=== block 1 ===
==> block_1/flops_by_reg.png <==
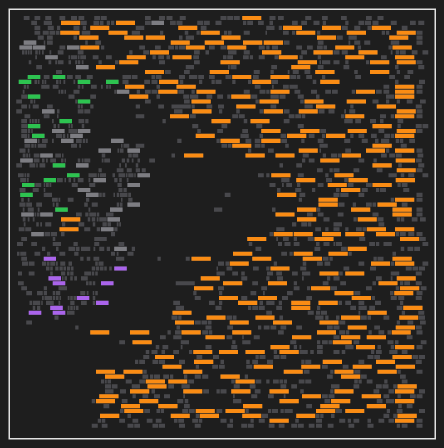

`src/rtl/mac_stream_feeder.sv`:
```
// Per-job sequencer: clears the MAC accumulator, streams 256-bit source beats onto the four
// 64-bit DMA lanes, requests the biased result and holds it for a valid/ready consumer.
module mac_stream_feeder #(
    parameter int LEN_W   = 10,
    parameter int TIMEOUT = 255
) (
    input  logic             clk,
    input  logic             rst,
    input  logic             start,
    input  logic [LEN_W-1:0] beat_count,
    input  logic [15:0]      bias_in,
    input  logic             op_mode_in,
    output logic             busy,
    input  logic             src_valid,
    output logic             src_ready,
    input  logic [255:0]     src_data,
    output logic [63:0]      DMA_channel_0,
    output logic [63:0]      DMA_channel_1,
    output logic [63:0]      DMA_channel_2,
    output logic [63:0]      DMA_channel_3,
    output logic [15:0]      bias,
    output logic             op_mode,
    output logic             en,
    output logic             clr,
    output logic             read_en,
    input  logic             done,
    input  logic [15:0]      result,
    output logic             res_valid,
    input  logic             res_ready,
    output logic [15:0]      res_data,
    output logic             timeout_err
);
    localparam int CNT_W = (TIMEOUT < 2) ? 1 : $clog2(TIMEOUT + 1);

    typedef enum logic [2:0] {
        IDLE   = 3'd0,
        CLEAR  = 3'd1,
        STREAM = 3'd2,
        DRAIN  = 3'd3,
        READ   = 3'd4,
        WAIT   = 3'd5
    } state_t;

    state_t           state_r;
    logic [LEN_W-1:0] beats_left_r;
    logic [CNT_W-1:0] wait_cnt_r;
    logic [63:0]      ch_r [0:3];
    logic [15:0]      bias_r;
    logic             op_mode_r;
    logic             en_r;
    logic             clr_r;
    logic             read_en_r;
    logic             res_valid_r;
    logic [15:0]      res_data_r;
    logic             timeout_err_r;
    logic             start_ok_s;

    // A held result blocks new jobs until the consumer has taken it.
    assign start_ok_s    = start && !res_valid_r;
    assign busy          = (state_r != IDLE);
    assign src_ready     = (state_r == STREAM);
    assign DMA_channel_0 = ch_r[0];
    assign DMA_channel_1 = ch_r[1];
    assign DMA_channel_2 = ch_r[2];
    assign DMA_channel_3 = ch_r[3];
    assign bias          = bias_r;
    assign op_mode       = op_mode_r;
    assign en            = en_r;
    assign clr           = clr_r;
    assign read_en       = read_en_r;
    assign res_valid     = res_valid_r;
    assign res_data      = res_data_r;
    assign timeout_err   = timeout_err_r;

    // Job sequencer with registered strobes, lane data and result holding register.
    always_ff @(posedge clk) begin
        if (rst) begin
            state_r       <= IDLE;
            beats_left_r  <= '0;
            wait_cnt_r    <= '0;
            for (int k = 0; k < 4; k++) ch_r[k] <= 64'd0;
            bias_r        <= 16'd0;
            op_mode_r     <= 1'b0;
            en_r          <= 1'b0;
            clr_r         <= 1'b0;
            read_en_r     <= 1'b0;
            res_valid_r   <= 1'b0;
            res_data_r    <= 16'd0;
            timeout_err_r <= 1'b0;
        end else begin
            en_r      <= 1'b0;
            clr_r     <= 1'b0;
            read_en_r <= 1'b0;
            if (res_valid_r && res_ready) begin
                res_valid_r <= 1'b0;
            end
            case (state_r)
                IDLE: begin
                    if (start_ok_s) begin
                        beats_left_r  <= beat_count;
                        bias_r        <= bias_in;
                        op_mode_r     <= op_mode_in;
                        timeout_err_r <= 1'b0;
                        clr_r         <= 1'b1;
                        state_r       <= CLEAR;
                    end
                end
                CLEAR: begin
                    if (beats_left_r != '0) begin
                        state_r <= STREAM;
                    end else begin
                        read_en_r <= 1'b1;
                        state_r   <= READ;
                    end
                end
                STREAM: begin
                    if (src_valid) begin
                        for (int k = 0; k < 4; k++) ch_r[k] <= src_data[64*k +: 64];
                        en_r         <= 1'b1;
                        beats_left_r <= beats_left_r - LEN_W'(1);
                        if (beats_left_r == LEN_W'(1)) begin
                            state_r <= DRAIN;
                        end
                    end
                end
                DRAIN: begin
                    read_en_r <= 1'b1;
                    state_r   <= READ;
                end
                READ: begin
                    wait_cnt_r <= CNT_W'(1);
                    state_r    <= WAIT;
                end
                WAIT: begin
                    // A done on the final allowed cycle still wins over the timeout.
                    if (done) begin
                        res_data_r  <= result;
                        res_valid_r <= 1'b1;
                        state_r     <= IDLE;
                    end else if (wait_cnt_r == CNT_W'(TIMEOUT)) begin
                        timeout_err_r <= 1'b1;
                        state_r       <= IDLE;
                    end else begin
                        wait_cnt_r <= wait_cnt_r + CNT_W'(1);
                    end
                end
                default: begin
                    state_r <= IDLE;
                end
            endcase
        end
    end
endmodule

```
`config.mk`:
```
export PLATFORM = sky130hd
export DESIGN_NAME = mac_stream_feeder
export DESIGN_NICKNAME = d
export VERILOG_FILES = /design/src/rtl/mac_stream_feeder.sv
export SDC_FILE = /design/constraint.sdc
export NUM_CORES = 1
export LEC_CHECK = 0
export CORE_AREA = 3 3 232 234
export CTS_BUF_LIST = sky130_fd_sc_hd__clkbuf_8
export CTS_CLUSTER_SIZE = 12
export DETAILED_ROUTE_END_ITERATION = 10
export DIE_AREA = 0 0 235 237
export GPL_ROUTABILITY_DRIVEN = 0
export PLACE_DENSITY_LB_ADDON = 0.08
export SETUP_SLACK_MARGIN = 0.05
export SLEW_MARGIN = 20
export SYNTH_ARGS = -nofsm -noshare
export SYNTH_HDL_FRONTEND = slang
export SYNTH_SLANG_ARGS = --single-unit
```
`constraint.sdc`:
```
create_clock -name clk -period 20.6 [get_ports clk]
set_input_delay 4.12 -clock clk [delete_from_list [all_inputs] [get_ports clk]]
set_output_delay 4.12 -clock clk [all_outputs]
set_load 0.02 [all_outputs]
```
=== block 2 ===
## src/rtl/regfile_write_arbiter.sv

```systemverilog
`timescale 1ns/1ps
// regfile_write_arbiter
//   Merges two register-file writeback streams (req0 = memory writeback,
//   req1 = ALU writeback) into a single registered write port. Each requester
//   has its own DEPTH-entry FIFO. Non-empty queue heads are arbitrated
//   round-robin, with at most one register-file write per cycle.
//
//   Ports
//     clk, reset           clock; asynchronous active-high reset
//     reqN_valid/ready     per-requester handshake (N = 0, 1)
//     reqN_addr/data       destination register / write value
//     RegWrite, WriteAddr,
//     WriteData            registered register-file write port
//     pending_mask         bit a set while a write to register a is queued or in flight
//     commit_count         saturating count of committed writes

// Per-requester write queue.
//   push_i/addr_i/data_i enqueue, pop_i dequeues the head.
//   ready_o = room available, nonempty_o = head valid,
//   pend_o  = one-hot OR of the addresses currently held.
module regfile_wq #(
  parameter int DEPTH = 2
) (
  input  logic        clk,
  input  logic        reset,
  input  logic        push_i,
  input  logic [4:0]  addr_i,
  input  logic [31:0] data_i,
  input  logic        pop_i,
  output logic        ready_o,
  output logic        nonempty_o,
  output logic [4:0]  head_addr_o,
  output logic [31:0] head_data_o,
  output logic [31:0] pend_o
);
  localparam int PW = (DEPTH > 1) ? $clog2(DEPTH) : 1;
  localparam int CW = $clog2(DEPTH + 1);

  logic [DEPTH-1:0][4:0]  addr_q;
  logic [DEPTH-1:0][31:0] data_q;
  logic [DEPTH-1:0]       vld_q;
  logic [PW-1:0]          wr_q, rd_q;
  logic [CW-1:0]          cnt_q;

  function automatic logic [PW-1:0] ptr_inc(input logic [PW-1:0] p);
    return (p == PW'(DEPTH - 1)) ? '0 : p + 1'b1;
  endfunction

  // Ready is forced low while reset is held so no handshake can occur.
  assign ready_o     = !reset && (cnt_q < CW'(DEPTH));
  assign nonempty_o  = (cnt_q != '0);
  assign head_addr_o = addr_q[rd_q];
  assign head_data_o = data_q[rd_q];

  always_ff @(posedge clk or posedge reset) begin
    if (reset) begin
      addr_q <= '0;
      data_q <= '0;
      vld_q  <= '0;
      wr_q   <= '0;
      rd_q   <= '0;
      cnt_q  <= '0;
    end else begin
      // Push and pop never hit the same slot: pop needs cnt>0, push needs
      // cnt<DEPTH, so wr==rd only when exactly one of them is legal.
      if (pop_i) begin
        vld_q[rd_q] <= 1'b0;
        rd_q        <= ptr_inc(rd_q);
      end
      if (push_i) begin
        addr_q[wr_q] <= addr_i;
        data_q[wr_q] <= data_i;
        vld_q[wr_q]  <= 1'b1;
        wr_q         <= ptr_inc(wr_q);
      end
      case ({push_i, pop_i})
        2'b10:   cnt_q <= cnt_q + 1'b1;
        2'b01:   cnt_q <= cnt_q - 1'b1;
        default: cnt_q <= cnt_q;
      endcase
    end
  end

  always_comb begin
    pend_o = '0;
    for (int i = 0; i < DEPTH; i++)
      if (vld_q[i]) pend_o[addr_q[i]] = 1'b1;
  end
endmodule

module regfile_write_arbiter #(
  parameter int DEPTH = 2
) (
  input  logic        clk,
  input  logic        reset,
  input  logic        req0_valid,
  output logic        req0_ready,
  input  logic [4:0]  req0_addr,
  input  logic [31:0] req0_data,
  input  logic        req1_valid,
  output logic        req1_ready,
  input  logic [4:0]  req1_addr,
  input  logic [31:0] req1_data,
  output logic        RegWrite,
  output logic [4:0]  WriteAddr,
  output logic [31:0] WriteData,
  output logic [31:0] pending_mask,
  output logic [15:0] commit_count
);
  localparam int NREQ = 2;

  logic [NREQ-1:0]        valid_w, ready_w, push_w, pop_w, ne_w;
  logic [NREQ-1:0][4:0]   addr_w, haddr_w;
  logic [NREQ-1:0][31:0]  data_w, hdata_w, pend_w;

  assign valid_w = {req1_valid, req0_valid};
  assign addr_w  = {req1_addr,  req0_addr};
  assign data_w  = {req1_data,  req0_data};
  assign req0_ready = ready_w[0];
  assign req1_ready = ready_w[1];

  genvar g;
  generate
    for (g = 0; g < NREQ; g++) begin : g_q
      // Writes to r0 complete the handshake but are dropped here.
      assign push_w[g] = valid_w[g] && ready_w[g] && (addr_w[g] != 5'd0);
      regfile_wq #(.DEPTH(DEPTH)) u_wq (
        .clk        (clk),
        .reset      (reset),
        .push_i     (push_w[g]),
        .addr_i     (addr_w[g]),
        .data_i     (data_w[g]),
        .pop_i      (pop_w[g]),
        .ready_o    (ready_w[g]),
        .nonempty_o (ne_w[g]),
        .head_addr_o(haddr_w[g]),
        .head_data_o(hdata_w[g]),
        .pend_o     (pend_w[g])
      );
    end
  endgenerate

  // last_q = 1 means requester 1 had the most recent grant.
  logic        rw_q, rw_d;
  logic [4:0]  wa_q, wa_d;
  logic [31:0] wd_q, wd_d;
  logic        last_q, last_d;
  logic [15:0] cc_q, cc_d;

  // Round-robin: a lone requester always wins; on a tie the one that did
  // not win last time goes.
  assign pop_w[0] = ne_w[0] && (!ne_w[1] ||  last_q);
  assign pop_w[1] = ne_w[1] && (!ne_w[0] || !last_q);

  always_comb begin
    rw_d   = 1'b0;
    wa_d   = wa_q;
    wd_d   = wd_q;
    last_d = last_q;
    cc_d   = cc_q;
    if (pop_w[1]) begin
      rw_d = 1'b1; wa_d = haddr_w[1]; wd_d = hdata_w[1]; last_d = 1'b1;
    end else if (pop_w[0]) begin
      rw_d = 1'b1; wa_d = haddr_w[0]; wd_d = hdata_w[0]; last_d = 1'b0;
    end
    if (rw_q && (cc_q != 16'hFFFF)) cc_d = cc_q + 16'd1;
  end

  always_ff @(posedge clk or posedge reset) begin
    if (reset) begin
      rw_q   <= 1'b0;
      wa_q   <= '0;
      wd_q   <= '0;
      last_q <= 1'b1;
      cc_q   <= '0;
    end else begin
      rw_q   <= rw_d;
      wa_q   <= wa_d;
      wd_q   <= wd_d;
      last_q <= last_d;
      cc_q   <= cc_d;
    end
  end

  assign RegWrite     = rw_q;
  assign WriteAddr    = wa_q;
  assign WriteData    = wd_q;
  assign commit_count = cc_q;
  // Register 0 never holds a pending write.
  assign pending_mask = (pend_w[0] | pend_w[1] | (rw_q ? (32'd1 << wa_q) : 32'd0))
                        & ~32'd1;
endmodule
```

## config.mk

```make
export PLATFORM = sky130hd
export DESIGN_NAME = regfile_write_arbiter
export DESIGN_NICKNAME = d
export VERILOG_FILES = /design/src/rtl/regfile_write_arbiter.sv
export SDC_FILE = /design/constraint.sdc
export NUM_CORES = 1
export LEC_CHECK = 0
export ABC_AREA = 1
export CAP_MARGIN = 20
export CORE_MARGIN = 2
export CORE_UTILIZATION = 40
export DETAILED_ROUTE_END_ITERATION = 10
export SLEW_MARGIN = 20
export SYNTH_ARGS = -nofsm -noshare
export SYNTH_HDL_FRONTEND = slang
export SYNTH_SLANG_ARGS = --single-unit
```

## constraint.sdc

```tcl
create_clock -name clk -period 8.4 [get_ports clk]
set_input_delay 0.84 -clock clk [delete_from_list [all_inputs] [get_ports clk]]
set_output_delay 0.84 -clock clk [all_outputs]
set_load 0.005 [all_outputs]
```

=== block 3 ===
## config.mk

```make
export PLATFORM = sky130hd
export DESIGN_NAME = alu_arbiter
export DESIGN_NICKNAME = d
export VERILOG_FILES = /design/src/rtl/alu_pkg.sv /design/src/rtl/alu.sv /design/src/rtl/alu_arbiter.sv
export SDC_FILE = /design/constraint.sdc
export NUM_CORES = 1
export LEC_CHECK = 0
export CAP_MARGIN = 20
export CORE_MARGIN = 2
export CORE_UTILIZATION = 48
export DETAILED_ROUTE_END_ITERATION = 10
export GPL_TIMING_DRIVEN = 0
export PLACE_DENSITY = 0.85
export SETUP_SLACK_MARGIN = 0.5
export SYNTH_ARGS = -nofsm -noshare
export SYNTH_HDL_FRONTEND = slang
export SYNTH_HIERARCHICAL = 1
export SYNTH_SLANG_ARGS = --single-unit
```

## constraint.sdc

```tcl
create_clock -name clk -period 6.4 [get_ports clk]
set_input_delay 0.64 -clock clk [delete_from_list [all_inputs] [get_ports clk]]
set_output_delay 0.64 -clock clk [all_outputs]
set_load 0.05 [all_outputs]
```

## src/rtl/alu_pkg.sv

```systemverilog
`default_nettype none
// ============================================================================
//  Module      : alu_pkg
//  Description : Shared definitions for the ALU and its requester arbiter:
//                ALU op codes, arbiter FSM state encoding, width defaults.
//  Revision    : 1.0 - initial release
// ============================================================================
package alu_pkg;

    localparam int DW_DEFAULT  = 32;
    localparam int OPW_DEFAULT = 4;

    localparam logic [3:0] ALU_AND = 4'b0000;
    localparam logic [3:0] ALU_OR  = 4'b0001;
    localparam logic [3:0] ALU_ADD = 4'b0010;
    localparam logic [3:0] ALU_XOR = 4'b0100;
    localparam logic [3:0] ALU_NOR = 4'b0101;
    localparam logic [3:0] ALU_SUB = 4'b0110;

    typedef enum logic [1:0] {
        ST_IDLE = 2'd0,
        ST_EXEC = 2'd1,
        ST_DONE = 2'd2
    } arb_state_t;

endpackage
`default_nettype wire

```

## src/rtl/alu.sv

```systemverilog
`default_nettype none
// ============================================================================
//  Module      : alu
//  Description : Combinational ALU. Unknown op codes produce a zero result.
//  Revision    : 1.0 - initial release
// ============================================================================
module alu
    import alu_pkg::*;
#(
    parameter int DW  = DW_DEFAULT,
    parameter int OPW = OPW_DEFAULT
) (
    input  logic [DW-1:0]  a,
    input  logic [DW-1:0]  b,
    input  logic [OPW-1:0] op,
    output logic [DW-1:0]  result,
    output logic           zero
);

    // Select the operation; the zero flag always reflects the chosen result
    always_comb begin
        result = '0;
        case (op)
            OPW'(ALU_AND): result = a & b;
            OPW'(ALU_OR):  result = a | b;
            OPW'(ALU_ADD): result = a + b;
            OPW'(ALU_XOR): result = a ^ b;
            OPW'(ALU_NOR): result = ~(a | b);
            OPW'(ALU_SUB): result = a - b;
            default:       result = '0;
        endcase
        zero = (result == '0);
    end

endmodule
`default_nettype wire

```

## src/rtl/alu_arbiter.sv

```systemverilog
`default_nettype none
// ============================================================================
//  Module      : alu_arbiter
//  Description : Shares one ALU among NREQ requesters. Round-robin grant in
//                IDLE, one execute cycle, then the response is held in DONE
//                until the consumer takes it.
//                Optional macro ALU_ARB_STATS_EN adds op/grant counters.
//  Revision    : 1.0 - initial release
// ============================================================================
module alu_arbiter
    import alu_pkg::*;
#(
    parameter int NREQ = 2,
    parameter int DW   = DW_DEFAULT,
    parameter int OPW  = OPW_DEFAULT
) (
    input  logic                clk,
    input  logic                rst,
    input  logic [NREQ-1:0]     req_valid,
    output logic [NREQ-1:0]     req_ready,
    input  logic [NREQ*DW-1:0]  req_a,
    input  logic [NREQ*DW-1:0]  req_b,
    input  logic [NREQ*OPW-1:0] req_op,
    output logic                resp_valid,
    input  logic                resp_ready,
    output logic [NREQ-1:0]     resp_id,
    output logic [DW-1:0]       resp_result,
    output logic                resp_zero,
    output logic                busy
`ifdef ALU_ARB_STATS_EN
    ,
    output logic [15:0]         op_count,
    output logic [NREQ*16-1:0]  grant_count
`endif
);

    localparam int PW = (NREQ > 1) ? $clog2(NREQ) : 1;

    arb_state_t      state;
    logic [PW-1:0]   rr_ptr;
    logic [DW-1:0]   op_a;
    logic [DW-1:0]   op_b;
    logic [OPW-1:0]  op_code;
    logic [NREQ-1:0] op_id;
    logic [NREQ-1:0] grant;
    logic [PW-1:0]   win_idx;
    logic [DW-1:0]   alu_result;
    logic            alu_zero;

    // First valid requester at or after the pointer, wrapping; one-hot result
    function automatic logic [NREQ-1:0] rr_pick(input logic [NREQ-1:0] valid,
                                                input logic [PW-1:0]   ptr);
        logic [NREQ-1:0] g;
        logic            found;
        int              idx;
        g     = '0;
        found = 1'b0;
        for (int k = 0; k < NREQ; k++) begin
            idx = (int'(ptr) + k) % NREQ;
            if (!found && valid[idx]) begin
                g[idx] = 1'b1;
                found  = 1'b1;
            end
        end
        return g;
    endfunction

    // Binary index of a one-hot vector
    function automatic logic [PW-1:0] onehot_idx(input logic [NREQ-1:0] g);
        logic [PW-1:0] idx;
        idx = '0;
        for (int i = 0; i < NREQ; i++) begin
            if (g[i]) idx = PW'(i);
        end
        return idx;
    endfunction

    // Grant is only offered while idle; nothing is queued in EXEC/DONE
    always_comb begin
        grant     = rr_pick(req_valid, rr_ptr);
        win_idx   = onehot_idx(grant);
        req_ready = (state == ST_IDLE) ? grant : '0;
        busy      = (state != ST_IDLE);
    end

    alu #(
        .DW  (DW),
        .OPW (OPW)
    ) u_alu (
        .a      (op_a),
        .b      (op_b),
        .op     (op_code),
        .result (alu_result),
        .zero   (alu_zero)
    );

    // Arbiter FSM: accept and latch operands, execute, hold response
    always_ff @(posedge clk or posedge rst) begin
        if (rst) begin
            state       <= ST_IDLE;
            rr_ptr      <= '0;
            op_a        <= '0;
            op_b        <= '0;
            op_code     <= '0;
            op_id       <= '0;
            resp_valid  <= 1'b0;
            resp_id     <= '0;
            resp_result <= '0;
            resp_zero   <= 1'b0;
        end else begin
            case (state)
                ST_IDLE: begin
                    if (|grant) begin
                        op_a    <= req_a[win_idx*DW +: DW];
                        op_b    <= req_b[win_idx*DW +: DW];
                        op_code <= req_op[win_idx*OPW +: OPW];
                        op_id   <= grant;
                        rr_ptr  <= (int'(win_idx) == NREQ - 1) ? '0 : win_idx + 1'b1;
                        state   <= ST_EXEC;
                    end
                end
                ST_EXEC: begin
                    resp_result <= alu_result;
                    resp_zero   <= alu_zero;
                    resp_id     <= op_id;
                    resp_valid  <= 1'b1;
                    state       <= ST_DONE;
                end
                ST_DONE: begin
                    if (resp_ready) begin
                        resp_valid <= 1'b0;
                        state      <= ST_IDLE;
                    end
                end
                default: state <= ST_IDLE;
            endcase
        end
    end

`ifdef ALU_ARB_STATS_EN
    // Completed responses, wrapping at 16 bits
    always_ff @(posedge clk or posedge rst) begin
        if (rst) begin
            op_count <= '0;
        end else if (state == ST_DONE && resp_ready) begin
            op_count <= op_count + 16'd1;
        end
    end

    for (genvar i = 0; i < NREQ; i++) begin : g_grant_cnt
        // Accepts per requester, wrapping at 16 bits
        always_ff @(posedge clk or posedge rst) begin
            if (rst) begin
                grant_count[i*16 +: 16] <= '0;
            end else if (state == ST_IDLE && grant[i]) begin
                grant_count[i*16 +: 16] <= grant_count[i*16 +: 16] + 16'd1;
            end
        end
    end
`endif

endmodule
`default_nettype wire

```

==> block_2/io_fan.png <==
The bar under the picture is 50 um long.
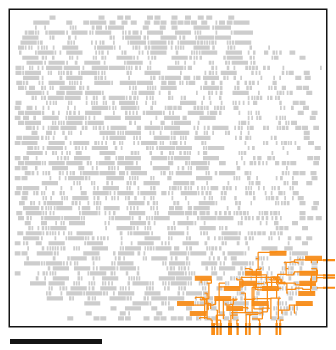
[`commit_count`] orange | bits: 16 | direction: output | edge: 12 bottom, 4 right | end cells: 16 | buffers: 16 | wire: 750 um

==> qor.yml, block 2 <==
status:
  outcome: "finished clean"
synth:
  synth_adder_area_share: 0.00335
  synth.cell_area_um2: 11200
  ys_seq_share: 0.480
  netlist_top_cells_count: "nand2_1 (655), dfrtp_1 (214), o21ai_0 (153)"
  yosysUniqueCellTypes: 38
  ys_sh_aoi: 0.114
  most_common_cell: "nand2_1"
  synthXorXnorAreaFrac: 0.00937
drt:
  ant_nets: 0
  met1Wirelength_mm: 15.1
  top_layer_used: "met4"
  wl_mm: 36.0
  first_pass_iters: 10
  routed-wl-met3_mm: 1.91
  wl_met2_mm: 17.7
final_layout:
  buf_share: 0.126
  logic_gates: 1126
  largest_register_ffs: 128
  top_register: "g_q.u_wq.data_q"
  layout_top_cell: "nand2_1"
  sh_comb_area: 0.355
  seq_share: 0.388
  drive_gt1_frac: 0.0399
  final_cell_area_um2: 13900
  n_fill_cell: 2757
critical_path:
  rr_worst_depth: 4
  cp.arrival_ns: 2.73
  critPathMaxStageDelay_ns: 0.57
  critical_path_class: "flop to output pin"
  cp.required_ns: 7.56
  path_cells: "inv_1 > nor2_2 > nand2_1 > o211ai_1 > clkdlybuf4s50_1"
worst_hold_path:
  min_from: "g_q[0].u_wq.data_q[46]"
  holdCritPathClass: "flop to flop"
final_timing:
  drv_slew: 0
power:
  pwr-share-clk: 0.205
  combPwrFrac: 0.434
  p_comb_w: 0.00225
place:
  placed_area_um2: 13000
clock_tree:
  cts-root-buf: "clkbuf_16"
floorplanning:
  initial_utilization: 0.405
  die_area_um2: 29400
  pin_count: 166
global_route:
  grt_pass1_wl_mm: 56.5
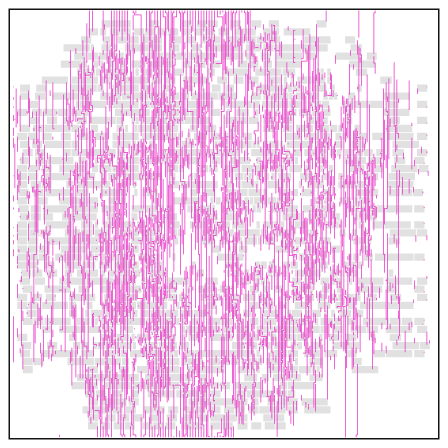
(block_3/layer_met2.png)
Cells faint in the background.
wire length on this layer: 14000 um
main direction: vertical
longest straight run: 60.4 um
share of all routed wire: 46%

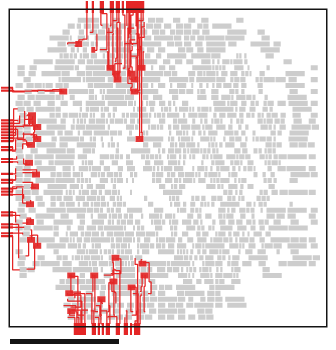
(block_3/io_fan.png)
The bar under the picture is 50 um long.
[`req_b`] red | bits: 64 | direction: input | edge: 26 left, 20 bottom, 18 top | end cells: 33 | buffers: 64 | wire: 1520 um

==> qor.yml, block 3 <==
synth:
  mux_share: 0.0747
  synthTopCellsByArea: "dfrtp_1 (29%), ha_1 (13%), a221o_1 (6.8%)"
  synth.cell_area_um2: 9510
  yosysUniqueCellTypes: 83
  synth-seq-cells: 109
  netlist_top_cells_count: "dfrtp_1 (109), ha_1 (96), inv_1 (95)"
  edf_count: 0
  ys_sh_simple: 0.114
  async_flop_share: 1.00
  top_area_cell: "dfrtp_1"
  yosys_area_um2: 9510
clock_tree:
  cts_tree: "done"
  cts_setup_buffers: 0
  clock-sinks: 109
  cts_resized: 5
  clk_pin_slew_ns: 0.09
  cts_hold_buf: 0
place:
  hpwl_mm: 24.0
critical_path:
  crit_buf_inv: 6
  critPathMaxStageDelay_ns: 0.42
  cp.arrival_ns: 6.00
  startpoint: "op_code[2]"
  reg2reg_slack_ns: 0.71
  cpMostUsedCell: "clkbuf_2"
  cpMaxStageDelayCell: "mux2i_1"
  r2r-end: "resp_zero"
  crit_family: "buffers and inverters"
  rr_worst_depth: 21
  worstPathMaxFanout: 10
  path_cells: "clkbuf_2 > clkbuf_8 > clkbuf_2 > and3_1 > clkbuf_2 > clkbuf_2 > nor2_1 > xnor2_1 > ha_1 > clkbuf_1 > nand4_1 > nor2_1 > o21ai_0 > a31oi_1 > o211ai_1 > a211oi_1 > a311oi_1 > mux2i_1 > nor4b_2 > nor2b_4 > mux2_2"
final_layout:
  sh_comb_area: 0.507
  post-route-util: 0.616
  ff_latch_area_um2: 2730
  top_regs: "op_a: 32 flops, op_b: 32 flops, resp_result: 32 flops"
  layout_top_cells: "clkdlybuf4s50_1 (178), dfrtp_1 (109), ha_1 (96), inv_1 (94), o21a_1 (72)"
  logic_gates: 781
  seq_share: 0.228
  final_cell_area_um2: 12000
  largest_class: "combinational gates"
drt:
  drc: 0
  routed_via_density: 6.08
  wl_mm: 30.5
floorplanning:
  die_x_um: 145
  fp.dieH_um: 145
global_route:
  met1_usage: 0.411
status:
  outcome: "finished clean"
worst_hold_path:
  whs_endpoint: "op_id[0]"
  holdCritPathClass: "flop to flop"
power:
  switching_share: 0.523
  combPwrFrac: 0.721
  top_power_group: "combinational logic"
run:
  drv_cap: 0
final_timing:
  worst_pin_slew_ns: 0.739
  worst_slew_margin_rel: 0.503
  max_freq_ghz: 0.176
  drv_slew: 0
  setup_tns_ns: 0
  rsz0062_at_grt: "no"
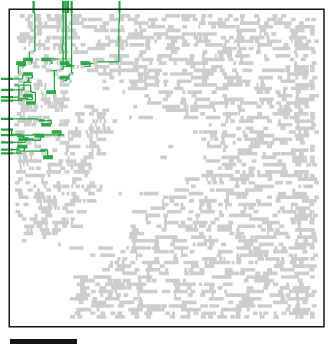
(block_1/io_fan.png)
The bar under the picture is 50 um long.
[`bias`] green | bits: 16 | direction: output | edge: 10 left, 6 top | end cells: 16 | buffers: 16 | wire: 660 um

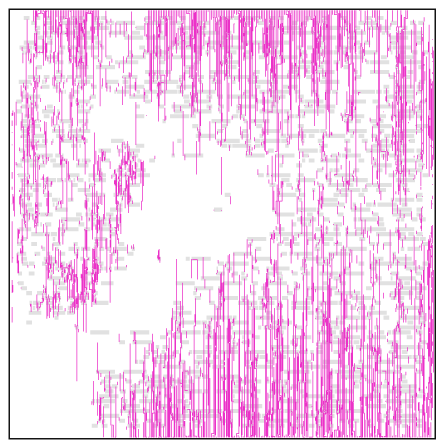
(block_1/layer_met2.png)
Cells faint in the background.
share of all routed wire: 51%
nets with wire on the layer: 1501

About block_1/flops_by_reg.png:
[`bias`] green | flops: 16 | where: upper left
[`ch_r`] orange | flops: 256 | where: widely spread
[`beats_left_r`] purple | flops: 10

==> qor.yml, block 1 <==
floorplanning:
  pin_count: 601
synth:
  synthXorXnorAreaFrac: 0
  synth-seq-cells: 315
  netlist_instances: 867
  top_logic_kind: "simple AND/OR/NAND/NOR gates"
  edf_count: 256
  mux_share: 0.00419
  synth.cell_area_um2: 12200
  yosysUniqueCellTypes: 56
  syn_area_per_cell_um2: 14.1
  ys.flop_type: "edfxtp_1"
final_layout:
  clk_share: 0.0529
  layout_top_cells: "clkdlybuf4s50_1 (599), and2_1 (263), edfxtp_1 (256), nand2_1 (79), clkbuf_8 (60)"
  sh_comb_area: 0.149
  final_cell_area_um2: 19800
  fin_nets: 1792
  post-route-util: 0.379
  nonClockInverterCount: 7
  buffers: 607
  buf_share: 0.306
drt:
  met1Wirelength_mm: 17.5
  first_pass_iters: 4
  wl_met2_mm: 24.9
critical_path:
  crit_buf_inv: 4
  worstPathMaxFanout: 75
  path_cells: "buf_2 > buf_4 > a21o_4 > buf_4 > buf_4"
  reg2reg_from: "state_r[1]"
  cpMaxStageDelayCell: "buf_4"
  cp.arrival_ns: 7.45
  worstSetupPathDepth: 5
  crit_end: "ch_r[3][29]"
  critPathMaxStageDelay_ns: 0.89
  r2r-end: "ch_r[3][29]"
global_route:
  antenna_found_initial: 7
  grt_overflow: 0
  met3_usage: 0.0742
clock_tree:
  clock_latency_ns: 0.64
  cts_max_path_buffers: 3
  cts_tree: "done"
  cts-root-buf: "clkbuf_8"
worst_hold_path:
  holdCritPathClass: "flop to flop"
  whs_endpoint: "bias[15]"
place:
  placed_area_um2: 18800
final_timing:
  finalSetupViolations: 0
  finalCriticalPeriod_ns: 7.19
power:
  top_power_group: "registers"
  pwr-share-clk: 0.300
run:
  warning_count: 27
status:
  outcome: "finished clean"

==> gallery <==
Routing congestion map.
image #1
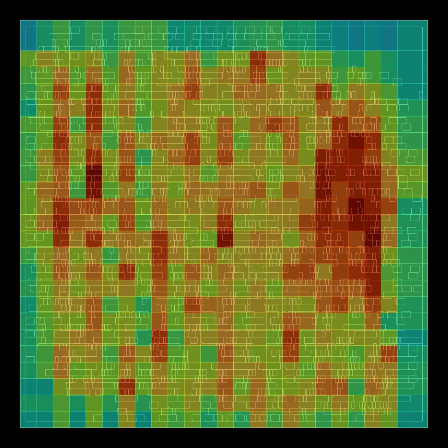
image #2
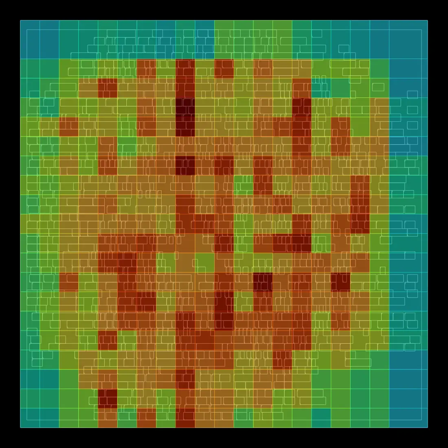
image #3
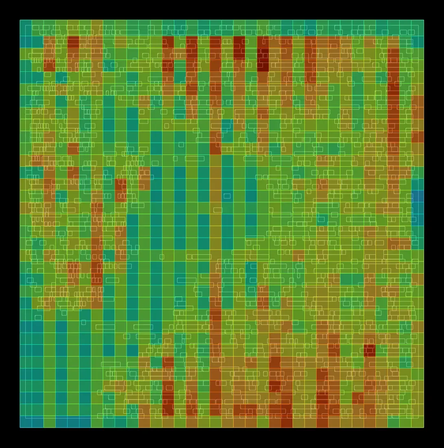
| picture | from |
|---|---|
| image #3 | block 1 |
| image #1 | block 2 |
| image #2 | block 3 |
- highest track usage: image #2
- highest utilization: image #2


=== block 4 ===
==> block_4/layer_met1.png <==
Supply wires on this layer in gray. Cells faint in the background.
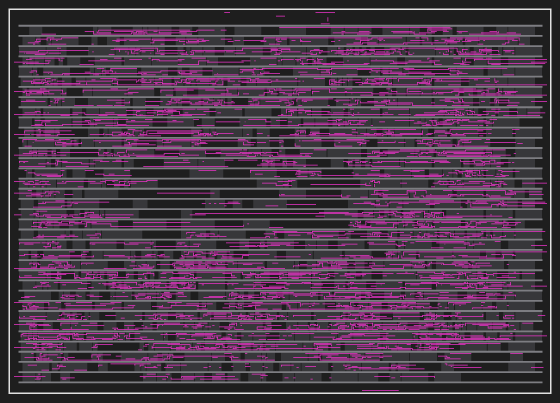

--- src/rtl/dut_vector_sequencer.sv ---
// rtl/dut_vector_sequencer.sv - applies buffered test vectors to DUT pins and writes captured pin samples back
module dut_vector_sequencer #(
    parameter int DATA_WIDTH    = 32,
    parameter int ADDR_WIDTH    = 8,
    parameter int SETTLE_CYCLES = 1
) (
    input  logic                  ACLK,
    input  logic                  ARESETN,
    input  logic                  go,
    input  logic [DATA_WIDTH-1:0] dut_ctrl,
    input  logic [ADDR_WIDTH:0]   burst_size,
    output logic                  finished,
    output logic                  busy,
    output logic                  mem_rd_en,
    output logic [ADDR_WIDTH-1:0] mem_rd_addr,
    input  logic [DATA_WIDTH-1:0] mem_rd_data,
    output logic                  mem_wr_en,
    output logic [ADDR_WIDTH-1:0] mem_wr_addr,
    output logic [DATA_WIDTH-1:0] mem_wr_data,
    output logic [DATA_WIDTH-1:0] dut_out,
    output logic [DATA_WIDTH-1:0] dut_oe,
    input  logic [DATA_WIDTH-1:0] dut_in
);

    typedef enum logic [2:0] {
        S_IDLE,
        S_FETCH,
        S_LOAD,
        S_SETTLE,
        S_CAPTURE,
        S_WRITE,
        S_DONE
    } state_t;

    localparam logic [3:0]            SETTLE_LOAD = 4'(SETTLE_CYCLES);
    localparam logic [ADDR_WIDTH-1:0] IDX_ONE     = {{(ADDR_WIDTH-1){1'b0}}, 1'b1};

    state_t                  r_state;
    state_t                  w_next;
    logic [DATA_WIDTH-1:0]   r_ctrl;
    logic [ADDR_WIDTH-1:0]   r_last;
    logic [ADDR_WIDTH-1:0]   r_idx;
    logic [3:0]              r_settle;
    logic [DATA_WIDTH-1:0]   r_cap;
    logic [DATA_WIDTH-1:0]   r_dut_out;
    logic [DATA_WIDTH-1:0]   r_dut_oe;
    logic [ADDR_WIDTH-1:0]   w_last;
    logic                    w_busy;
    logic                    w_is_last;

    // Any burst of 2^ADDR_WIDTH or more clamps to the full buffer, so the last index is all ones.
    assign w_last    = burst_size[ADDR_WIDTH] ? {ADDR_WIDTH{1'b1}}
                                              : burst_size[ADDR_WIDTH-1:0] - IDX_ONE;
    assign w_is_last = (r_idx == r_last);
    assign w_busy    = (r_state == S_FETCH) || (r_state == S_LOAD) || (r_state == S_SETTLE) ||
                       (r_state == S_CAPTURE) || (r_state == S_WRITE);

    always_ff @(posedge ACLK) begin
        if (!ARESETN) begin
            r_state <= S_IDLE;
        end else begin
            r_state <= w_next;
        end
    end

    always_comb begin
        w_next = r_state;
        case (r_state)
            S_IDLE: begin
                if (go) begin
                    w_next = (burst_size == '0) ? S_DONE : S_FETCH;
                end
            end
            S_FETCH:   w_next = go ? S_LOAD : S_IDLE;
            S_LOAD:    w_next = go ? S_SETTLE : S_IDLE;
            S_SETTLE: begin
                if (!go) begin
                    w_next = S_IDLE;
                end else if (r_settle <= 4'd1) begin
                    w_next = S_CAPTURE;
                end
            end
            S_CAPTURE: w_next = go ? S_WRITE : S_IDLE;
            S_WRITE: begin
                if (!go) begin
                    w_next = S_IDLE;
                end else begin
                    w_next = w_is_last ? S_DONE : S_FETCH;
                end
            end
            S_DONE: begin
                if (!go) begin
                    w_next = S_IDLE;
                end
            end
            default:   w_next = S_IDLE;
        endcase
    end

    always_ff @(posedge ACLK) begin
        if (!ARESETN) begin
            r_ctrl    <= '0;
            r_last    <= '0;
            r_idx     <= '0;
            r_settle  <= '0;
            r_cap     <= '0;
            r_dut_out <= '0;
            r_dut_oe  <= '0;
        end else begin
            case (r_state)
                S_IDLE: begin
                    if (go) begin
                        r_ctrl <= dut_ctrl;
                        r_last <= w_last;
                        r_idx  <= '0;
                    end
                end
                S_LOAD: begin
                    if (go) begin
                        r_dut_out <= mem_rd_data;
                        r_dut_oe  <= r_ctrl;
                        r_settle  <= SETTLE_LOAD;
                    end
                end
                S_SETTLE: begin
                    if (r_settle != 4'd0) begin
                        r_settle <= r_settle - 4'd1;
                    end
                end
                S_CAPTURE: begin
                    r_cap <= dut_in & ~r_ctrl;
                end
                S_WRITE: begin
                    if (go && !w_is_last) begin
                        r_idx <= r_idx + IDX_ONE;
                    end
                    if (go && w_is_last) begin
                        r_dut_oe <= '0;
                    end
                end
                default: begin
                end
            endcase
            // Aborting releases the bus; the pin values themselves are left as they were.
            if (w_busy && !go) begin
                r_dut_oe <= '0;
            end
        end
    end

    assign busy        = w_busy;
    assign finished    = (r_state == S_DONE);
    assign mem_rd_en   = (r_state == S_FETCH);
    assign mem_rd_addr = mem_rd_en ? r_idx : '0;
    assign mem_wr_en   = (r_state == S_WRITE) && go;
    assign mem_wr_addr = mem_wr_en ? r_idx : '0;
    assign mem_wr_data = mem_wr_en ? r_cap : '0;
    assign dut_out     = r_dut_out;
    assign dut_oe      = r_dut_oe;

endmodule

--- config.mk ---
export PLATFORM = sky130hd
export DESIGN_NAME = dut_vector_sequencer
export DESIGN_NICKNAME = d
export VERILOG_FILES = /design/src/rtl/dut_vector_sequencer.sv
export SDC_FILE = /design/constraint.sdc
export NUM_CORES = 1
export LEC_CHECK = 0
export CORE_ASPECT_RATIO = 0.7
export CORE_MARGIN = 2
export CORE_UTILIZATION = 45
export CTS_CLUSTER_DIAMETER = 40
export DETAILED_ROUTE_END_ITERATION = 7
export GPL_ROUTABILITY_DRIVEN = 0
export PLACE_DENSITY = 0.81
export SYNTH_ARGS = -nofsm -noshare
export SYNTH_HDL_FRONTEND = slang
export SYNTH_SLANG_ARGS = --single-unit
--- constraint.sdc ---
create_clock -name ACLK -period 2.3 [get_ports ACLK]
set_clock_uncertainty 0.2 [all_clocks]
set_input_delay 0.46 -clock ACLK [delete_from_list [all_inputs] [get_ports ACLK]]
set_output_delay 0.46 -clock ACLK [all_outputs]
set_load 0.1 [all_outputs]
=== block 5 ===
### src/rtl/cmd_arbiter.sv
// rtl/cmd_arbiter.sv - two-requester round-robin arbiter and sequencer for the SD command path
// Grants the command controller to one requester, issues the command, times it out and returns status.
module cmd_arbiter (
    input  logic         clock,
    input  logic         reset,
    input  logic         i_req0,
    input  logic         i_req1,
    input  logic [5:0]   i_idx0,
    input  logic [5:0]   i_idx1,
    input  logic [31:0]  i_arg0,
    input  logic [31:0]  i_arg1,
    input  logic [31:0]  i_timeout_limit,
    output logic         o_grant0,
    output logic         o_grant1,
    output logic         o_done0,
    output logic         o_done1,
    output logic         o_err_timeout,
    output logic         o_err_index,
    output logic [127:0] o_resp_out,
    output logic         o_ctl_new_command,
    output logic [5:0]   o_ctl_cmd_index,
    output logic [31:0]  o_ctl_cmd_argument,
    input  logic         i_ctl_busy,
    input  logic         i_ctl_command_complete,
    input  logic         i_ctl_command_index_error,
    input  logic [127:0] i_ctl_response
);

    typedef enum logic [1:0] {
        S_IDLE  = 2'd0,
        S_ISSUE = 2'd1,
        S_WAIT  = 2'd2,
        S_DONE  = 2'd3
    } state_t;

    state_t         r_state;
    logic           r_owner;
    logic           r_last_grant;
    logic [31:0]    r_timer;
    logic           r_grant0;
    logic           r_grant1;
    logic           r_done0;
    logic           r_done1;
    logic           r_err_timeout;
    logic           r_err_index;
    logic [127:0]   r_resp;
    logic           r_new_command;
    logic [5:0]     r_cmd_index;
    logic [31:0]    r_cmd_argument;

    logic           w_any_req;
    logic           w_pick;
    logic           w_timeout_hit;

    // On a tie the requester that did not own the last command wins.
    assign w_any_req = i_req0 | i_req1;
    assign w_pick    = (i_req0 && i_req1) ? ~r_last_grant : i_req1;

    // The timer holds the number of WAIT cycles already completed, so a timeout
    // spends timeout_limit+1 WAIT cycles and done lands timeout_limit+2 cycles after new_command.
    assign w_timeout_hit = (i_timeout_limit != 32'd0) && (r_timer == i_timeout_limit);

    always_ff @(posedge clock) begin
        if (reset) begin
            r_state        <= S_IDLE;
            r_owner        <= 1'b0;
            r_last_grant   <= 1'b1;
            r_timer        <= 32'd0;
            r_grant0       <= 1'b0;
            r_grant1       <= 1'b0;
            r_done0        <= 1'b0;
            r_done1        <= 1'b0;
            r_err_timeout  <= 1'b0;
            r_err_index    <= 1'b0;
            r_resp         <= 128'd0;
            r_new_command  <= 1'b0;
            r_cmd_index    <= 6'd0;
            r_cmd_argument <= 32'd0;
        end else begin
            r_new_command <= 1'b0;
            r_done0       <= 1'b0;
            r_done1       <= 1'b0;
            case (r_state)
                S_IDLE: begin
                    if (!i_ctl_busy && w_any_req) begin
                        r_owner        <= w_pick;
                        r_cmd_index    <= w_pick ? i_idx1 : i_idx0;
                        r_cmd_argument <= w_pick ? i_arg1 : i_arg0;
                        r_grant0       <= ~w_pick;
                        r_grant1       <= w_pick;
                        r_new_command  <= 1'b1;
                        r_state        <= S_ISSUE;
                    end
                end
                S_ISSUE: begin
                    r_timer <= 32'd0;
                    r_state <= S_WAIT;
                end
                S_WAIT: begin
                    if (r_timer != 32'hFFFF_FFFF) begin
                        r_timer <= r_timer + 32'd1;
                    end
                    if (i_ctl_command_complete) begin
                        r_resp        <= i_ctl_response;
                        r_err_index   <= i_ctl_command_index_error;
                        r_err_timeout <= 1'b0;
                        r_done0       <= ~r_owner;
                        r_done1       <= r_owner;
                        r_state       <= S_DONE;
                    end else if (w_timeout_hit) begin
                        r_err_index   <= 1'b0;
                        r_err_timeout <= 1'b1;
                        r_done0       <= ~r_owner;
                        r_done1       <= r_owner;
                        r_state       <= S_DONE;
                    end
                end
                S_DONE: begin
                    r_last_grant <= r_owner;
                    r_grant0     <= 1'b0;
                    r_grant1     <= 1'b0;
                    r_state      <= S_IDLE;
                end
                default: begin
                    r_state <= S_IDLE;
                end
            endcase
        end
    end

    assign o_grant0           = r_grant0;
    assign o_grant1           = r_grant1;
    assign o_done0            = r_done0;
    assign o_done1            = r_done1;
    assign o_err_timeout      = r_err_timeout;
    assign o_err_index        = r_err_index;
    assign o_resp_out         = r_resp;
    assign o_ctl_new_command  = r_new_command;
    assign o_ctl_cmd_index    = r_cmd_index;
    assign o_ctl_cmd_argument = r_cmd_argument;

endmodule

### config.mk
export PLATFORM = sky130hd
export DESIGN_NAME = cmd_arbiter
export DESIGN_NICKNAME = d
export VERILOG_FILES = /design/src/rtl/cmd_arbiter.sv
export SDC_FILE = /design/constraint.sdc
export NUM_CORES = 1
export LEC_CHECK = 0
export ABC_AREA = 0
export CAP_MARGIN = 20
export CORE_AREA = 2 2 161 163
export CTS_BUF_LIST = sky130_fd_sc_hd__clkbuf_16
export CTS_CLUSTER_DIAMETER = 60
export CTS_CLUSTER_SIZE = 16
export DETAILED_ROUTE_END_ITERATION = 8
export DIE_AREA = 0 0 163 165
export DONT_BUFFER_PORTS = 1
export PLACE_DENSITY = 0.5
export RECOVER_POWER = 50
export SYNTH_ARGS = -nofsm -noshare
export SYNTH_HDL_FRONTEND = slang
export SYNTH_SLANG_ARGS = --single-unit
### constraint.sdc
create_clock -name clock -period 2.3 [get_ports clock]
set_input_delay 0.46 -clock clock [delete_from_list [all_inputs] [get_ports clock]]
set_output_delay 0.46 -clock clock [all_outputs]
set_load 0.05 [all_outputs]

==> layout pictures side by side <==
Routing congestion map.
Plate I
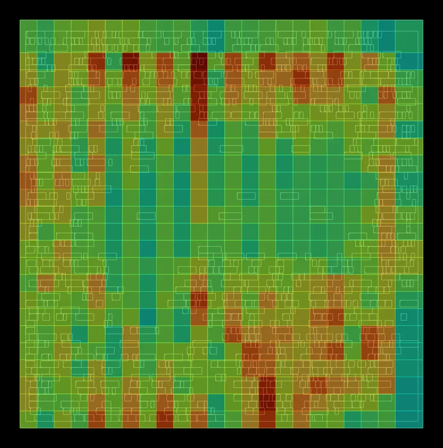
Plate II
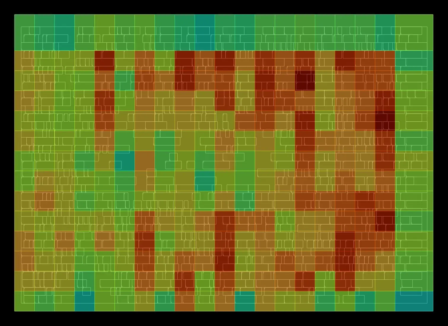
The one with the highest utilization is Plate II.
The one with the highest track usage is Plate II.
- block 4 = Plate II
- block 5 = Plate I

==> block_5/layer_met1.png <==
Supply wires on this layer in gray. Cells faint in the background.
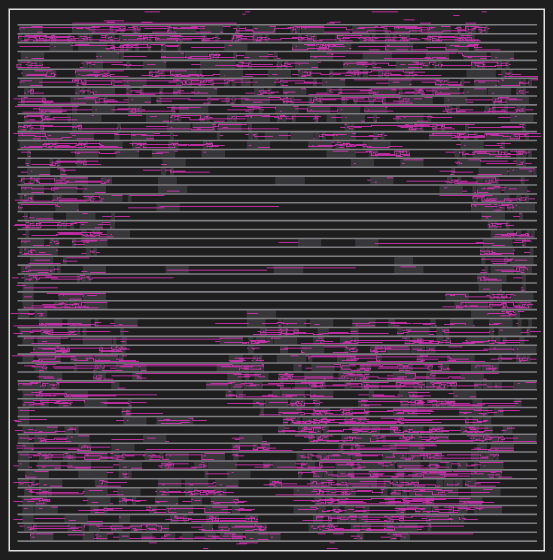
main direction: horizontal
wire length on this layer: 10200 um
nets with wire on the layer: 1143

==> qor.yml, block 5 <==
status:
  outcome: "finished clean"
drt:
  first_pass_iters: 4
  top_layer_used: "met4"
  drt_iter0_drc: 440
  ant_nets: 0
worst_hold_path:
  holdCritPathClass: "input pin to flop"
  whs_endpoint: "o_done0"
final_layout:
  n_fill_cell: 2584
  fin_nets: 1268
  ff_latch_area_um2: 4180
  clk_share: 0.0788
  layout_top_cell: "nand2_1"
  buf_share: 0.0332
  num_antenna_cells: 0
  drive_gt1_frac: 0.0841
final_timing:
  drv_slew: 0
  setup_tns_ns: 0
  rsz0062_at_grt: "no"
synth:
  synthXorXnorAreaFrac: 0.0498
  synth_warnings: 0
  top_cell_area_share: 0.486
  ys_sh_aoi: 0.145
place:
  hpwl_mm: 19.1
  placed_area_um2: 9090
  port_buffers: 0
  routabilityCongestion: 0.834
power:
  fin_total_pwr_w: 0.0115
  switchingPower_w: 0.00472
  combPwrFrac: 0.158
  internal_power_w: 0.00682
  p_leak_nw: 3.41
  pwr-share-clk: 0.324
  switching_share: 0.409
floorplanning:
  tap_cells: 330
  core_area_um2: 25000
  die_x_um: 163
clock_tree:
  cts_resized: 0
  cts_hold_buf: 1
  cts_tree: "done"
global_route:
  grt_pass1_vias: 6500
  met3_usage: 0.0578
  grt_max_degree: 181
critical_path:
  crit_family: "AND-OR/OR-AND gates"
  cp.arrival_ns: 2.58
  worstSetupPathDepth: 7
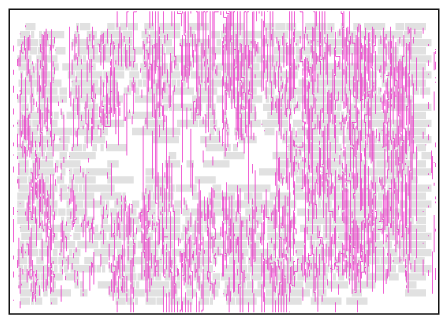
(block_4/layer_met2.png)
Cells faint in the background.
nets with wire on the layer: 928
wire length on this layer: 10100 um
share of all routed wire: 47%
longest straight run: 40.3 um
main direction: vertical

Notes on block_4/layer_met1.png above:
wire length on this layer: 8600 um
nets with wire on the layer: 951
main direction: horizontal
share of all routed wire: 40%

==> qor.yml, block 4 <==
status:
  outcome: "finished with violations"
  violations: "setup timing"
final_layout:
  sh_comb_area: 0.299
  num_antenna_cells: 0
  clk_share: 0.0561
  layout_top_cell: "nand2_1"
  drive_gt1_frac: 0.290
  largest_class: "non-clock buffers"
worst_hold_path:
  min_from: "r_cap[19]"
  whs_path_depth: 2
power:
  switching_share: 0.251
  p_leak_nw: 3.99
  internal_power_w: 0.00452
  combPwrFrac: 0.102
final_timing:
  hold_viol: 0
  worst_pin_slew_ns: 0.508
  worst_slew_margin_rel: 0.653
  finalSetupViolations: 44
  finalWorstSetupSlack_ns: -0.0716
  setup_tns_ns: -1.43
  hold_slack_ns: 0.253
floorplanning:
  die_x_um: 144
  rows: 35
drt:
  wl_met2_mm: 10.1
critical_path:
  cpMostUsedCell: "buf_12"
  rr_worst_depth: 10
  path_cells: "and4b_2 > buf_6 > buf_12 > and2_4 > buf_12"
synth:
  yosys_area_um2: 6190
  netlist_instances: 722
  syn_area_per_cell_um2: 8.57
  synthTopCellsByArea: "dfxtp_1 (49%), nand2_1 (11%), a21oi_1 (8.7%)"
  most_common_cell: "nand2_1"
  ys_sh_simple: 0.252
global_route:
  grt_max_degree: 51
place:
  port_buffers: 223
run:
  warning_count: 30

=== block 6 ===
==> block_6/layer_met2.png <==
Cells faint in the background.
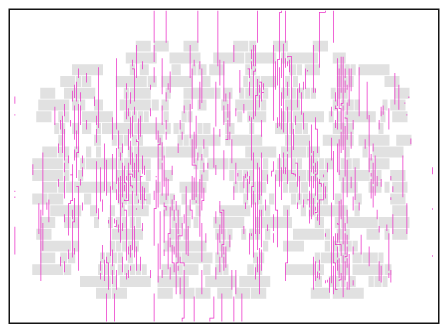

$ cat src/rtl/hsi_pkg.sv
// Shared definitions for the HSI slave receive path.
// Contents: CRC16-CCITT constants and byte update function, receive frame
// state encoding, and the flag byte values that open HSI frames.
package hsi_pkg;

  localparam logic [15:0] CRC_POLY = 16'h1021;
  localparam logic [15:0] CRC_INIT = 16'hFFFF;

  localparam logic [7:0] FLAG_CONTROL_COMMAND_WORD = 8'h11;
  localparam logic [7:0] FLAG_DATA_PACKET_REQUEST  = 8'h22;
  localparam logic [7:0] FLAG_STATUS_REQUEST       = 8'h33;

  typedef enum logic [1:0] {
    ST_IDLE = 2'd0,
    ST_DATA = 2'd1,
    ST_DROP = 2'd2
  } rx_state_t;

  // One full byte of CCITT (MSB-first, no reflection); unrolls to a single
  // combinational stage.
  function automatic logic [15:0] crc16_byte(input logic [15:0] c,
                                             input logic [7:0]  d);
    logic [15:0] r;
    r = c ^ {d, 8'h00};
    for (int unsigned i = 0; i < 8; i++) begin
      r = r[15] ? ((r << 1) ^ CRC_POLY) : (r << 1);
    end
    return r;
  endfunction

endpackage

$ cat src/rtl/hsi_rx_crc16.sv
// Byte-parallel CRC16-CCITT register for the receive frame controller.
// Ports:
//   clk, rst   clock and synchronous active-high reset (register -> 0xFFFF)
//   init       restart the register at 0xFFFF
//   en         fold byte d into the register; with init, folds d into 0xFFFF
//   d[7:0]     byte to fold in
//   crc[15:0]  current register value (0x0000 after a good frame + CRC)
module hsi_rx_crc16
  import hsi_pkg::*;
(
  input  logic        clk,
  input  logic        rst,
  input  logic        init,
  input  logic        en,
  input  logic [7:0]  d,
  output logic [15:0] crc
);

  always_ff @(posedge clk) begin
    if (rst) begin
      crc <= CRC_INIT;
    end else if (en) begin
      crc <= crc16_byte(init ? CRC_INIT : crc, d);
    end else if (init) begin
      crc <= CRC_INIT;
    end
  end

endmodule

$ cat src/rtl/hsi_s_rx_frame_ctrl.sv
// HSI slave receive frame controller.
// Delimits frames by line-idle gaps, captures the leading flag byte, strips
// the trailing two CRC bytes through a 2-deep delay line and forwards the
// payload. Closes each frame with rx_frame_end (good) or rx_err (rejected).
// Build option: HSI_RX_CRC_CHECK_EN -- when defined, the CRC residue is
// checked; otherwise only length and decoder errors reject a frame.
// Ports:
//   clk, rst      clock, synchronous active-high reset
//   clk_en        line-rate tick for the gap counter
//   dec_d         decoded byte, valid with dec_d_rdy strobe
//   dec_err       decoder code violation strobe
//   rx_flag       flag byte of current/last frame
//   rx_d/rx_d_rdy payload byte and its strobe (not yet CRC-verified)
//   rx_len        payload count of current/last frame
//   rx_frame_end  pulse: frame closed with good CRC
//   rx_err        pulse: frame rejected
//   rx_busy       high while not idle
module hsi_s_rx_frame_ctrl
  import hsi_pkg::*;
#(
  parameter int unsigned GAP_TICKS = 16,
  parameter int unsigned MAX_LEN   = 32
) (
  input  logic       clk,
  input  logic       rst,
  input  logic       clk_en,
  input  logic [7:0] dec_d,
  input  logic       dec_d_rdy,
  input  logic       dec_err,
  output logic [7:0] rx_flag,
  output logic [7:0] rx_d,
  output logic       rx_d_rdy,
  output logic [7:0] rx_len,
  output logic       rx_frame_end,
  output logic       rx_err,
  output logic       rx_busy
);

  localparam int unsigned GW = $clog2(GAP_TICKS + 1);

  rx_state_t      state, state_nx;
  logic [GW-1:0]  gap_cnt;
  logic           gap_hit;
  logic [7:0]     dl0, dl1;     // dl0 is the oldest byte
  logic [1:0]     dl_cnt;
  logic           crc_ok;

  logic flag_ld, fwd, push, flush, end_nx, err_nx;

`ifdef HSI_RX_CRC_CHECK_EN
  logic [15:0] crc;

  hsi_rx_crc16 u_crc (
    .clk  (clk),
    .rst  (rst),
    .init (flag_ld),
    .en   (flag_ld | push),
    .d    (dec_d),
    .crc  (crc)
  );

  assign crc_ok = (crc == 16'h0000);
`else
  assign crc_ok = 1'b1;
`endif

  // A byte or error in the threshold cycle takes priority over closing.
  assign gap_hit = (gap_cnt == GW'(GAP_TICKS)) && !dec_d_rdy && !dec_err;
  assign rx_busy = (state != ST_IDLE);

  always_comb begin
    state_nx = state;
    flag_ld  = 1'b0;
    fwd      = 1'b0;
    push     = 1'b0;
    flush    = 1'b0;
    end_nx   = 1'b0;
    err_nx   = 1'b0;
    case (state)
      ST_IDLE: begin
        if (dec_err) begin
          state_nx = ST_DROP;
        end else if (dec_d_rdy) begin
          flag_ld  = 1'b1;
          state_nx = ST_DATA;
        end
      end
      ST_DATA: begin
        if (dec_err) begin
          err_nx   = 1'b1;
          flush    = 1'b1;
          state_nx = ST_DROP;
        end else if (dec_d_rdy) begin
          if (dl_cnt == 2'd2 && rx_len == 8'(MAX_LEN)) begin
            err_nx   = 1'b1;
            flush    = 1'b1;
            state_nx = ST_DROP;
          end else begin
            push = 1'b1;
            fwd  = (dl_cnt == 2'd2);
          end
        end else if (gap_hit) begin
          flush    = 1'b1;
          state_nx = ST_IDLE;
          if (dl_cnt != 2'd2 || !crc_ok) begin
            err_nx = 1'b1;
          end else begin
            end_nx = 1'b1;
          end
        end
      end
      ST_DROP: begin
        if (gap_hit) begin
          state_nx = ST_IDLE;
        end
      end
      default: state_nx = ST_IDLE;
    endcase
  end

  always_ff @(posedge clk) begin
    if (rst) begin
      state        <= ST_IDLE;
      gap_cnt      <= '0;
      dl0          <= '0;
      dl1          <= '0;
      dl_cnt       <= '0;
      rx_flag      <= '0;
      rx_d         <= '0;
      rx_d_rdy     <= 1'b0;
      rx_len       <= '0;
      rx_frame_end <= 1'b0;
      rx_err       <= 1'b0;
    end else begin
      state        <= state_nx;
      rx_d_rdy     <= fwd;
      rx_frame_end <= end_nx;
      rx_err       <= err_nx;

      if (dec_d_rdy || dec_err) begin
        gap_cnt <= '0;
      end else if (clk_en && gap_cnt != GW'(GAP_TICKS)) begin
        gap_cnt <= gap_cnt + GW'(1);
      end

      if (fwd) begin
        rx_d <= dl0;
      end

      if (flag_ld) begin
        rx_flag <= dec_d;
        rx_len  <= '0;
      end else if (fwd) begin
        rx_len <= rx_len + 8'd1;
      end

      if (flush) begin
        dl_cnt <= '0;
      end else if (push) begin
        case (dl_cnt)
          2'd0: begin
            dl0    <= dec_d;
            dl_cnt <= 2'd1;
          end
          2'd1: begin
            dl1    <= dec_d;
            dl_cnt <= 2'd2;
          end
          default: begin
            dl0 <= dl1;
            dl1 <= dec_d;
          end
        endcase
      end
    end
  end

endmodule

$ cat config.mk
export PLATFORM = sky130hd
export DESIGN_NAME = hsi_s_rx_frame_ctrl
export DESIGN_NICKNAME = d
export VERILOG_FILES = /design/src/rtl/hsi_pkg.sv /design/src/rtl/hsi_rx_crc16.sv /design/src/rtl/hsi_s_rx_frame_ctrl.sv
export SDC_FILE = /design/constraint.sdc
export NUM_CORES = 1
export LEC_CHECK = 0
export ABC_AREA = 1
export CORE_ASPECT_RATIO = 0.7
export CORE_MARGIN = 5
export CORE_UTILIZATION = 46
export CTS_CLUSTER_SIZE = 14
export DETAILED_ROUTE_END_ITERATION = 12
export PLACE_DENSITY = 0.68
export SYNTH_ARGS = -nofsm -noshare
export SYNTH_HDL_FRONTEND = slang
export SYNTH_SLANG_ARGS = --single-unit
$ cat constraint.sdc
create_clock -name clk -period 3.85 [get_ports clk]
set_input_delay 0.5775 -clock clk [delete_from_list [all_inputs] [get_ports clk]]
set_output_delay 0.5775 -clock clk [all_outputs]
set_load 0.05 [all_outputs]
=== block 7 ===
`config.mk`:
```
export PLATFORM = sky130hd
export DESIGN_NAME = stream_transposer
export DESIGN_NICKNAME = d
export VERILOG_FILES = /design/src/rtl/stream_transposer.sv
export SDC_FILE = /design/constraint.sdc
export NUM_CORES = 1
export LEC_CHECK = 0
export ABC_AREA = 1
export ABC_CLOCK_PERIOD_IN_PS = 4150
export CAP_MARGIN = 20
export CORE_UTILIZATION = 50
export CTS_BUF_LIST = sky130_fd_sc_hd__clkbuf_4 sky130_fd_sc_hd__clkbuf_8
export DETAILED_ROUTE_END_ITERATION = 7
export GPL_TIMING_DRIVEN = 0
export PLACE_DENSITY = 0.71
export SYNTH_ARGS = -nofsm -noshare
export SYNTH_HDL_FRONTEND = slang
export SYNTH_SLANG_ARGS = --single-unit
```
`constraint.sdc`:
```
create_clock -name clk -period 4.15 [get_ports clk]
set_input_delay 0.83 -clock clk [delete_from_list [all_inputs] [get_ports clk]]
set_output_delay 0.83 -clock clk [all_outputs]
set_load 0.01 [all_outputs]
```
`src/rtl/stream_transposer.sv`:
```
// Streaming ROWxCOL matrix transposer: accepts one row per beat, emits one column per beat.
// Define STREAM_TRANSPOSER_PINGPONG_EN for two banks, so one matrix fills while the previous drains.
module stream_transposer #(
  parameter int IL  = 8,
  parameter int FL  = 12,
  parameter int ROW = 4,
  parameter int COL = 4
) (
  input  logic                          clk,
  input  logic                          reset_n,
  input  logic                          flush,
  input  logic                          in_valid,
  output logic                          in_ready,
  input  logic [COL-1:0][IL+FL-1:0]     in_row,
  output logic                          out_valid,
  input  logic                          out_ready,
  output logic [ROW-1:0][IL+FL-1:0]     out_col,
  output logic                          out_last,
  output logic [1:0]                    state
);

  localparam int W  = IL + FL;
`ifdef STREAM_TRANSPOSER_PINGPONG_EN
  localparam int NB = 2;
`else
  localparam int NB = 1;
`endif
  localparam int RW = (ROW > 1) ? $clog2(ROW) : 1;
  localparam int CW = (COL > 1) ? $clog2(COL) : 1;
  localparam logic [RW-1:0] ROW_LAST = RW'(ROW - 1);
  localparam logic [CW-1:0] COL_LAST = CW'(COL - 1);

  logic [COL-1:0][W-1:0] r_mem [NB][ROW];
  logic [NB-1:0]         r_full;
  logic [RW-1:0]         r_wr_row;
  logic [CW-1:0]         r_rd_col;
  logic                  r_wr_bank;
  logic                  r_rd_bank;

  logic                  w_in_acc;
  logic                  w_out_xfer;
  logic                  w_wr_last;
  logic                  w_rd_last;
  logic                  w_wr_bank_nxt;
  logic                  w_rd_bank_nxt;

  // Handshakes occurring in a flush cycle are discarded.
  assign in_ready      = !r_full[r_wr_bank];
  assign out_valid     = r_full[r_rd_bank];
  assign w_in_acc      = in_valid && in_ready && !flush;
  assign w_out_xfer    = out_valid && out_ready && !flush;
  assign w_wr_last     = (r_wr_row == ROW_LAST);
  assign w_rd_last     = (r_rd_col == COL_LAST);
  assign w_wr_bank_nxt = (NB == 2) ? ~r_wr_bank : 1'b0;
  assign w_rd_bank_nxt = (NB == 2) ? ~r_rd_bank : 1'b0;
  assign out_last      = out_valid && w_rd_last;
  assign state         = {out_valid, (r_wr_row != '0)};

  // Fill and drain always complete on different banks, so both updates may land on one edge.
  always_ff @(posedge clk or negedge reset_n) begin
    if (!reset_n) begin
      r_full    <= '0;
      r_wr_row  <= '0;
      r_rd_col  <= '0;
      r_wr_bank <= 1'b0;
      r_rd_bank <= 1'b0;
    end else if (flush) begin
      r_full    <= '0;
      r_wr_row  <= '0;
      r_rd_col  <= '0;
      r_wr_bank <= 1'b0;
      r_rd_bank <= 1'b0;
    end else begin
      if (w_in_acc) begin
        if (w_wr_last) begin
          r_wr_row          <= '0;
          r_wr_bank         <= w_wr_bank_nxt;
          r_full[r_wr_bank] <= 1'b1;
        end else begin
          r_wr_row <= r_wr_row + RW'(1);
        end
      end
      if (w_out_xfer) begin
        if (w_rd_last) begin
          r_rd_col          <= '0;
          r_rd_bank         <= w_rd_bank_nxt;
          r_full[r_rd_bank] <= 1'b0;
        end else begin
          r_rd_col <= r_rd_col + CW'(1);
        end
      end
    end
  end

  always_ff @(posedge clk or negedge reset_n) begin
    if (!reset_n) begin
      for (int b = 0; b < NB; b++) begin
        for (int r = 0; r < ROW; r++) begin
          r_mem[b][r] <= '0;
        end
      end
    end else if (flush) begin
      for (int b = 0; b < NB; b++) begin
        for (int r = 0; r < ROW; r++) begin
          r_mem[b][r] <= '0;
        end
      end
    end else if (w_in_acc) begin
      r_mem[r_wr_bank][r_wr_row] <= in_row;
    end
  end

  // Column select; forced to zero while no matrix is ready.
  always_comb begin
    out_col = '0;
    if (out_valid) begin
      for (int r = 0; r < ROW; r++) begin
        out_col[r] = r_mem[r_rd_bank][r][r_rd_col];
      end
    end
  end

endmodule

```
=== block 8 ===
### config.mk
export PLATFORM = sky130hd
export DESIGN_NAME = hazard_forward_ctrl_flat
export DESIGN_NICKNAME = d
export VERILOG_FILES = /design/src/rtl/hazard_forward_ctrl_if.sv /design/src/rtl/hazard_forward_ctrl.sv /design/src/flat_wrapper.sv
export SDC_FILE = /design/constraint.sdc
export NUM_CORES = 1
export LEC_CHECK = 0
export CAP_MARGIN = 20
export CORE_MARGIN = 1.5
export CORE_UTILIZATION = 46
export DETAILED_ROUTE_END_ITERATION = 16
export PLACE_DENSITY_LB_ADDON = 0.25
export SYNTH_ARGS = -nofsm -noshare
export SYNTH_HDL_FRONTEND = slang
export SYNTH_SLANG_ARGS = --single-unit
### constraint.sdc
create_clock -name clk -period 2.7 [get_ports clk]
set_clock_uncertainty 0.1 [all_clocks]
set_input_delay 0.81 -clock clk [delete_from_list [all_inputs] [get_ports clk]]
set_output_delay 0.81 -clock clk [all_outputs]
set_load 0.01 [all_outputs]
### src/rtl/hazard_forward_ctrl_if.sv
// Hazard/forwarding controller bus: ID-stage decode info, EX/MEM pipeline
// events in, pipeline enables, forward selects and event counters out.
interface hazard_forward_ctrl_if #(
  parameter int REG_ADDR_WIDTH = 5,
  parameter int CNT_WIDTH      = 32
);
  logic                      id_valid;
  logic [REG_ADDR_WIDTH-1:0] id_rs1;
  logic [REG_ADDR_WIDTH-1:0] id_rs2;
  logic                      id_uses_rs1;
  logic                      id_uses_rs2;
  logic [REG_ADDR_WIDTH-1:0] id_rd;
  logic                      id_reg_write;
  logic                      id_mem_read;
  logic                      ex_branch_taken;
  logic                      mem_stall;
  logic                      pc_write;
  logic                      if_id_write;
  logic                      if_id_flush;
  logic                      id_ex_bubble;
  logic [1:0]                forwardA;
  logic [1:0]                forwardB;
  logic [CNT_WIDTH-1:0]      stall_cnt;
  logic [CNT_WIDTH-1:0]      flush_cnt;

  // Pipeline side: supplies decode info, consumes control
  modport master (
    output id_valid, id_rs1, id_rs2, id_uses_rs1, id_uses_rs2, id_rd,
           id_reg_write, id_mem_read, ex_branch_taken, mem_stall,
    input  pc_write, if_id_write, if_id_flush, id_ex_bubble,
           forwardA, forwardB, stall_cnt, flush_cnt
  );

  // Controller side
  modport slave (
    input  id_valid, id_rs1, id_rs2, id_uses_rs1, id_uses_rs2, id_rd,
           id_reg_write, id_mem_read, ex_branch_taken, mem_stall,
    output pc_write, if_id_write, if_id_flush, id_ex_bubble,
           forwardA, forwardB, stall_cnt, flush_cnt
  );
endinterface

### src/rtl/hazard_forward_ctrl.sv
// Hazard and forwarding controller for the five-stage pipeline. Tracks the
// destination registers of the EX and MEM instructions, produces registered
// forward selects for the EX operand muxes, and decides load-use stalls,
// branch flushes and memory freezes. Saturating stall/flush event counters.
module hazard_forward_ctrl #(
  parameter int REG_ADDR_WIDTH = 5,
  parameter int CNT_WIDTH      = 32
) (
  input logic                 clk,
  input logic                 rst_n,
  hazard_forward_ctrl_if.slave bus
);

  typedef enum logic [1:0] {
    MODE_NORMAL,
    MODE_LOAD_USE,
    MODE_FLUSH,
    MODE_FREEZE
  } mode_e;

  localparam logic [1:0] SEL_RF  = 2'b00;
  localparam logic [1:0] SEL_WB  = 2'b01;
  localparam logic [1:0] SEL_ALU = 2'b10;

  // Shadow of the instruction in EX
  logic                      ex_valid;
  logic [REG_ADDR_WIDTH-1:0] ex_rd;
  logic                      ex_reg_write;
  logic                      ex_mem_read;

  // Shadow of the instruction in MEM
  logic                      mem_valid;
  logic [REG_ADDR_WIDTH-1:0] mem_rd;
  logic                      mem_reg_write;

  logic [1:0]                fwd_a_q;
  logic [1:0]                fwd_b_q;
  logic [1:0]                fwd_a_d;
  logic [1:0]                fwd_b_d;
  logic [CNT_WIDTH-1:0]      stall_cnt_q;
  logic [CNT_WIDTH-1:0]      flush_cnt_q;

  logic                      load_use;
  logic                      bubble;
  mode_e                     mode;

  // Forward select for one source; the younger EX producer wins over MEM
  function automatic logic [1:0] fwd_sel(
    input logic [REG_ADDR_WIDTH-1:0] rs,
    input logic                      use_rs,
    input logic                      e_valid,
    input logic                      e_reg_write,
    input logic [REG_ADDR_WIDTH-1:0] e_rd,
    input logic                      m_valid,
    input logic                      m_reg_write,
    input logic [REG_ADDR_WIDTH-1:0] m_rd
  );
    logic [1:0] sel;
    sel = SEL_RF;
    if (use_rs && (rs != '0)) begin
      if (e_valid && e_reg_write && (e_rd == rs))
        sel = SEL_ALU;
      else if (m_valid && m_reg_write && (m_rd == rs))
        sel = SEL_WB;
    end
    return sel;
  endfunction

  // Next forward selects for the ID instruction against current EX/MEM
  always_comb begin
    fwd_a_d = fwd_sel(bus.id_rs1, bus.id_uses_rs1, ex_valid, ex_reg_write,
                      ex_rd, mem_valid, mem_reg_write, mem_rd);
    fwd_b_d = fwd_sel(bus.id_rs2, bus.id_uses_rs2, ex_valid, ex_reg_write,
                      ex_rd, mem_valid, mem_reg_write, mem_rd);
  end

  // Load in EX whose result the ID instruction needs
  always_comb begin
    load_use = bus.id_valid && ex_valid && ex_mem_read && (ex_rd != '0) &&
               ((bus.id_uses_rs1 && (bus.id_rs1 == ex_rd)) ||
                (bus.id_uses_rs2 && (bus.id_rs2 == ex_rd)));
  end

  // Mode priority: freeze > flush > load-use > normal
  always_comb begin
    mode = MODE_NORMAL;
    if (bus.mem_stall)
      mode = MODE_FREEZE;
    else if (bus.ex_branch_taken)
      mode = MODE_FLUSH;
    else if (load_use)
      mode = MODE_LOAD_USE;
  end

  // Pipeline enables decoded from the mode
  always_comb begin
    bus.pc_write     = 1'b1;
    bus.if_id_write  = 1'b1;
    bus.if_id_flush  = 1'b0;
    bus.id_ex_bubble = 1'b0;
    unique case (mode)
      MODE_FREEZE: begin
        bus.pc_write    = 1'b0;
        bus.if_id_write = 1'b0;
      end
      MODE_FLUSH: begin
        bus.if_id_flush  = 1'b1;
        bus.id_ex_bubble = 1'b1;
      end
      MODE_LOAD_USE: begin
        bus.pc_write     = 1'b0;
        bus.if_id_write  = 1'b0;
        bus.id_ex_bubble = 1'b1;
      end
      default: ;
    endcase
  end

  assign bubble = (mode == MODE_FLUSH) || (mode == MODE_LOAD_USE);

  // Advance shadow state and forward selects on every non-freeze edge
  always_ff @(posedge clk or negedge rst_n) begin
    if (!rst_n) begin
      ex_valid      <= 1'b0;
      ex_rd         <= '0;
      ex_reg_write  <= 1'b0;
      ex_mem_read   <= 1'b0;
      mem_valid     <= 1'b0;
      mem_rd        <= '0;
      mem_reg_write <= 1'b0;
      fwd_a_q       <= SEL_RF;
      fwd_b_q       <= SEL_RF;
    end else if (mode != MODE_FREEZE) begin
      mem_valid     <= ex_valid;
      mem_rd        <= ex_rd;
      mem_reg_write <= ex_reg_write;
      if (bubble) begin
        ex_valid <= 1'b0;
        fwd_a_q  <= SEL_RF;
        fwd_b_q  <= SEL_RF;
      end else begin
        ex_valid     <= bus.id_valid;
        ex_rd        <= bus.id_rd;
        ex_reg_write <= bus.id_reg_write;
        ex_mem_read  <= bus.id_mem_read;
        fwd_a_q      <= fwd_a_d;
        fwd_b_q      <= fwd_b_d;
      end
    end
  end

  // Saturating stall/flush event counters
  always_ff @(posedge clk or negedge rst_n) begin
    if (!rst_n) begin
      stall_cnt_q <= '0;
      flush_cnt_q <= '0;
    end else begin
      if ((mode == MODE_LOAD_USE) && (stall_cnt_q != '1))
        stall_cnt_q <= stall_cnt_q + CNT_WIDTH'(1);
      if ((mode == MODE_FLUSH) && (flush_cnt_q != '1))
        flush_cnt_q <= flush_cnt_q + CNT_WIDTH'(1);
    end
  end

  assign bus.forwardA  = fwd_a_q;
  assign bus.forwardB  = fwd_b_q;
  assign bus.stall_cnt = stall_cnt_q;
  assign bus.flush_cnt = flush_cnt_q;

endmodule

### src/flat_wrapper.sv
// flat-port wrapper written by rule: the top's interface ports become plain ports
module hazard_forward_ctrl_flat 
#(
  parameter int REG_ADDR_WIDTH = 5,
  parameter int CNT_WIDTH      = 32
)
  (clk, rst_n, bus_id_valid, bus_id_rs1, bus_id_rs2, bus_id_uses_rs1, bus_id_uses_rs2, bus_id_rd, bus_id_reg_write, bus_id_mem_read, bus_ex_branch_taken, bus_mem_stall, bus_pc_write, bus_if_id_write, bus_if_id_flush, bus_id_ex_bubble, bus_forwardA, bus_forwardB, bus_stall_cnt, bus_flush_cnt);
  hazard_forward_ctrl_if #(.REG_ADDR_WIDTH(REG_ADDR_WIDTH), .CNT_WIDTH(CNT_WIDTH)) bus_i ();
  input logic clk;
  input logic rst_n;
  input wire logic [$bits(bus_i.id_valid)-1:0] bus_id_valid;
  input wire logic [$bits(bus_i.id_rs1)-1:0] bus_id_rs1;
  input wire logic [$bits(bus_i.id_rs2)-1:0] bus_id_rs2;
  input wire logic [$bits(bus_i.id_uses_rs1)-1:0] bus_id_uses_rs1;
  input wire logic [$bits(bus_i.id_uses_rs2)-1:0] bus_id_uses_rs2;
  input wire logic [$bits(bus_i.id_rd)-1:0] bus_id_rd;
  input wire logic [$bits(bus_i.id_reg_write)-1:0] bus_id_reg_write;
  input wire logic [$bits(bus_i.id_mem_read)-1:0] bus_id_mem_read;
  input wire logic [$bits(bus_i.ex_branch_taken)-1:0] bus_ex_branch_taken;
  input wire logic [$bits(bus_i.mem_stall)-1:0] bus_mem_stall;
  output wire logic [$bits(bus_i.pc_write)-1:0] bus_pc_write;
  output wire logic [$bits(bus_i.if_id_write)-1:0] bus_if_id_write;
  output wire logic [$bits(bus_i.if_id_flush)-1:0] bus_if_id_flush;
  output wire logic [$bits(bus_i.id_ex_bubble)-1:0] bus_id_ex_bubble;
  output wire logic [$bits(bus_i.forwardA)-1:0] bus_forwardA;
  output wire logic [$bits(bus_i.forwardB)-1:0] bus_forwardB;
  output wire logic [$bits(bus_i.stall_cnt)-1:0] bus_stall_cnt;
  output wire logic [$bits(bus_i.flush_cnt)-1:0] bus_flush_cnt;
  assign bus_i.id_valid = bus_id_valid;
  assign bus_i.id_rs1 = bus_id_rs1;
  assign bus_i.id_rs2 = bus_id_rs2;
  assign bus_i.id_uses_rs1 = bus_id_uses_rs1;
  assign bus_i.id_uses_rs2 = bus_id_uses_rs2;
  assign bus_i.id_rd = bus_id_rd;
  assign bus_i.id_reg_write = bus_id_reg_write;
  assign bus_i.id_mem_read = bus_id_mem_read;
  assign bus_i.ex_branch_taken = bus_ex_branch_taken;
  assign bus_i.mem_stall = bus_mem_stall;
  assign bus_pc_write = bus_i.pc_write;
  assign bus_if_id_write = bus_i.if_id_write;
  assign bus_if_id_flush = bus_i.if_id_flush;
  assign bus_id_ex_bubble = bus_i.id_ex_bubble;
  assign bus_forwardA = bus_i.forwardA;
  assign bus_forwardB = bus_i.forwardB;
  assign bus_stall_cnt = bus_i.stall_cnt;
  assign bus_flush_cnt = bus_i.flush_cnt;
  hazard_forward_ctrl #(.REG_ADDR_WIDTH(REG_ADDR_WIDTH), .CNT_WIDTH(CNT_WIDTH)) u_core (.clk(clk), .rst_n(rst_n), .bus(bus_i));
endmodule
=== block 9 ===
===== src/rtl/data_memory_controller_if.sv =====
// DCache-side request/response and 8-bit memory bus signals of the data memory controller.
// The master modport is the controller; the slave modport is its environment.
interface data_memory_controller_if #(
    parameter int unsigned ADDR_WIDTH = 32
);
    logic [1:0]            accessType;
    logic                  readWriteIn;
    logic [ADDR_WIDTH-1:0] dataAddr;
    logic [31:0]           dataIn;
    logic                  dataValid;
    logic [31:0]           dataOut;
    logic                  dataWriteSuc;
    logic                  memReq;
    logic                  memGrant;
    logic [7:0]            memIn;
    logic [7:0]            memOut;
    logic [ADDR_WIDTH-1:0] memAddr;
    logic                  memWrite;
    logic                  ioBufferFull;

    modport master (
        input  accessType, readWriteIn, dataAddr, dataIn, memGrant, memIn, ioBufferFull,
        output dataValid, dataOut, dataWriteSuc, memReq, memOut, memAddr, memWrite
    );

    modport slave (
        output accessType, readWriteIn, dataAddr, dataIn, memGrant, memIn, ioBufferFull,
        input  dataValid, dataOut, dataWriteSuc, memReq, memOut, memAddr, memWrite
    );
endinterface


===== src/rtl/data_memory_controller.sv =====
// Byte-serial data memory controller: splits byte/half/word requests into little-endian
// byte transfers on a shared 8-bit bus, holding I/O stores while the I/O buffer is full.
module data_memory_controller #(
    parameter int unsigned ADDR_WIDTH = 32,
    parameter int unsigned IO_SEL_HI  = 17
) (
    input logic                      clockIn,
    input logic                      resetIn,
    data_memory_controller_if.master bus
);

    typedef enum logic [1:0] {
        StIdle,
        StWaitGrant,
        StXfer
    } state_e;

    state_e                stateQ, stateD;
    logic                  opReadQ, opReadD;
    logic                  isIoQ, isIoD;
    logic [2:0]            sizeQ, sizeD;
    logic [2:0]            kQ, kD;
    logic [ADDR_WIDTH-1:0] baseQ, baseD;
    logic [31:0]           wrDataQ, wrDataD;
    logic                  rdAddrActiveQ, rdAddrActiveD;
    logic                  capValidQ, capValidD;
    logic [1:0]            capIdxQ, capIdxD;
    logic [31:0]           rdBufQ, rdBufD;

    logic                  dataValidQ, dataValidD;
    logic [31:0]           dataOutQ, dataOutD;
    logic                  dataWriteSucQ, dataWriteSucD;
    logic                  memReqQ, memReqD;
    logic [7:0]            memOutQ, memOutD;
    logic [ADDR_WIDTH-1:0] memAddrQ, memAddrD;
    logic                  memWriteQ, memWriteD;

    logic                  ioHold;

    assign ioHold = isIoQ && !opReadQ && bus.ioBufferFull;

    always_comb begin
        stateD        = stateQ;
        opReadD       = opReadQ;
        isIoD         = isIoQ;
        sizeD         = sizeQ;
        kD            = kQ;
        baseD         = baseQ;
        wrDataD       = wrDataQ;
        rdBufD        = rdBufQ;
        rdAddrActiveD = 1'b0;
        // memIn answers the address driven last cycle, whose index is kQ-1
        capValidD     = rdAddrActiveQ;
        capIdxD       = kQ[1:0] - 2'd1;
        dataValidD    = 1'b0;
        dataOutD      = dataOutQ;
        dataWriteSucD = 1'b0;
        memReqD       = memReqQ;
        memOutD       = memOutQ;
        memAddrD      = memAddrQ;
        memWriteD     = 1'b0;

        unique case (stateQ)
            StIdle: begin
                if (bus.accessType != 2'b00) begin
                    opReadD = bus.readWriteIn;
                    isIoD   = (bus.dataAddr[IO_SEL_HI -: 2] == 2'b11);
                    case (bus.accessType)
                        2'b01:   sizeD = 3'd1;
                        2'b10:   sizeD = 3'd2;
                        default: sizeD = 3'd4;
                    endcase
                    baseD   = bus.dataAddr;
                    wrDataD = bus.dataIn;
                    kD      = 3'd0;
                    rdBufD  = '0;
                    memReqD = 1'b1;
                    stateD  = StWaitGrant;
                end
            end
            StWaitGrant, StXfer: begin
                if (stateQ == StXfer || bus.memGrant) begin
                    stateD = StXfer;
                    if (kQ != sizeQ) begin
                        if (!ioHold) begin
                            memAddrD      = baseQ + ADDR_WIDTH'(kQ);
                            memOutD       = wrDataQ[{kQ[1:0], 3'b000} +: 8];
                            memWriteD     = !opReadQ;
                            rdAddrActiveD = opReadQ;
                            kD            = kQ + 3'd1;
                        end
                    end else if (!opReadQ) begin
                        dataWriteSucD = 1'b1;
                        memReqD       = 1'b0;
                        stateD        = StIdle;
                    end
                end
            end
            default: stateD = StIdle;
        endcase

        // Reads finish once the byte for the last address has been captured.
        if (capValidQ) begin
            rdBufD[{capIdxQ, 3'b000} +: 8] = bus.memIn;
            if ({1'b0, capIdxQ} == sizeQ - 3'd1) begin
                dataValidD = 1'b1;
                dataOutD   = rdBufD;
                memReqD    = 1'b0;
                stateD     = StIdle;
            end
        end
    end

    always_ff @(posedge clockIn or negedge resetIn) begin
        if (!resetIn) begin
            stateQ        <= StIdle;
            opReadQ       <= 1'b0;
            isIoQ         <= 1'b0;
            sizeQ         <= 3'd0;
            kQ            <= 3'd0;
            baseQ         <= '0;
            wrDataQ       <= '0;
            rdAddrActiveQ <= 1'b0;
            capValidQ     <= 1'b0;
            capIdxQ       <= 2'd0;
            rdBufQ        <= '0;
            dataValidQ    <= 1'b0;
            dataOutQ      <= '0;
            dataWriteSucQ <= 1'b0;
            memReqQ       <= 1'b0;
            memOutQ       <= '0;
            memAddrQ      <= '0;
            memWriteQ     <= 1'b0;
        end else begin
            stateQ        <= stateD;
            opReadQ       <= opReadD;
            isIoQ         <= isIoD;
            sizeQ         <= sizeD;
            kQ            <= kD;
            baseQ         <= baseD;
            wrDataQ       <= wrDataD;
            rdAddrActiveQ <= rdAddrActiveD;
            capValidQ     <= capValidD;
            capIdxQ       <= capIdxD;
            rdBufQ        <= rdBufD;
            dataValidQ    <= dataValidD;
            dataOutQ      <= dataOutD;
            dataWriteSucQ <= dataWriteSucD;
            memReqQ       <= memReqD;
            memOutQ       <= memOutD;
            memAddrQ      <= memAddrD;
            memWriteQ     <= memWriteD;
        end
    end

    assign bus.dataValid    = dataValidQ;
    assign bus.dataOut      = dataOutQ;
    assign bus.dataWriteSuc = dataWriteSucQ;
    assign bus.memReq       = memReqQ;
    assign bus.memOut       = memOutQ;
    assign bus.memAddr      = memAddrQ;
    assign bus.memWrite     = memWriteQ;

endmodule


===== src/flat_wrapper.sv =====
// flat-port wrapper written by rule: the top's interface ports become plain ports
module data_memory_controller_flat 
#(
    parameter int unsigned ADDR_WIDTH = 32,
    parameter int unsigned IO_SEL_HI  = 17
)
  (clockIn, resetIn, bus_accessType, bus_readWriteIn, bus_dataAddr, bus_dataIn, bus_memGrant, bus_memIn, bus_ioBufferFull, bus_dataValid, bus_dataOut, bus_dataWriteSuc, bus_memReq, bus_memOut, bus_memAddr, bus_memWrite);
  data_memory_controller_if #(.ADDR_WIDTH(ADDR_WIDTH)) bus_i ();
  input logic clockIn;
  input logic resetIn;
  input wire logic [$bits(bus_i.accessType)-1:0] bus_accessType;
  input wire logic [$bits(bus_i.readWriteIn)-1:0] bus_readWriteIn;
  input wire logic [$bits(bus_i.dataAddr)-1:0] bus_dataAddr;
  input wire logic [$bits(bus_i.dataIn)-1:0] bus_dataIn;
  input wire logic [$bits(bus_i.memGrant)-1:0] bus_memGrant;
  input wire logic [$bits(bus_i.memIn)-1:0] bus_memIn;
  input wire logic [$bits(bus_i.ioBufferFull)-1:0] bus_ioBufferFull;
  output wire logic [$bits(bus_i.dataValid)-1:0] bus_dataValid;
  output wire logic [$bits(bus_i.dataOut)-1:0] bus_dataOut;
  output wire logic [$bits(bus_i.dataWriteSuc)-1:0] bus_dataWriteSuc;
  output wire logic [$bits(bus_i.memReq)-1:0] bus_memReq;
  output wire logic [$bits(bus_i.memOut)-1:0] bus_memOut;
  output wire logic [$bits(bus_i.memAddr)-1:0] bus_memAddr;
  output wire logic [$bits(bus_i.memWrite)-1:0] bus_memWrite;
  assign bus_i.accessType = bus_accessType;
  assign bus_i.readWriteIn = bus_readWriteIn;
  assign bus_i.dataAddr = bus_dataAddr;
  assign bus_i.dataIn = bus_dataIn;
  assign bus_i.memGrant = bus_memGrant;
  assign bus_i.memIn = bus_memIn;
  assign bus_i.ioBufferFull = bus_ioBufferFull;
  assign bus_dataValid = bus_i.dataValid;
  assign bus_dataOut = bus_i.dataOut;
  assign bus_dataWriteSuc = bus_i.dataWriteSuc;
  assign bus_memReq = bus_i.memReq;
  assign bus_memOut = bus_i.memOut;
  assign bus_memAddr = bus_i.memAddr;
  assign bus_memWrite = bus_i.memWrite;
  data_memory_controller #(.ADDR_WIDTH(ADDR_WIDTH), .IO_SEL_HI(IO_SEL_HI)) u_core (.clockIn(clockIn), .resetIn(resetIn), .bus(bus_i));
endmodule

===== config.mk =====
export PLATFORM = sky130hd
export DESIGN_NAME = data_memory_controller_flat
export DESIGN_NICKNAME = d
export VERILOG_FILES = /design/src/rtl/data_memory_controller_if.sv /design/src/rtl/data_memory_controller.sv /design/src/flat_wrapper.sv
export SDC_FILE = /design/constraint.sdc
export NUM_CORES = 1
export LEC_CHECK = 0
export ABC_AREA = 1
export CAP_MARGIN = 20
export CORE_MARGIN = 10
export CORE_UTILIZATION = 25
export DETAILED_ROUTE_END_ITERATION = 8
export MAX_ROUTING_LAYER = met4
export PLACE_DENSITY_LB_ADDON = 0.15
export SYNTH_ARGS = -nofsm -noshare
export SYNTH_HDL_FRONTEND = slang
export SYNTH_SLANG_ARGS = --single-unit

===== constraint.sdc =====
create_clock -name clockIn -period 4.08 [get_ports clockIn]
set_clock_uncertainty 0.2 [all_clocks]
set_input_delay 0.816 -clock clockIn [delete_from_list [all_inputs] [get_ports clockIn]]
set_output_delay 0.816 -clock clockIn [all_outputs]
set_load 0.02 [all_outputs]

==> block_6/io_fan.png <==
The bar under the picture is 20 um long.
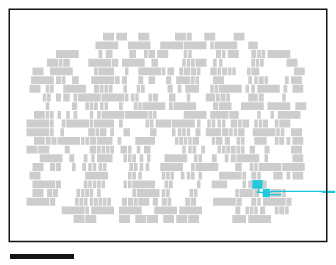
[`clk_en`] cyan | bits: 1 | direction: input | edge: right | end cells: 3 | buffers: 1 | wire: 30.5 um

Notes on block_6/layer_met2.png above:
longest straight run: 27.0 um
share of all routed wire: 43%
main direction: vertical
nets with wire on the layer: 325
wire length on this layer: 2310 um

==> qor.yml, block 6 <==
critical_path:
  worstPathMaxFanout: 4
  crit_end: "rx_busy"
  reg2reg_from: "rx_len[0]"
  startpoint: "state[1]"
  critical_path_class: "flop to output pin"
  cp.arrival_ns: 1.71
drt:
  met1Wirelength_mm: 2.67
  wl_mm: 5.36
  wl_per_cell_um: 11.1
  top_layer_used: "met4"
final_layout:
  ff_latch_area_um2: 1040
  fin_nets: 426
  seq_cells: 52
  final_cell_area_um2: 3070
  buffers: 40
synth:
  syn_area_per_cell_um2: 6.87
  most_common_cell: "nand2_1"
  netlist_instances: 371
  top_area_cell: "dfxtp_1"
  ys_seq_share: 0.408
global_route:
  busiest_layer: "met2"
  grt_overflow: 0
  grt_max_degree: 35
  antenna_found_initial: 0
  grt_pass1_wl_mm: 9.20
final_timing:
  drv_slew: 0
  finalCriticalPeriod_ns: 2.29
  finalSetupViolations: 0
  hold_viol: 0
  finalWorstSetupSlack_ns: 1.56
power:
  powerSeq_w: 0.000555
  switchingPower_w: 0.000257
  internal_power_w: 0.000731
  p_comb_w: 0.000111
  combPwrFrac: 0.112
worst_hold_path:
  min_from: "rx_d[7]"
status:
  outcome: "finished clean"
place:
  routabilityCongestion: 0.815
  numPlacedInstances: 474
  port_buffers: 40
floorplanning:
  rows: 22
  die_x_um: 99.0
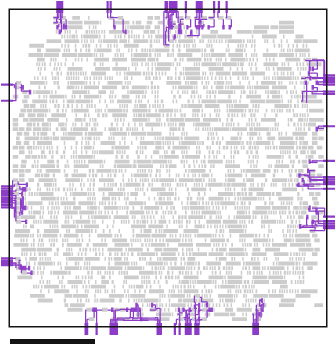
(block_7/io_fan.png)
The bar under the picture is 50 um long.
[`in_row`] purple | bits: 80 | direction: input | edge: 24 bottom, 21 top, 19 right, 16 left | end cells: 80 | buffers: 80 | wire: 1210 um

==> qor.yml, block 7 <==
status:
  outcome: "finished clean"
floorplanning:
  die_area_um2: 34400
  die_x_um: 186
final_layout:
  sh_comb_area: 0.323
  top_regs: "r_mem: 320 flops, r_rd_col: 2 flops, r_wr_row: 2 flops"
  num_antenna_cells: 0
clock_tree:
  cts_buffers: 54
  cts_max_path_buffers: 3
place:
  place_ws_ns: 0.766
drt:
  wl_per_cell_um: 18.3
  first_pass_iters: 6
  wl_mm: 58.5
synth:
  synth-seq-cells: 325
  synth.cell_area_um2: 16800
  yosysUniqueCellTypes: 17
  synth_warnings: 0
critical_path:
  reg2reg_slack_ns: 2.10
  path_cells: "clkbuf_1 > buf_1 > nand3_1 > a21oi_1 > clkdlybuf4s50_1"
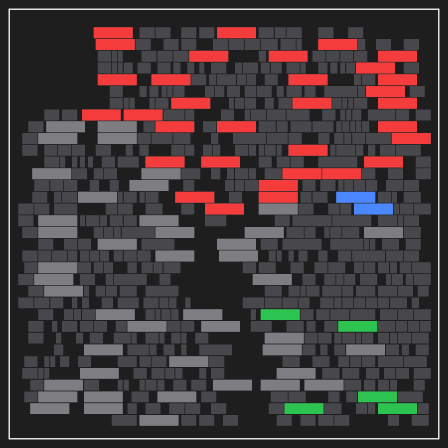
(block_8/flops_by_reg.png)
[`u_core.bus.forwardA`] blue | flops: 2
[`u_core.ex_rd`] green | flops: 5 | where: lower right
[`u_core.bus.flush_cnt`] red | flops: 32

==> qor.yml, block 8 <==
final_layout:
  seq_cells: 83
  area_delta_synth_final_pct: 49.4
  layout_top_cell: "dfrtp_1"
  logic_gates: 299
  post-route-util: 0.717
  sh_comb_area: 0.380
  largest_class: "combinational gates"
  final_cell_area_um2: 6350
  ff_latch_area_um2: 2080
  buf_share: 0.237
  clk_share: 0.0286
synth:
  synth_adder_area_share: 0.0177
  mux_share: 0.0448
  ys_sh_aoi: 0.0477
  top_area_cell: "dfrtp_1"
  synthTopCellsByArea: "dfrtp_1 (49%), xnor2_1 (8.9%), xor2_1 (6.8%)"
  syn_area_per_cell_um2: 10.7
  ys_seq_share: 0.489
  edf_count: 0
  ys_sh_simple: 0.230
  yosysUniqueCellTypes: 43
drt:
  met1Wirelength_mm: 5.03
  routed-wl-met3_um: 582
  drt_iter0_drc: 138
power:
  p_leak_nw: 2.78
  pwr-share-clk: 0.267
  fin_total_pwr_w: 0.00308
  powerClk_w: 0.000821
  vdd_drop_max_uv: 331
  p_seq_frac: 0.495
  switchingPower_w: 0.000901
  powerSeq_w: 0.00152
final_timing:
  drv_slew: 0
  hold_slack_ns: 0.292
  worst_pin_slew_ns: 0.542
  hold_viol: 0
  finalSetupViolations: 23
  finalWorstSetupSlack_ns: -0.393
status:
  outcome: "finished with violations"
  violations: "setup timing"
critical_path:
  reg2reg_slack_ns: -0.29
  cp.required_ns: 1.79
  cpMaxStageDelayCell: "nor3_1"
  start_kind: "input pin"
  cp.arrival_ns: 2.18
  r2r-end: "u_core.bus.forwardA[0]"
  cp-end-kind: "output pin"
  reg2reg_from: "u_core.ex_rd[3]"
global_route:
  grt_pass1_vias: 3721
  grt_use_met2: 0.381
  grt_max_degree: 33
  met3_usage: 0.0499
  met1_usage: 0.311
  busiest_layer: "met2"
floorplanning:
  tap_cells: 108
  initial_utilization: 0.480
  pin_count: 96
place:
  placed_area_um2: 5660
  hpwl_mm: 7.71
clock_tree:
  cts_tree: "done"
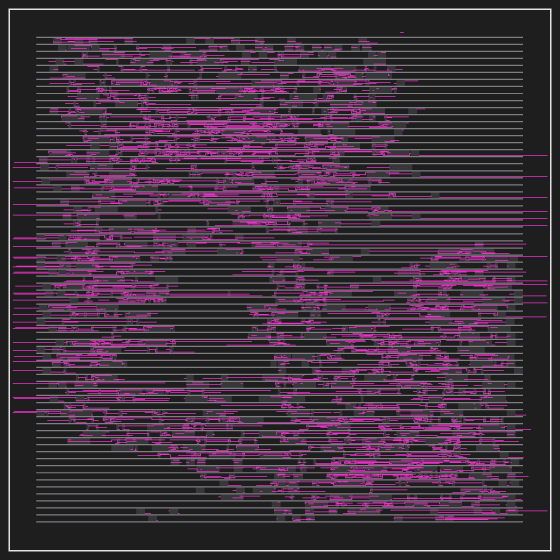
(block_9/layer_met1.png)
Supply wires on this layer in gray. Cells faint in the background.
share of all routed wire: 50%
nets with wire on the layer: 1248

==> qor.yml, block 9 <==
clock_tree:
  clock-sinks: 186
  cts_max_path_buffers: 2
  cts_setup_buffers: 0
  clock_latency_ns: 0.45
  cts_hold_buf: 0
drt:
  wl_met2_mm: 12.8
  wl_per_cell_um: 16.6
  wl_mm: 28.8
  met1Wirelength_mm: 14.3
  drt_iter0_drc: 500
  ant_nets: 0
  vias: 7620
  drc: 0
  first_pass_iters: 5
worst_hold_path:
  min_from: "u_core.capValidD"
  whs_path_depth: 0
  holdCritPathClass: "flop to flop"
run:
  drv_cap: 0
power:
  powerClk_w: 0.00171
  internal_power_w: 0.00489
  top_power_group: "combinational logic"
  p_leak_nw: 5.33
  fin_total_pwr_w: 0.00857
  vdd_drop_max_uv: 432
final_layout:
  final_cell_area_um2: 11500
  n_fill_cell: 3859
  instances_no_fill: 1738
  clkbuf_count: 19
  ff_latch_area_um2: 4650
  clk_share: 0.0512
  sh_comb_area: 0.322
  fin_nets: 1359
  post-route-util: 0.324
synth:
  most_common_cell: "nand2_1"
  syn_nets: 1224
  synthTopCellsByArea: "dfrtp_1 (52%), nand2_1 (21%), o21ai_0 (5.9%)"
  ys_cells: 1128
  ys_sh_aoi: 0.0935
  ys.flop_type: "dfrtp_1"
  mux_share: 0
  synth_warnings: 0
  edf_count: 0
  yosysUniqueCellTypes: 30
  netlist_instances: 1128
  synth_adder_area_share: 0.0246
  ys_sh_simple: 0.277
critical_path:
  start_kind: "flop"
  cp-end-kind: "flop"
  crit_buf_inv: 3
  cpMaxStageDelayCell: "inv_2"
  reg2reg_slack_ns: 1.27
  cpMostUsedCell: "nand2_1"
  critical_path_class: "flop to flop"
final_timing:
  max_freq_ghz: 0.356
  worst_slew_margin_rel: 0.332
  setup_tns_ns: 0
  hold_slack_ns: 0.169
  post-route-period-util: 0.688
place:
  placed_area_um2: 10900
  place_ws_ns: 0.867
  numPlacedInstances: 1705
global_route:
  grt_pass1_wl_mm: 46.1
  grt_pass1_vias: 7786
  met1_usage: 0.185
floorplanning:
  rows: 69
  die_x_um: 209
  tap_cells: 461
  pin_count: 155
status:
  outcome: "finished clean"

==> screenshots <==
Routing congestion map.
shot_01.png
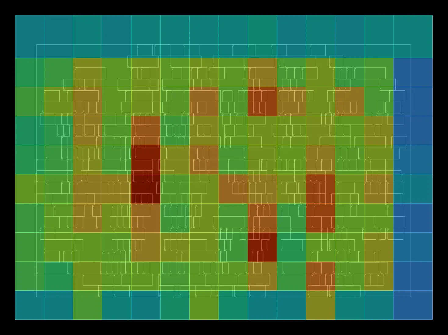
shot_02.png
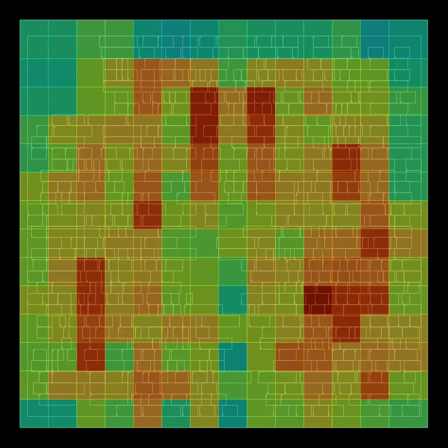
shot_03.png
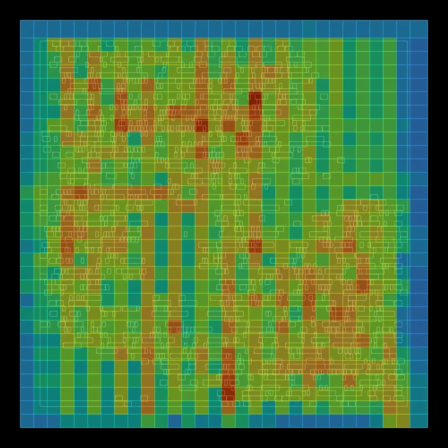
shot_04.png
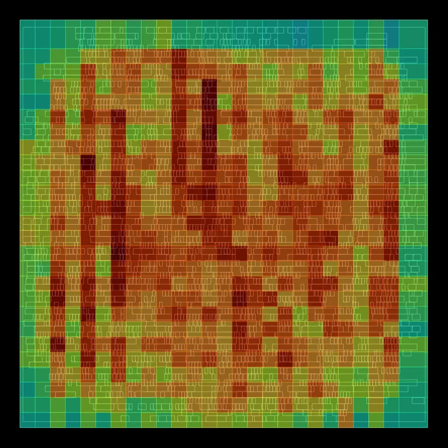
block 7 -> shot_04.png
block 8 -> shot_02.png
block 9 -> shot_03.png
block 6 -> shot_01.png
Of these, least wire per cell: shot_01.png
Of these, highest utilization: shot_02.png


=== block 10 ===
==> block_10/layer_met1.png <==
Supply wires on this layer in gray. Cells faint in the background.
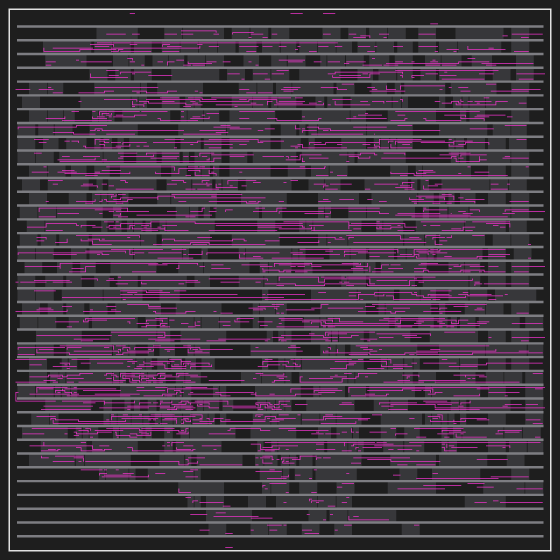

### src/rtl/ieu_rom_bist_if.sv
// ieu_rom_bist_if
// Test-port bus between the ROM BIST controller and the IEU ROM shell.
//   rom_tadr : test address (controller -> ROM)
//   rom_tm   : test-mode select (controller -> ROM)
//   rom_me   : memory enable (controller -> ROM)
//   rom_do   : registered ROM read data (ROM -> controller)
// master = BIST controller side, slave = ROM shell side.
interface ieu_rom_bist_if #(
  parameter int ADDR_W = 9,
  parameter int DATA_W = 80
);
  logic [ADDR_W-1:0] rom_tadr;
  logic              rom_tm;
  logic              rom_me;
  logic [DATA_W-1:0] rom_do;

  modport master (
    output rom_tadr,
    output rom_tm,
    output rom_me,
    input  rom_do
  );

  modport slave (
    input  rom_tadr,
    input  rom_tm,
    input  rom_me,
    output rom_do
  );
endinterface

### src/rtl/ieu_rom_bist.sv
// ieu_rom_bist
// Built-in self-test controller for the IEU microcode ROM. Sweeps every
// address 0..DEPTH-1 through the ROM test port, folds each returned word to
// 32 bits and compresses it into a MISR, then compares the final signature
// with an expected value latched at start.
// Ports:
//   clk          : clock, rising edge
//   reset        : asynchronous active-high reset
//   bist_start   : start request (accepted in IDLE or DONE only)
//   bist_sig_exp : expected signature, latched on accepted start
//   rom          : ROM test-port bus (tadr/tm/me out, do in)
//   bist_busy    : sweep in progress (RUN, DRAIN)
//   bist_done    : result valid
//   bist_pass    : final signature matched (valid while bist_done)
//   bist_sig     : current MISR contents
// All outputs come straight from registers.
module ieu_rom_bist #(
  parameter int          DEPTH  = 512,
  parameter int          ADDR_W = 9,
  parameter int          DATA_W = 80,
  parameter logic [31:0] SEED   = 32'hFFFF_FFFF,
  parameter logic [31:0] POLY   = 32'h04C1_1DB7
) (
  input  logic                clk,
  input  logic                reset,
  input  logic                bist_start,
  input  logic [31:0]         bist_sig_exp,
  ieu_rom_bist_if.master      rom,
  output logic                bist_busy,
  output logic                bist_done,
  output logic                bist_pass,
  output logic [31:0]         bist_sig
);

  typedef enum logic [1:0] {
    S_IDLE  = 2'd0,
    S_RUN   = 2'd1,
    S_DRAIN = 2'd2,
    S_DONE  = 2'd3
  } state_t;

  // One extra counter bit so DEPTH == 2**ADDR_W is reachable without wrap.
  localparam logic [ADDR_W:0] END_CNT = (ADDR_W+1)'(DEPTH);

  state_t            state_q;
  logic [ADDR_W:0]   addr_q;
  logic [ADDR_W-1:0] tadr_q;
  logic              tm_q;
  logic              me_q;
  logic              busy_q;
  logic              done_q;
  logic              pass_q;
  logic              valid_q;
  logic [31:0]       misr_q;
  logic [31:0]       misr_d;
  logic [31:0]       exp_q;
  logic [31:0]       fold;
  logic [95:0]       do_ext;

  // Zero-extend to three 32-bit lanes; the top lane carries do[79:64].
  assign do_ext = 96'(rom.rom_do);

  always_comb begin
    fold   = do_ext[31:0] ^ do_ext[63:32] ^ do_ext[95:64];
    misr_d = {misr_q[30:0], 1'b0} ^ (misr_q[31] ? POLY : 32'h0) ^ fold;
  end

  always_ff @(posedge clk or posedge reset) begin
    if (reset) begin
      state_q <= S_IDLE;
      addr_q  <= '0;
      tadr_q  <= '0;
      tm_q    <= 1'b0;
      me_q    <= 1'b0;
      busy_q  <= 1'b0;
      done_q  <= 1'b0;
      pass_q  <= 1'b0;
      valid_q <= 1'b0;
      misr_q  <= SEED;
      exp_q   <= '0;
    end else begin
      // The ROM returns data one cycle after it registers the address, so a
      // word driven in RUN is ready for capture one cycle after valid_q rises.
      valid_q <= (state_q == S_RUN);
      if (valid_q) begin
        misr_q <= misr_d;
      end

      case (state_q)
        S_IDLE, S_DONE: begin
          if (bist_start) begin
            state_q <= S_RUN;
            tadr_q  <= '0;
            addr_q  <= (ADDR_W+1)'(1);
            misr_q  <= SEED;
            exp_q   <= bist_sig_exp;
            tm_q    <= 1'b1;
            me_q    <= 1'b1;
            busy_q  <= 1'b1;
            done_q  <= 1'b0;
            pass_q  <= 1'b0;
          end
        end
        S_RUN: begin
          // addr_q holds the next address; once it reaches DEPTH the last
          // address has been on the bus for one cycle and is left there.
          if (addr_q == END_CNT) begin
            state_q <= S_DRAIN;
          end else begin
            tadr_q <= addr_q[ADDR_W-1:0];
            addr_q <= addr_q + 1'b1;
          end
        end
        S_DRAIN: begin
          // Last capture happens on this edge; compare the post-capture value.
          state_q <= S_DONE;
          tm_q    <= 1'b0;
          me_q    <= 1'b0;
          busy_q  <= 1'b0;
          done_q  <= 1'b1;
          pass_q  <= (misr_d == exp_q);
        end
        default: begin
          state_q <= S_IDLE;
        end
      endcase
    end
  end

  assign rom.rom_tadr = tadr_q;
  assign rom.rom_tm   = tm_q;
  assign rom.rom_me   = me_q;
  assign bist_busy    = busy_q;
  assign bist_done    = done_q;
  assign bist_pass    = pass_q;
  assign bist_sig     = misr_q;

endmodule
### src/flat_wrapper.sv
// flat-port wrapper written by rule: the top's interface ports become plain ports
module ieu_rom_bist_flat 
#(
  parameter int          DEPTH  = 512,
  parameter int          ADDR_W = 9,
  parameter int          DATA_W = 80,
  parameter logic [31:0] SEED   = 32'hFFFF_FFFF,
  parameter logic [31:0] POLY   = 32'h04C1_1DB7
)
  (clk, reset, bist_start, bist_sig_exp, bist_busy, bist_done, bist_pass, bist_sig, rom_rom_tadr, rom_rom_tm, rom_rom_me, rom_rom_do);
  ieu_rom_bist_if #(.ADDR_W(ADDR_W), .DATA_W(DATA_W)) rom_i ();
  input  logic clk;
  input  logic reset;
  input  logic bist_start;
  input  logic [31:0] bist_sig_exp;
  output logic bist_busy;
  output logic bist_done;
  output logic bist_pass;
  output logic [31:0] bist_sig;
  output wire logic [$bits(rom_i.rom_tadr)-1:0] rom_rom_tadr;
  output wire logic [$bits(rom_i.rom_tm)-1:0] rom_rom_tm;
  output wire logic [$bits(rom_i.rom_me)-1:0] rom_rom_me;
  input wire logic [$bits(rom_i.rom_do)-1:0] rom_rom_do;
  assign rom_rom_tadr = rom_i.rom_tadr;
  assign rom_rom_tm = rom_i.rom_tm;
  assign rom_rom_me = rom_i.rom_me;
  assign rom_i.rom_do = rom_rom_do;
  ieu_rom_bist #(.DEPTH(DEPTH), .ADDR_W(ADDR_W), .DATA_W(DATA_W), .SEED(SEED), .POLY(POLY)) u_core (.clk(clk), .reset(reset), .bist_start(bist_start), .bist_sig_exp(bist_sig_exp), .rom(rom_i), .bist_busy(bist_busy), .bist_done(bist_done), .bist_pass(bist_pass), .bist_sig(bist_sig));
endmodule
### config.mk
export PLATFORM = sky130hd
export DESIGN_NAME = ieu_rom_bist_flat
export DESIGN_NICKNAME = d
export VERILOG_FILES = /design/src/rtl/ieu_rom_bist_if.sv /design/src/rtl/ieu_rom_bist.sv /design/src/flat_wrapper.sv
export SDC_FILE = /design/constraint.sdc
export NUM_CORES = 1
export LEC_CHECK = 0
export CORE_UTILIZATION = 47
export CTS_CLUSTER_DIAMETER = 150
export DETAILED_ROUTE_END_ITERATION = 12
export GPL_ROUTABILITY_DRIVEN = 0
export GPL_TIMING_DRIVEN = 0
export PLACE_DENSITY = 0.81
export SETUP_SLACK_MARGIN = 0.02
export SKIP_CTS_REPAIR_TIMING = 1
export SYNTH_ARGS = -nofsm -noshare
export SYNTH_HDL_FRONTEND = slang
export SYNTH_SLANG_ARGS = --single-unit
### constraint.sdc
create_clock -name clk -period 3.35 [get_ports clk]
set_input_delay 0.8375 -clock clk [delete_from_list [all_inputs] [get_ports clk]]
set_output_delay 0.8375 -clock clk [all_outputs]
set_load 0.01 [all_outputs]
=== block 11 ===
### src/rtl/cpu_defs_pkg.sv
// cpu_defs_pkg: shared MIPS32 pipeline widths, reset constants and the IF/ID record.
// IF_ALIGN_CHECK_EN adds the adel flag to the IF/ID record.
package cpu_defs_pkg;
    localparam int INST_WIDTH = 32;
    localparam int ADDR_WIDTH = 32;
    localparam logic [ADDR_WIDTH-1:0] RESET_PC = 32'h0000_0000;
    localparam logic [INST_WIDTH-1:0] NOP_INST = 32'h0000_0000;
    typedef struct packed {
        logic [ADDR_WIDTH-1:0] pc;
        logic [INST_WIDTH-1:0] inst;
        logic valid;
`ifdef IF_ALIGN_CHECK_EN
        logic adel;
`endif
    } if_id_t;
endpackage

### src/rtl/if_fetch_stage_if_id_reg.sv
// if_id_reg: inter-stage register with flush, hold and bubble-insert controls.
// IF_ALIGN_CHECK_EN carries the adel flag under the same rules as valid.
module if_id_reg
    import cpu_defs_pkg::*;
#(
    parameter logic [INST_WIDTH-1:0] BUBBLE_INST = NOP_INST
) (
    input  logic   clk,
    input  logic   rst,
    input  logic   flush,
    input  logic   hold,
    input  logic   bubble,
    input  if_id_t d,
    output if_id_t q
);
    always_ff @(posedge clk) begin
        if (rst || flush) begin
            q.pc <= '0;
            q.inst <= BUBBLE_INST;
            q.valid <= 1'b0;
`ifdef IF_ALIGN_CHECK_EN
            q.adel <= 1'b0;
`endif
        end else if (!hold) begin
            if (!bubble) q.pc <= d.pc;
            q.inst <= bubble ? BUBBLE_INST : d.inst;
            q.valid <= !bubble && d.valid;
`ifdef IF_ALIGN_CHECK_EN
            q.adel <= !bubble && d.adel;
`endif
        end
    end
endmodule

### src/rtl/if_fetch_stage.sv
// if_fetch_stage: MIPS32 fetch front end - PC, pending branch across stalls, IF/ID capture.
// IF_ALIGN_CHECK_EN keeps unaligned targets raw and flags them on id_adel_o.
module if_fetch_stage #(
    parameter logic [cpu_defs_pkg::ADDR_WIDTH-1:0] RESET_PC = cpu_defs_pkg::RESET_PC,
    parameter logic [cpu_defs_pkg::INST_WIDTH-1:0] NOP_INST = cpu_defs_pkg::NOP_INST
) (
    input  logic                                  clk,
    input  logic                                  rst,
    input  logic                                  stall_if_i,
    input  logic                                  stall_id_i,
    input  logic                                  flush_i,
    input  logic [cpu_defs_pkg::ADDR_WIDTH-1:0]   flush_pc_i,
    input  logic                                  branch_flag_i,
    input  logic [cpu_defs_pkg::ADDR_WIDTH-1:0]   branch_target_i,
    input  logic [cpu_defs_pkg::INST_WIDTH-1:0]   inst_i,
    output logic [cpu_defs_pkg::ADDR_WIDTH-1:0]   pc_o,
    output logic                                  ce_o,
    output logic [cpu_defs_pkg::ADDR_WIDTH-1:0]   id_pc_o,
    output logic [cpu_defs_pkg::INST_WIDTH-1:0]   id_inst_o,
    output logic                                  id_valid_o
`ifdef IF_ALIGN_CHECK_EN
    ,
    output logic                                  id_adel_o
`endif
);
    import cpu_defs_pkg::if_id_t;
    logic ce;
    logic pend_v;
    logic [31:0] pc;
    logic [31:0] pend_t;
    logic [31:0] br_t;
    logic [31:0] fl_t;
    if_id_t d;
    if_id_t q;
`ifdef IF_ALIGN_CHECK_EN
    assign br_t = branch_target_i;
    assign fl_t = flush_pc_i;
`else
    assign br_t = branch_target_i & ~32'h3;
    assign fl_t = flush_pc_i & ~32'h3;
`endif
    // a branch seen during an IF stall is parked until the stall releases; newest wins
    always_ff @(posedge clk) begin
        ce <= !rst;
        if (rst) begin
            pc <= RESET_PC;
            pend_v <= 1'b0;
            pend_t <= '0;
        end else if (ce) begin
            if (flush_i) begin
                pc <= fl_t;
                pend_v <= 1'b0;
            end else if (stall_if_i) begin
                if (branch_flag_i) begin
                    pend_v <= 1'b1;
                    pend_t <= br_t;
                end
            end else if (pend_v) begin
                pc <= pend_t;
                pend_v <= 1'b0;
            end else begin
                pc <= branch_flag_i ? br_t : pc + 32'd4;
            end
        end
    end
    always_comb begin
        d.pc = pc;
        d.valid = ce;
`ifdef IF_ALIGN_CHECK_EN
        d.adel = ce && pc[1:0] != 2'b00;
        d.inst = ce && !d.adel ? inst_i : NOP_INST;
`else
        d.inst = ce ? inst_i : NOP_INST;
`endif
    end
    if_id_reg #(.BUBBLE_INST(NOP_INST)) u_if_id (
        .clk(clk),
        .rst(rst),
        .flush(flush_i),
        .hold(stall_id_i),
        .bubble(stall_if_i),
        .d(d),
        .q(q)
    );
    assign pc_o = pc;
    assign ce_o = ce;
    assign id_pc_o = q.pc;
    assign id_inst_o = q.inst;
    assign id_valid_o = q.valid;
`ifdef IF_ALIGN_CHECK_EN
    assign id_adel_o = q.adel;
`endif
endmodule

### config.mk
export PLATFORM = sky130hd
export DESIGN_NAME = if_fetch_stage
export DESIGN_NICKNAME = d
export VERILOG_FILES = /design/src/rtl/cpu_defs_pkg.sv /design/src/rtl/if_fetch_stage_if_id_reg.sv /design/src/rtl/if_fetch_stage.sv
export SDC_FILE = /design/constraint.sdc
export NUM_CORES = 1
export LEC_CHECK = 0
export ABC_AREA = 1
export ABC_CLOCK_PERIOD_IN_PS = 1600
export CAP_MARGIN = 10
export CORE_MARGIN = 2
export CORE_UTILIZATION = 48
export CTS_BUF_LIST = sky130_fd_sc_hd__clkbuf_2 sky130_fd_sc_hd__clkbuf_4 sky130_fd_sc_hd__clkbuf_8
export DETAILED_ROUTE_END_ITERATION = 16
export GPL_TIMING_DRIVEN = 1
export PLACE_DENSITY = 0.83
export REMOVE_ABC_BUFFERS = 1
export SLEW_MARGIN = 10
export SYNTH_ARGS = -nofsm -noshare
export SYNTH_HDL_FRONTEND = slang
export SYNTH_SLANG_ARGS = --single-unit
### constraint.sdc
create_clock -name clk -period 1.6 [get_ports clk]
set_clock_uncertainty 0.05 [all_clocks]
set_input_delay 0.32 -clock clk [delete_from_list [all_inputs] [get_ports clk]]
set_output_delay 0.32 -clock clk [all_outputs]
set_load 0.01 [all_outputs]
==> block_10/congestion.png <==
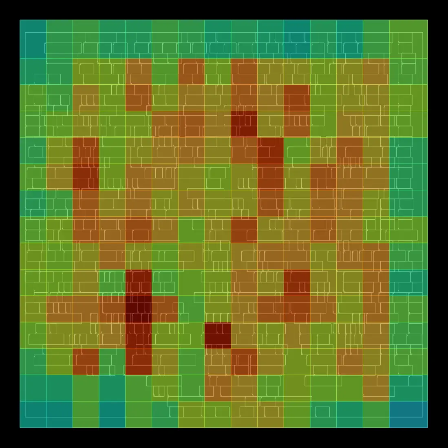
gr busiest metal: met2
global routing met2 resource utilization: 0.415
met1 Track Usage GR: 0.301
final core area utilization: 0.685
met3 usage: 0.0371

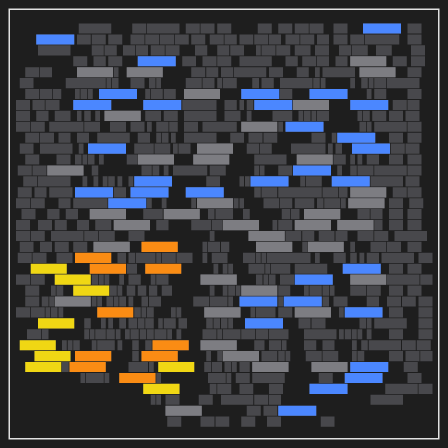
(block_10/flops_by_reg.png)
[`u_core.addr_q`] orange | flops: 10 | where: lower left
[`u_core.rom.rom_tadr`] yellow | flops: 9 | where: lower left
[`u_core.bist_sig`] blue | flops: 32 | where: widely spread

About block_10/layer_met1.png:
main direction: horizontal
share of all routed wire: 41%

==> qor.yml, block 10 <==
place:
  place_ws_ns: 0.177
  numPlacedInstances: 747
  port_buffers: 160
clock_tree:
  cts-root-buf: "clkbuf_8"
  cts_tree: "done"
  htree_levels: 3
synth:
  netlist_instances: 450
  edf_count: 0
  synthXorXnorAreaFrac: 0.285
  synth_warnings: 0
  top_logic_kind: "XOR/XNOR gates"
final_timing:
  finalWorstSetupSlack_ns: 0.587
  worst_pin_slew_ns: 0.677
critical_path:
  crit_buf_inv: 4
  critPathMaxStageDelay_ns: 0.50
  critical_path_class: "input pin to flop"
  path_cells: "clkdlybuf4s50_1 > nand2_1 > clkbuf_1 > buf_1 > clkbuf_1 > nand2_1"
  start_kind: "input pin"
drt:
  routed-wl-met3_um: 863
final_layout:
  buffers: 181
  sh_comb_area: 0.384
worst_hold_path:
  min_from: "u_core.rom.rom_tadr[2]"
status:
  outcome: "finished clean"
power:
  powerSeq_w: 0.00188
  p_leak_nw: 3.11
floorplanning:
  pin_count: 161
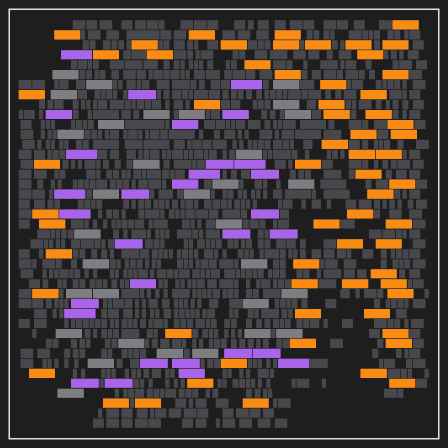
(block_11/flops_by_reg.png)
[`u_if_id.q`] orange | flops: 63 | where: widely spread
[`pc_o`] purple | flops: 30
not colored: 32

==> qor.yml, block 11 <==
critical_path:
  reg2reg_slack_ns: -0.002
  startpoint: "pc_o[3]"
  critical_path_class: "flop to flop"
  cp-end-kind: "flop"
  r2r-end: "pc_o[25]"
  rr_worst_depth: 12
  path_cells: "buf_6 > nand2_2 > nor2_4 > nand2_4 > nor2_4 > nand2_1 > nand2_1 > nand3_1 > nand2_1 > nand2_1 > nand2_1 > nand2_1"
  start_kind: "flop"
  crit_buf_inv: 1
  cp.required_ns: 1.89
clock_tree:
  cts-root-buf: "clkbuf_8"
  htree_levels: 4
  cts_buffers: 17
  clock-sinks: 125
  cts_setup_buffers: 8
final_timing:
  setup_tns_ns: -0.00156
  finalSetupViolations: 1
  drv_slew: 0
  finalCriticalPeriod_ns: 1.60
  hold_slack_ns: 0.381
  hold_viol: 0
  finalWorstSetupSlack_ns: -0.00156
run:
  warning_count: 30
  drv_cap: 0
final_layout:
  post-route-util: 0.720
  seq_cells: 125
  n_fill_cell: 1040
  final-comb-area_um2: 3170
  ff_latch_area_um2: 2550
  largest_class: "combinational gates"
  seq_share: 0.283
  buf_share: 0.271
  top_register: "u_if_id.q"
  drive_gt1_frac: 0.156
  clk_share: 0.0421
  clkbuf_count: 19
floorplanning:
  rows: 41
  pin_count: 200
  die_area_um2: 13700
  initial_utilization: 0.489
status:
  outcome: "finished with violations"
  violations: "setup timing"
synth:
  netlist_instances: 915
  synth_adder_area_share: 0.00204
  ys_sh_simple: 0.296
  synthTopCellsByArea: "dfxtp_1 (41%), nand2_1 (14%), a21oi_1 (11%)"
  async_flop_share: 0
  yosys_area_um2: 6120
  ys_sh_aoi: 0.195
  yosysUniqueCellTypes: 32
  top_cell_area_share: 0.409
  netlist_top_cells_count: "nand2_1 (233), a21oi_1 (135), dfxtp_1 (125)"
  ys_cells: 915
  syn_area_per_cell_um2: 6.69
worst_hold_path:
  min_from: "inst_i[28]"
  holdCritPathClass: "input pin to flop"
drt:
  wl_met2_mm: 9.60
  routed_via_density: 5.30
place:
  port_buffers: 191
  place_ws_ns: -0.239
  numPlacedInstances: 1286
power:
  combPwrFrac: 0.176
  powerSeq_w: 0.00333
  powerClk_w: 0.00268
  switchingPower_w: 0.00214
global_route:
  busiest_layer: "met2"
  antenna_found_initial: 0
  grt_overflow: 0
  met3_usage: 0.0705


## Gallery

Signal wires on met1.
Supply wires on this layer in gray. Cells faint in the background.
picture 1
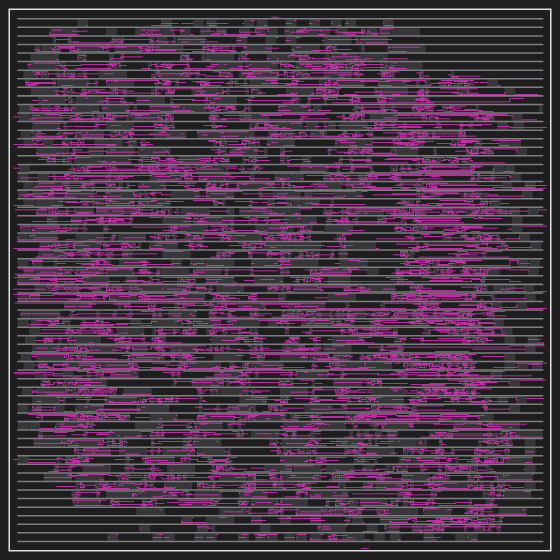
picture 2
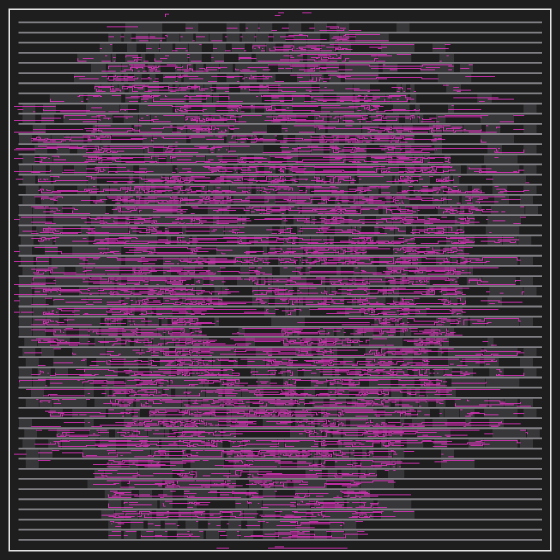
picture 3
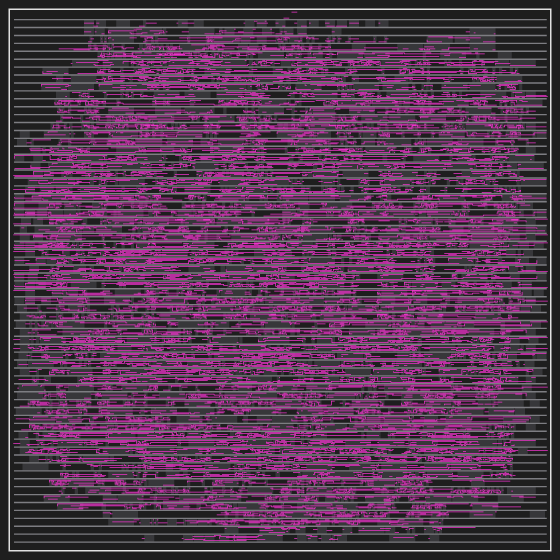
picture 4
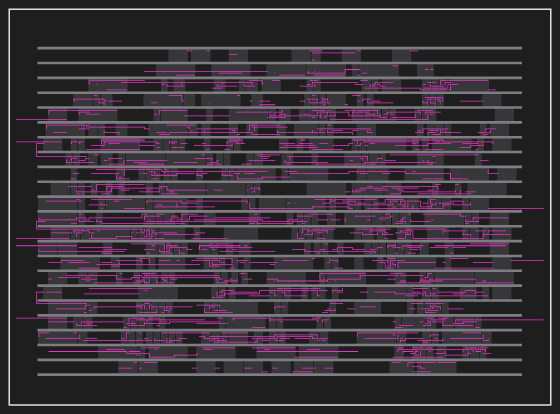
picture 5
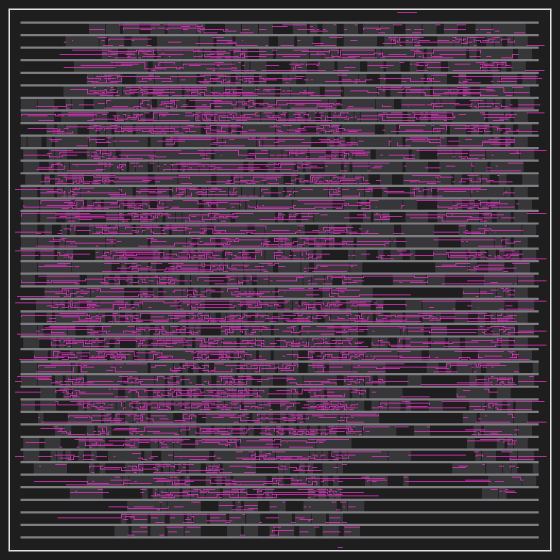
picture 6
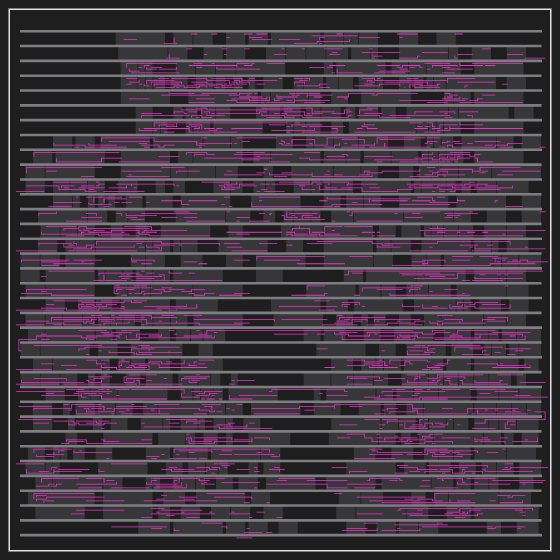
block 8: picture 6
block 11: picture 5
block 3: picture 2
block 6: picture 4
block 2: picture 1
block 7: picture 3

Key to picture 4:
nets with wire on the layer: 386
longest straight run: 23.9 um
share of all routed wire: 50%
wire length on this layer: 2670 um


==> screenshots <==
Register map, names as in the netlist.
panel A
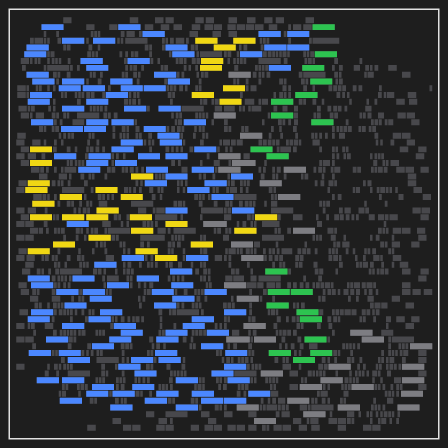
panel B
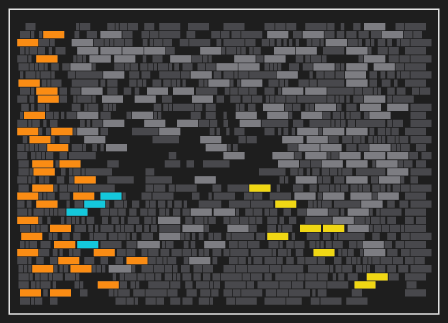
panel C
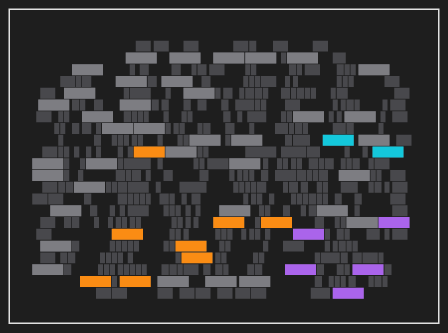
panel D
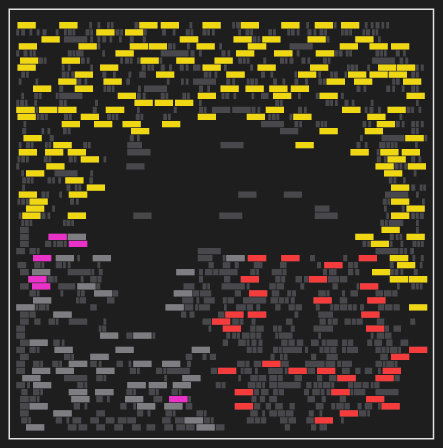
panel E
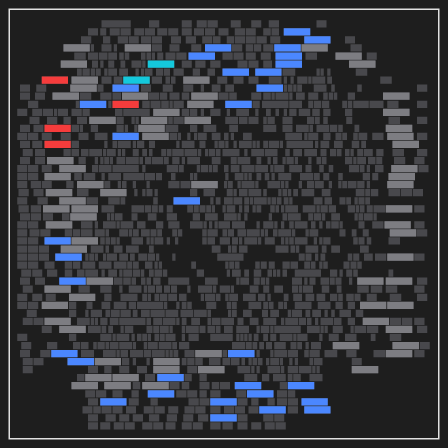
panel F
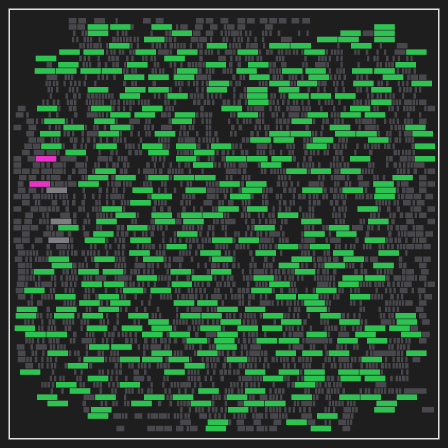
- panel D = block 5
- panel C = block 6
- panel B = block 4
- panel A = block 2
- panel F = block 7
- panel E = block 3
Of these, most cells: panel F
Of these, fewest cells: panel C

Power is estimated from default activity; no workload was simulated.
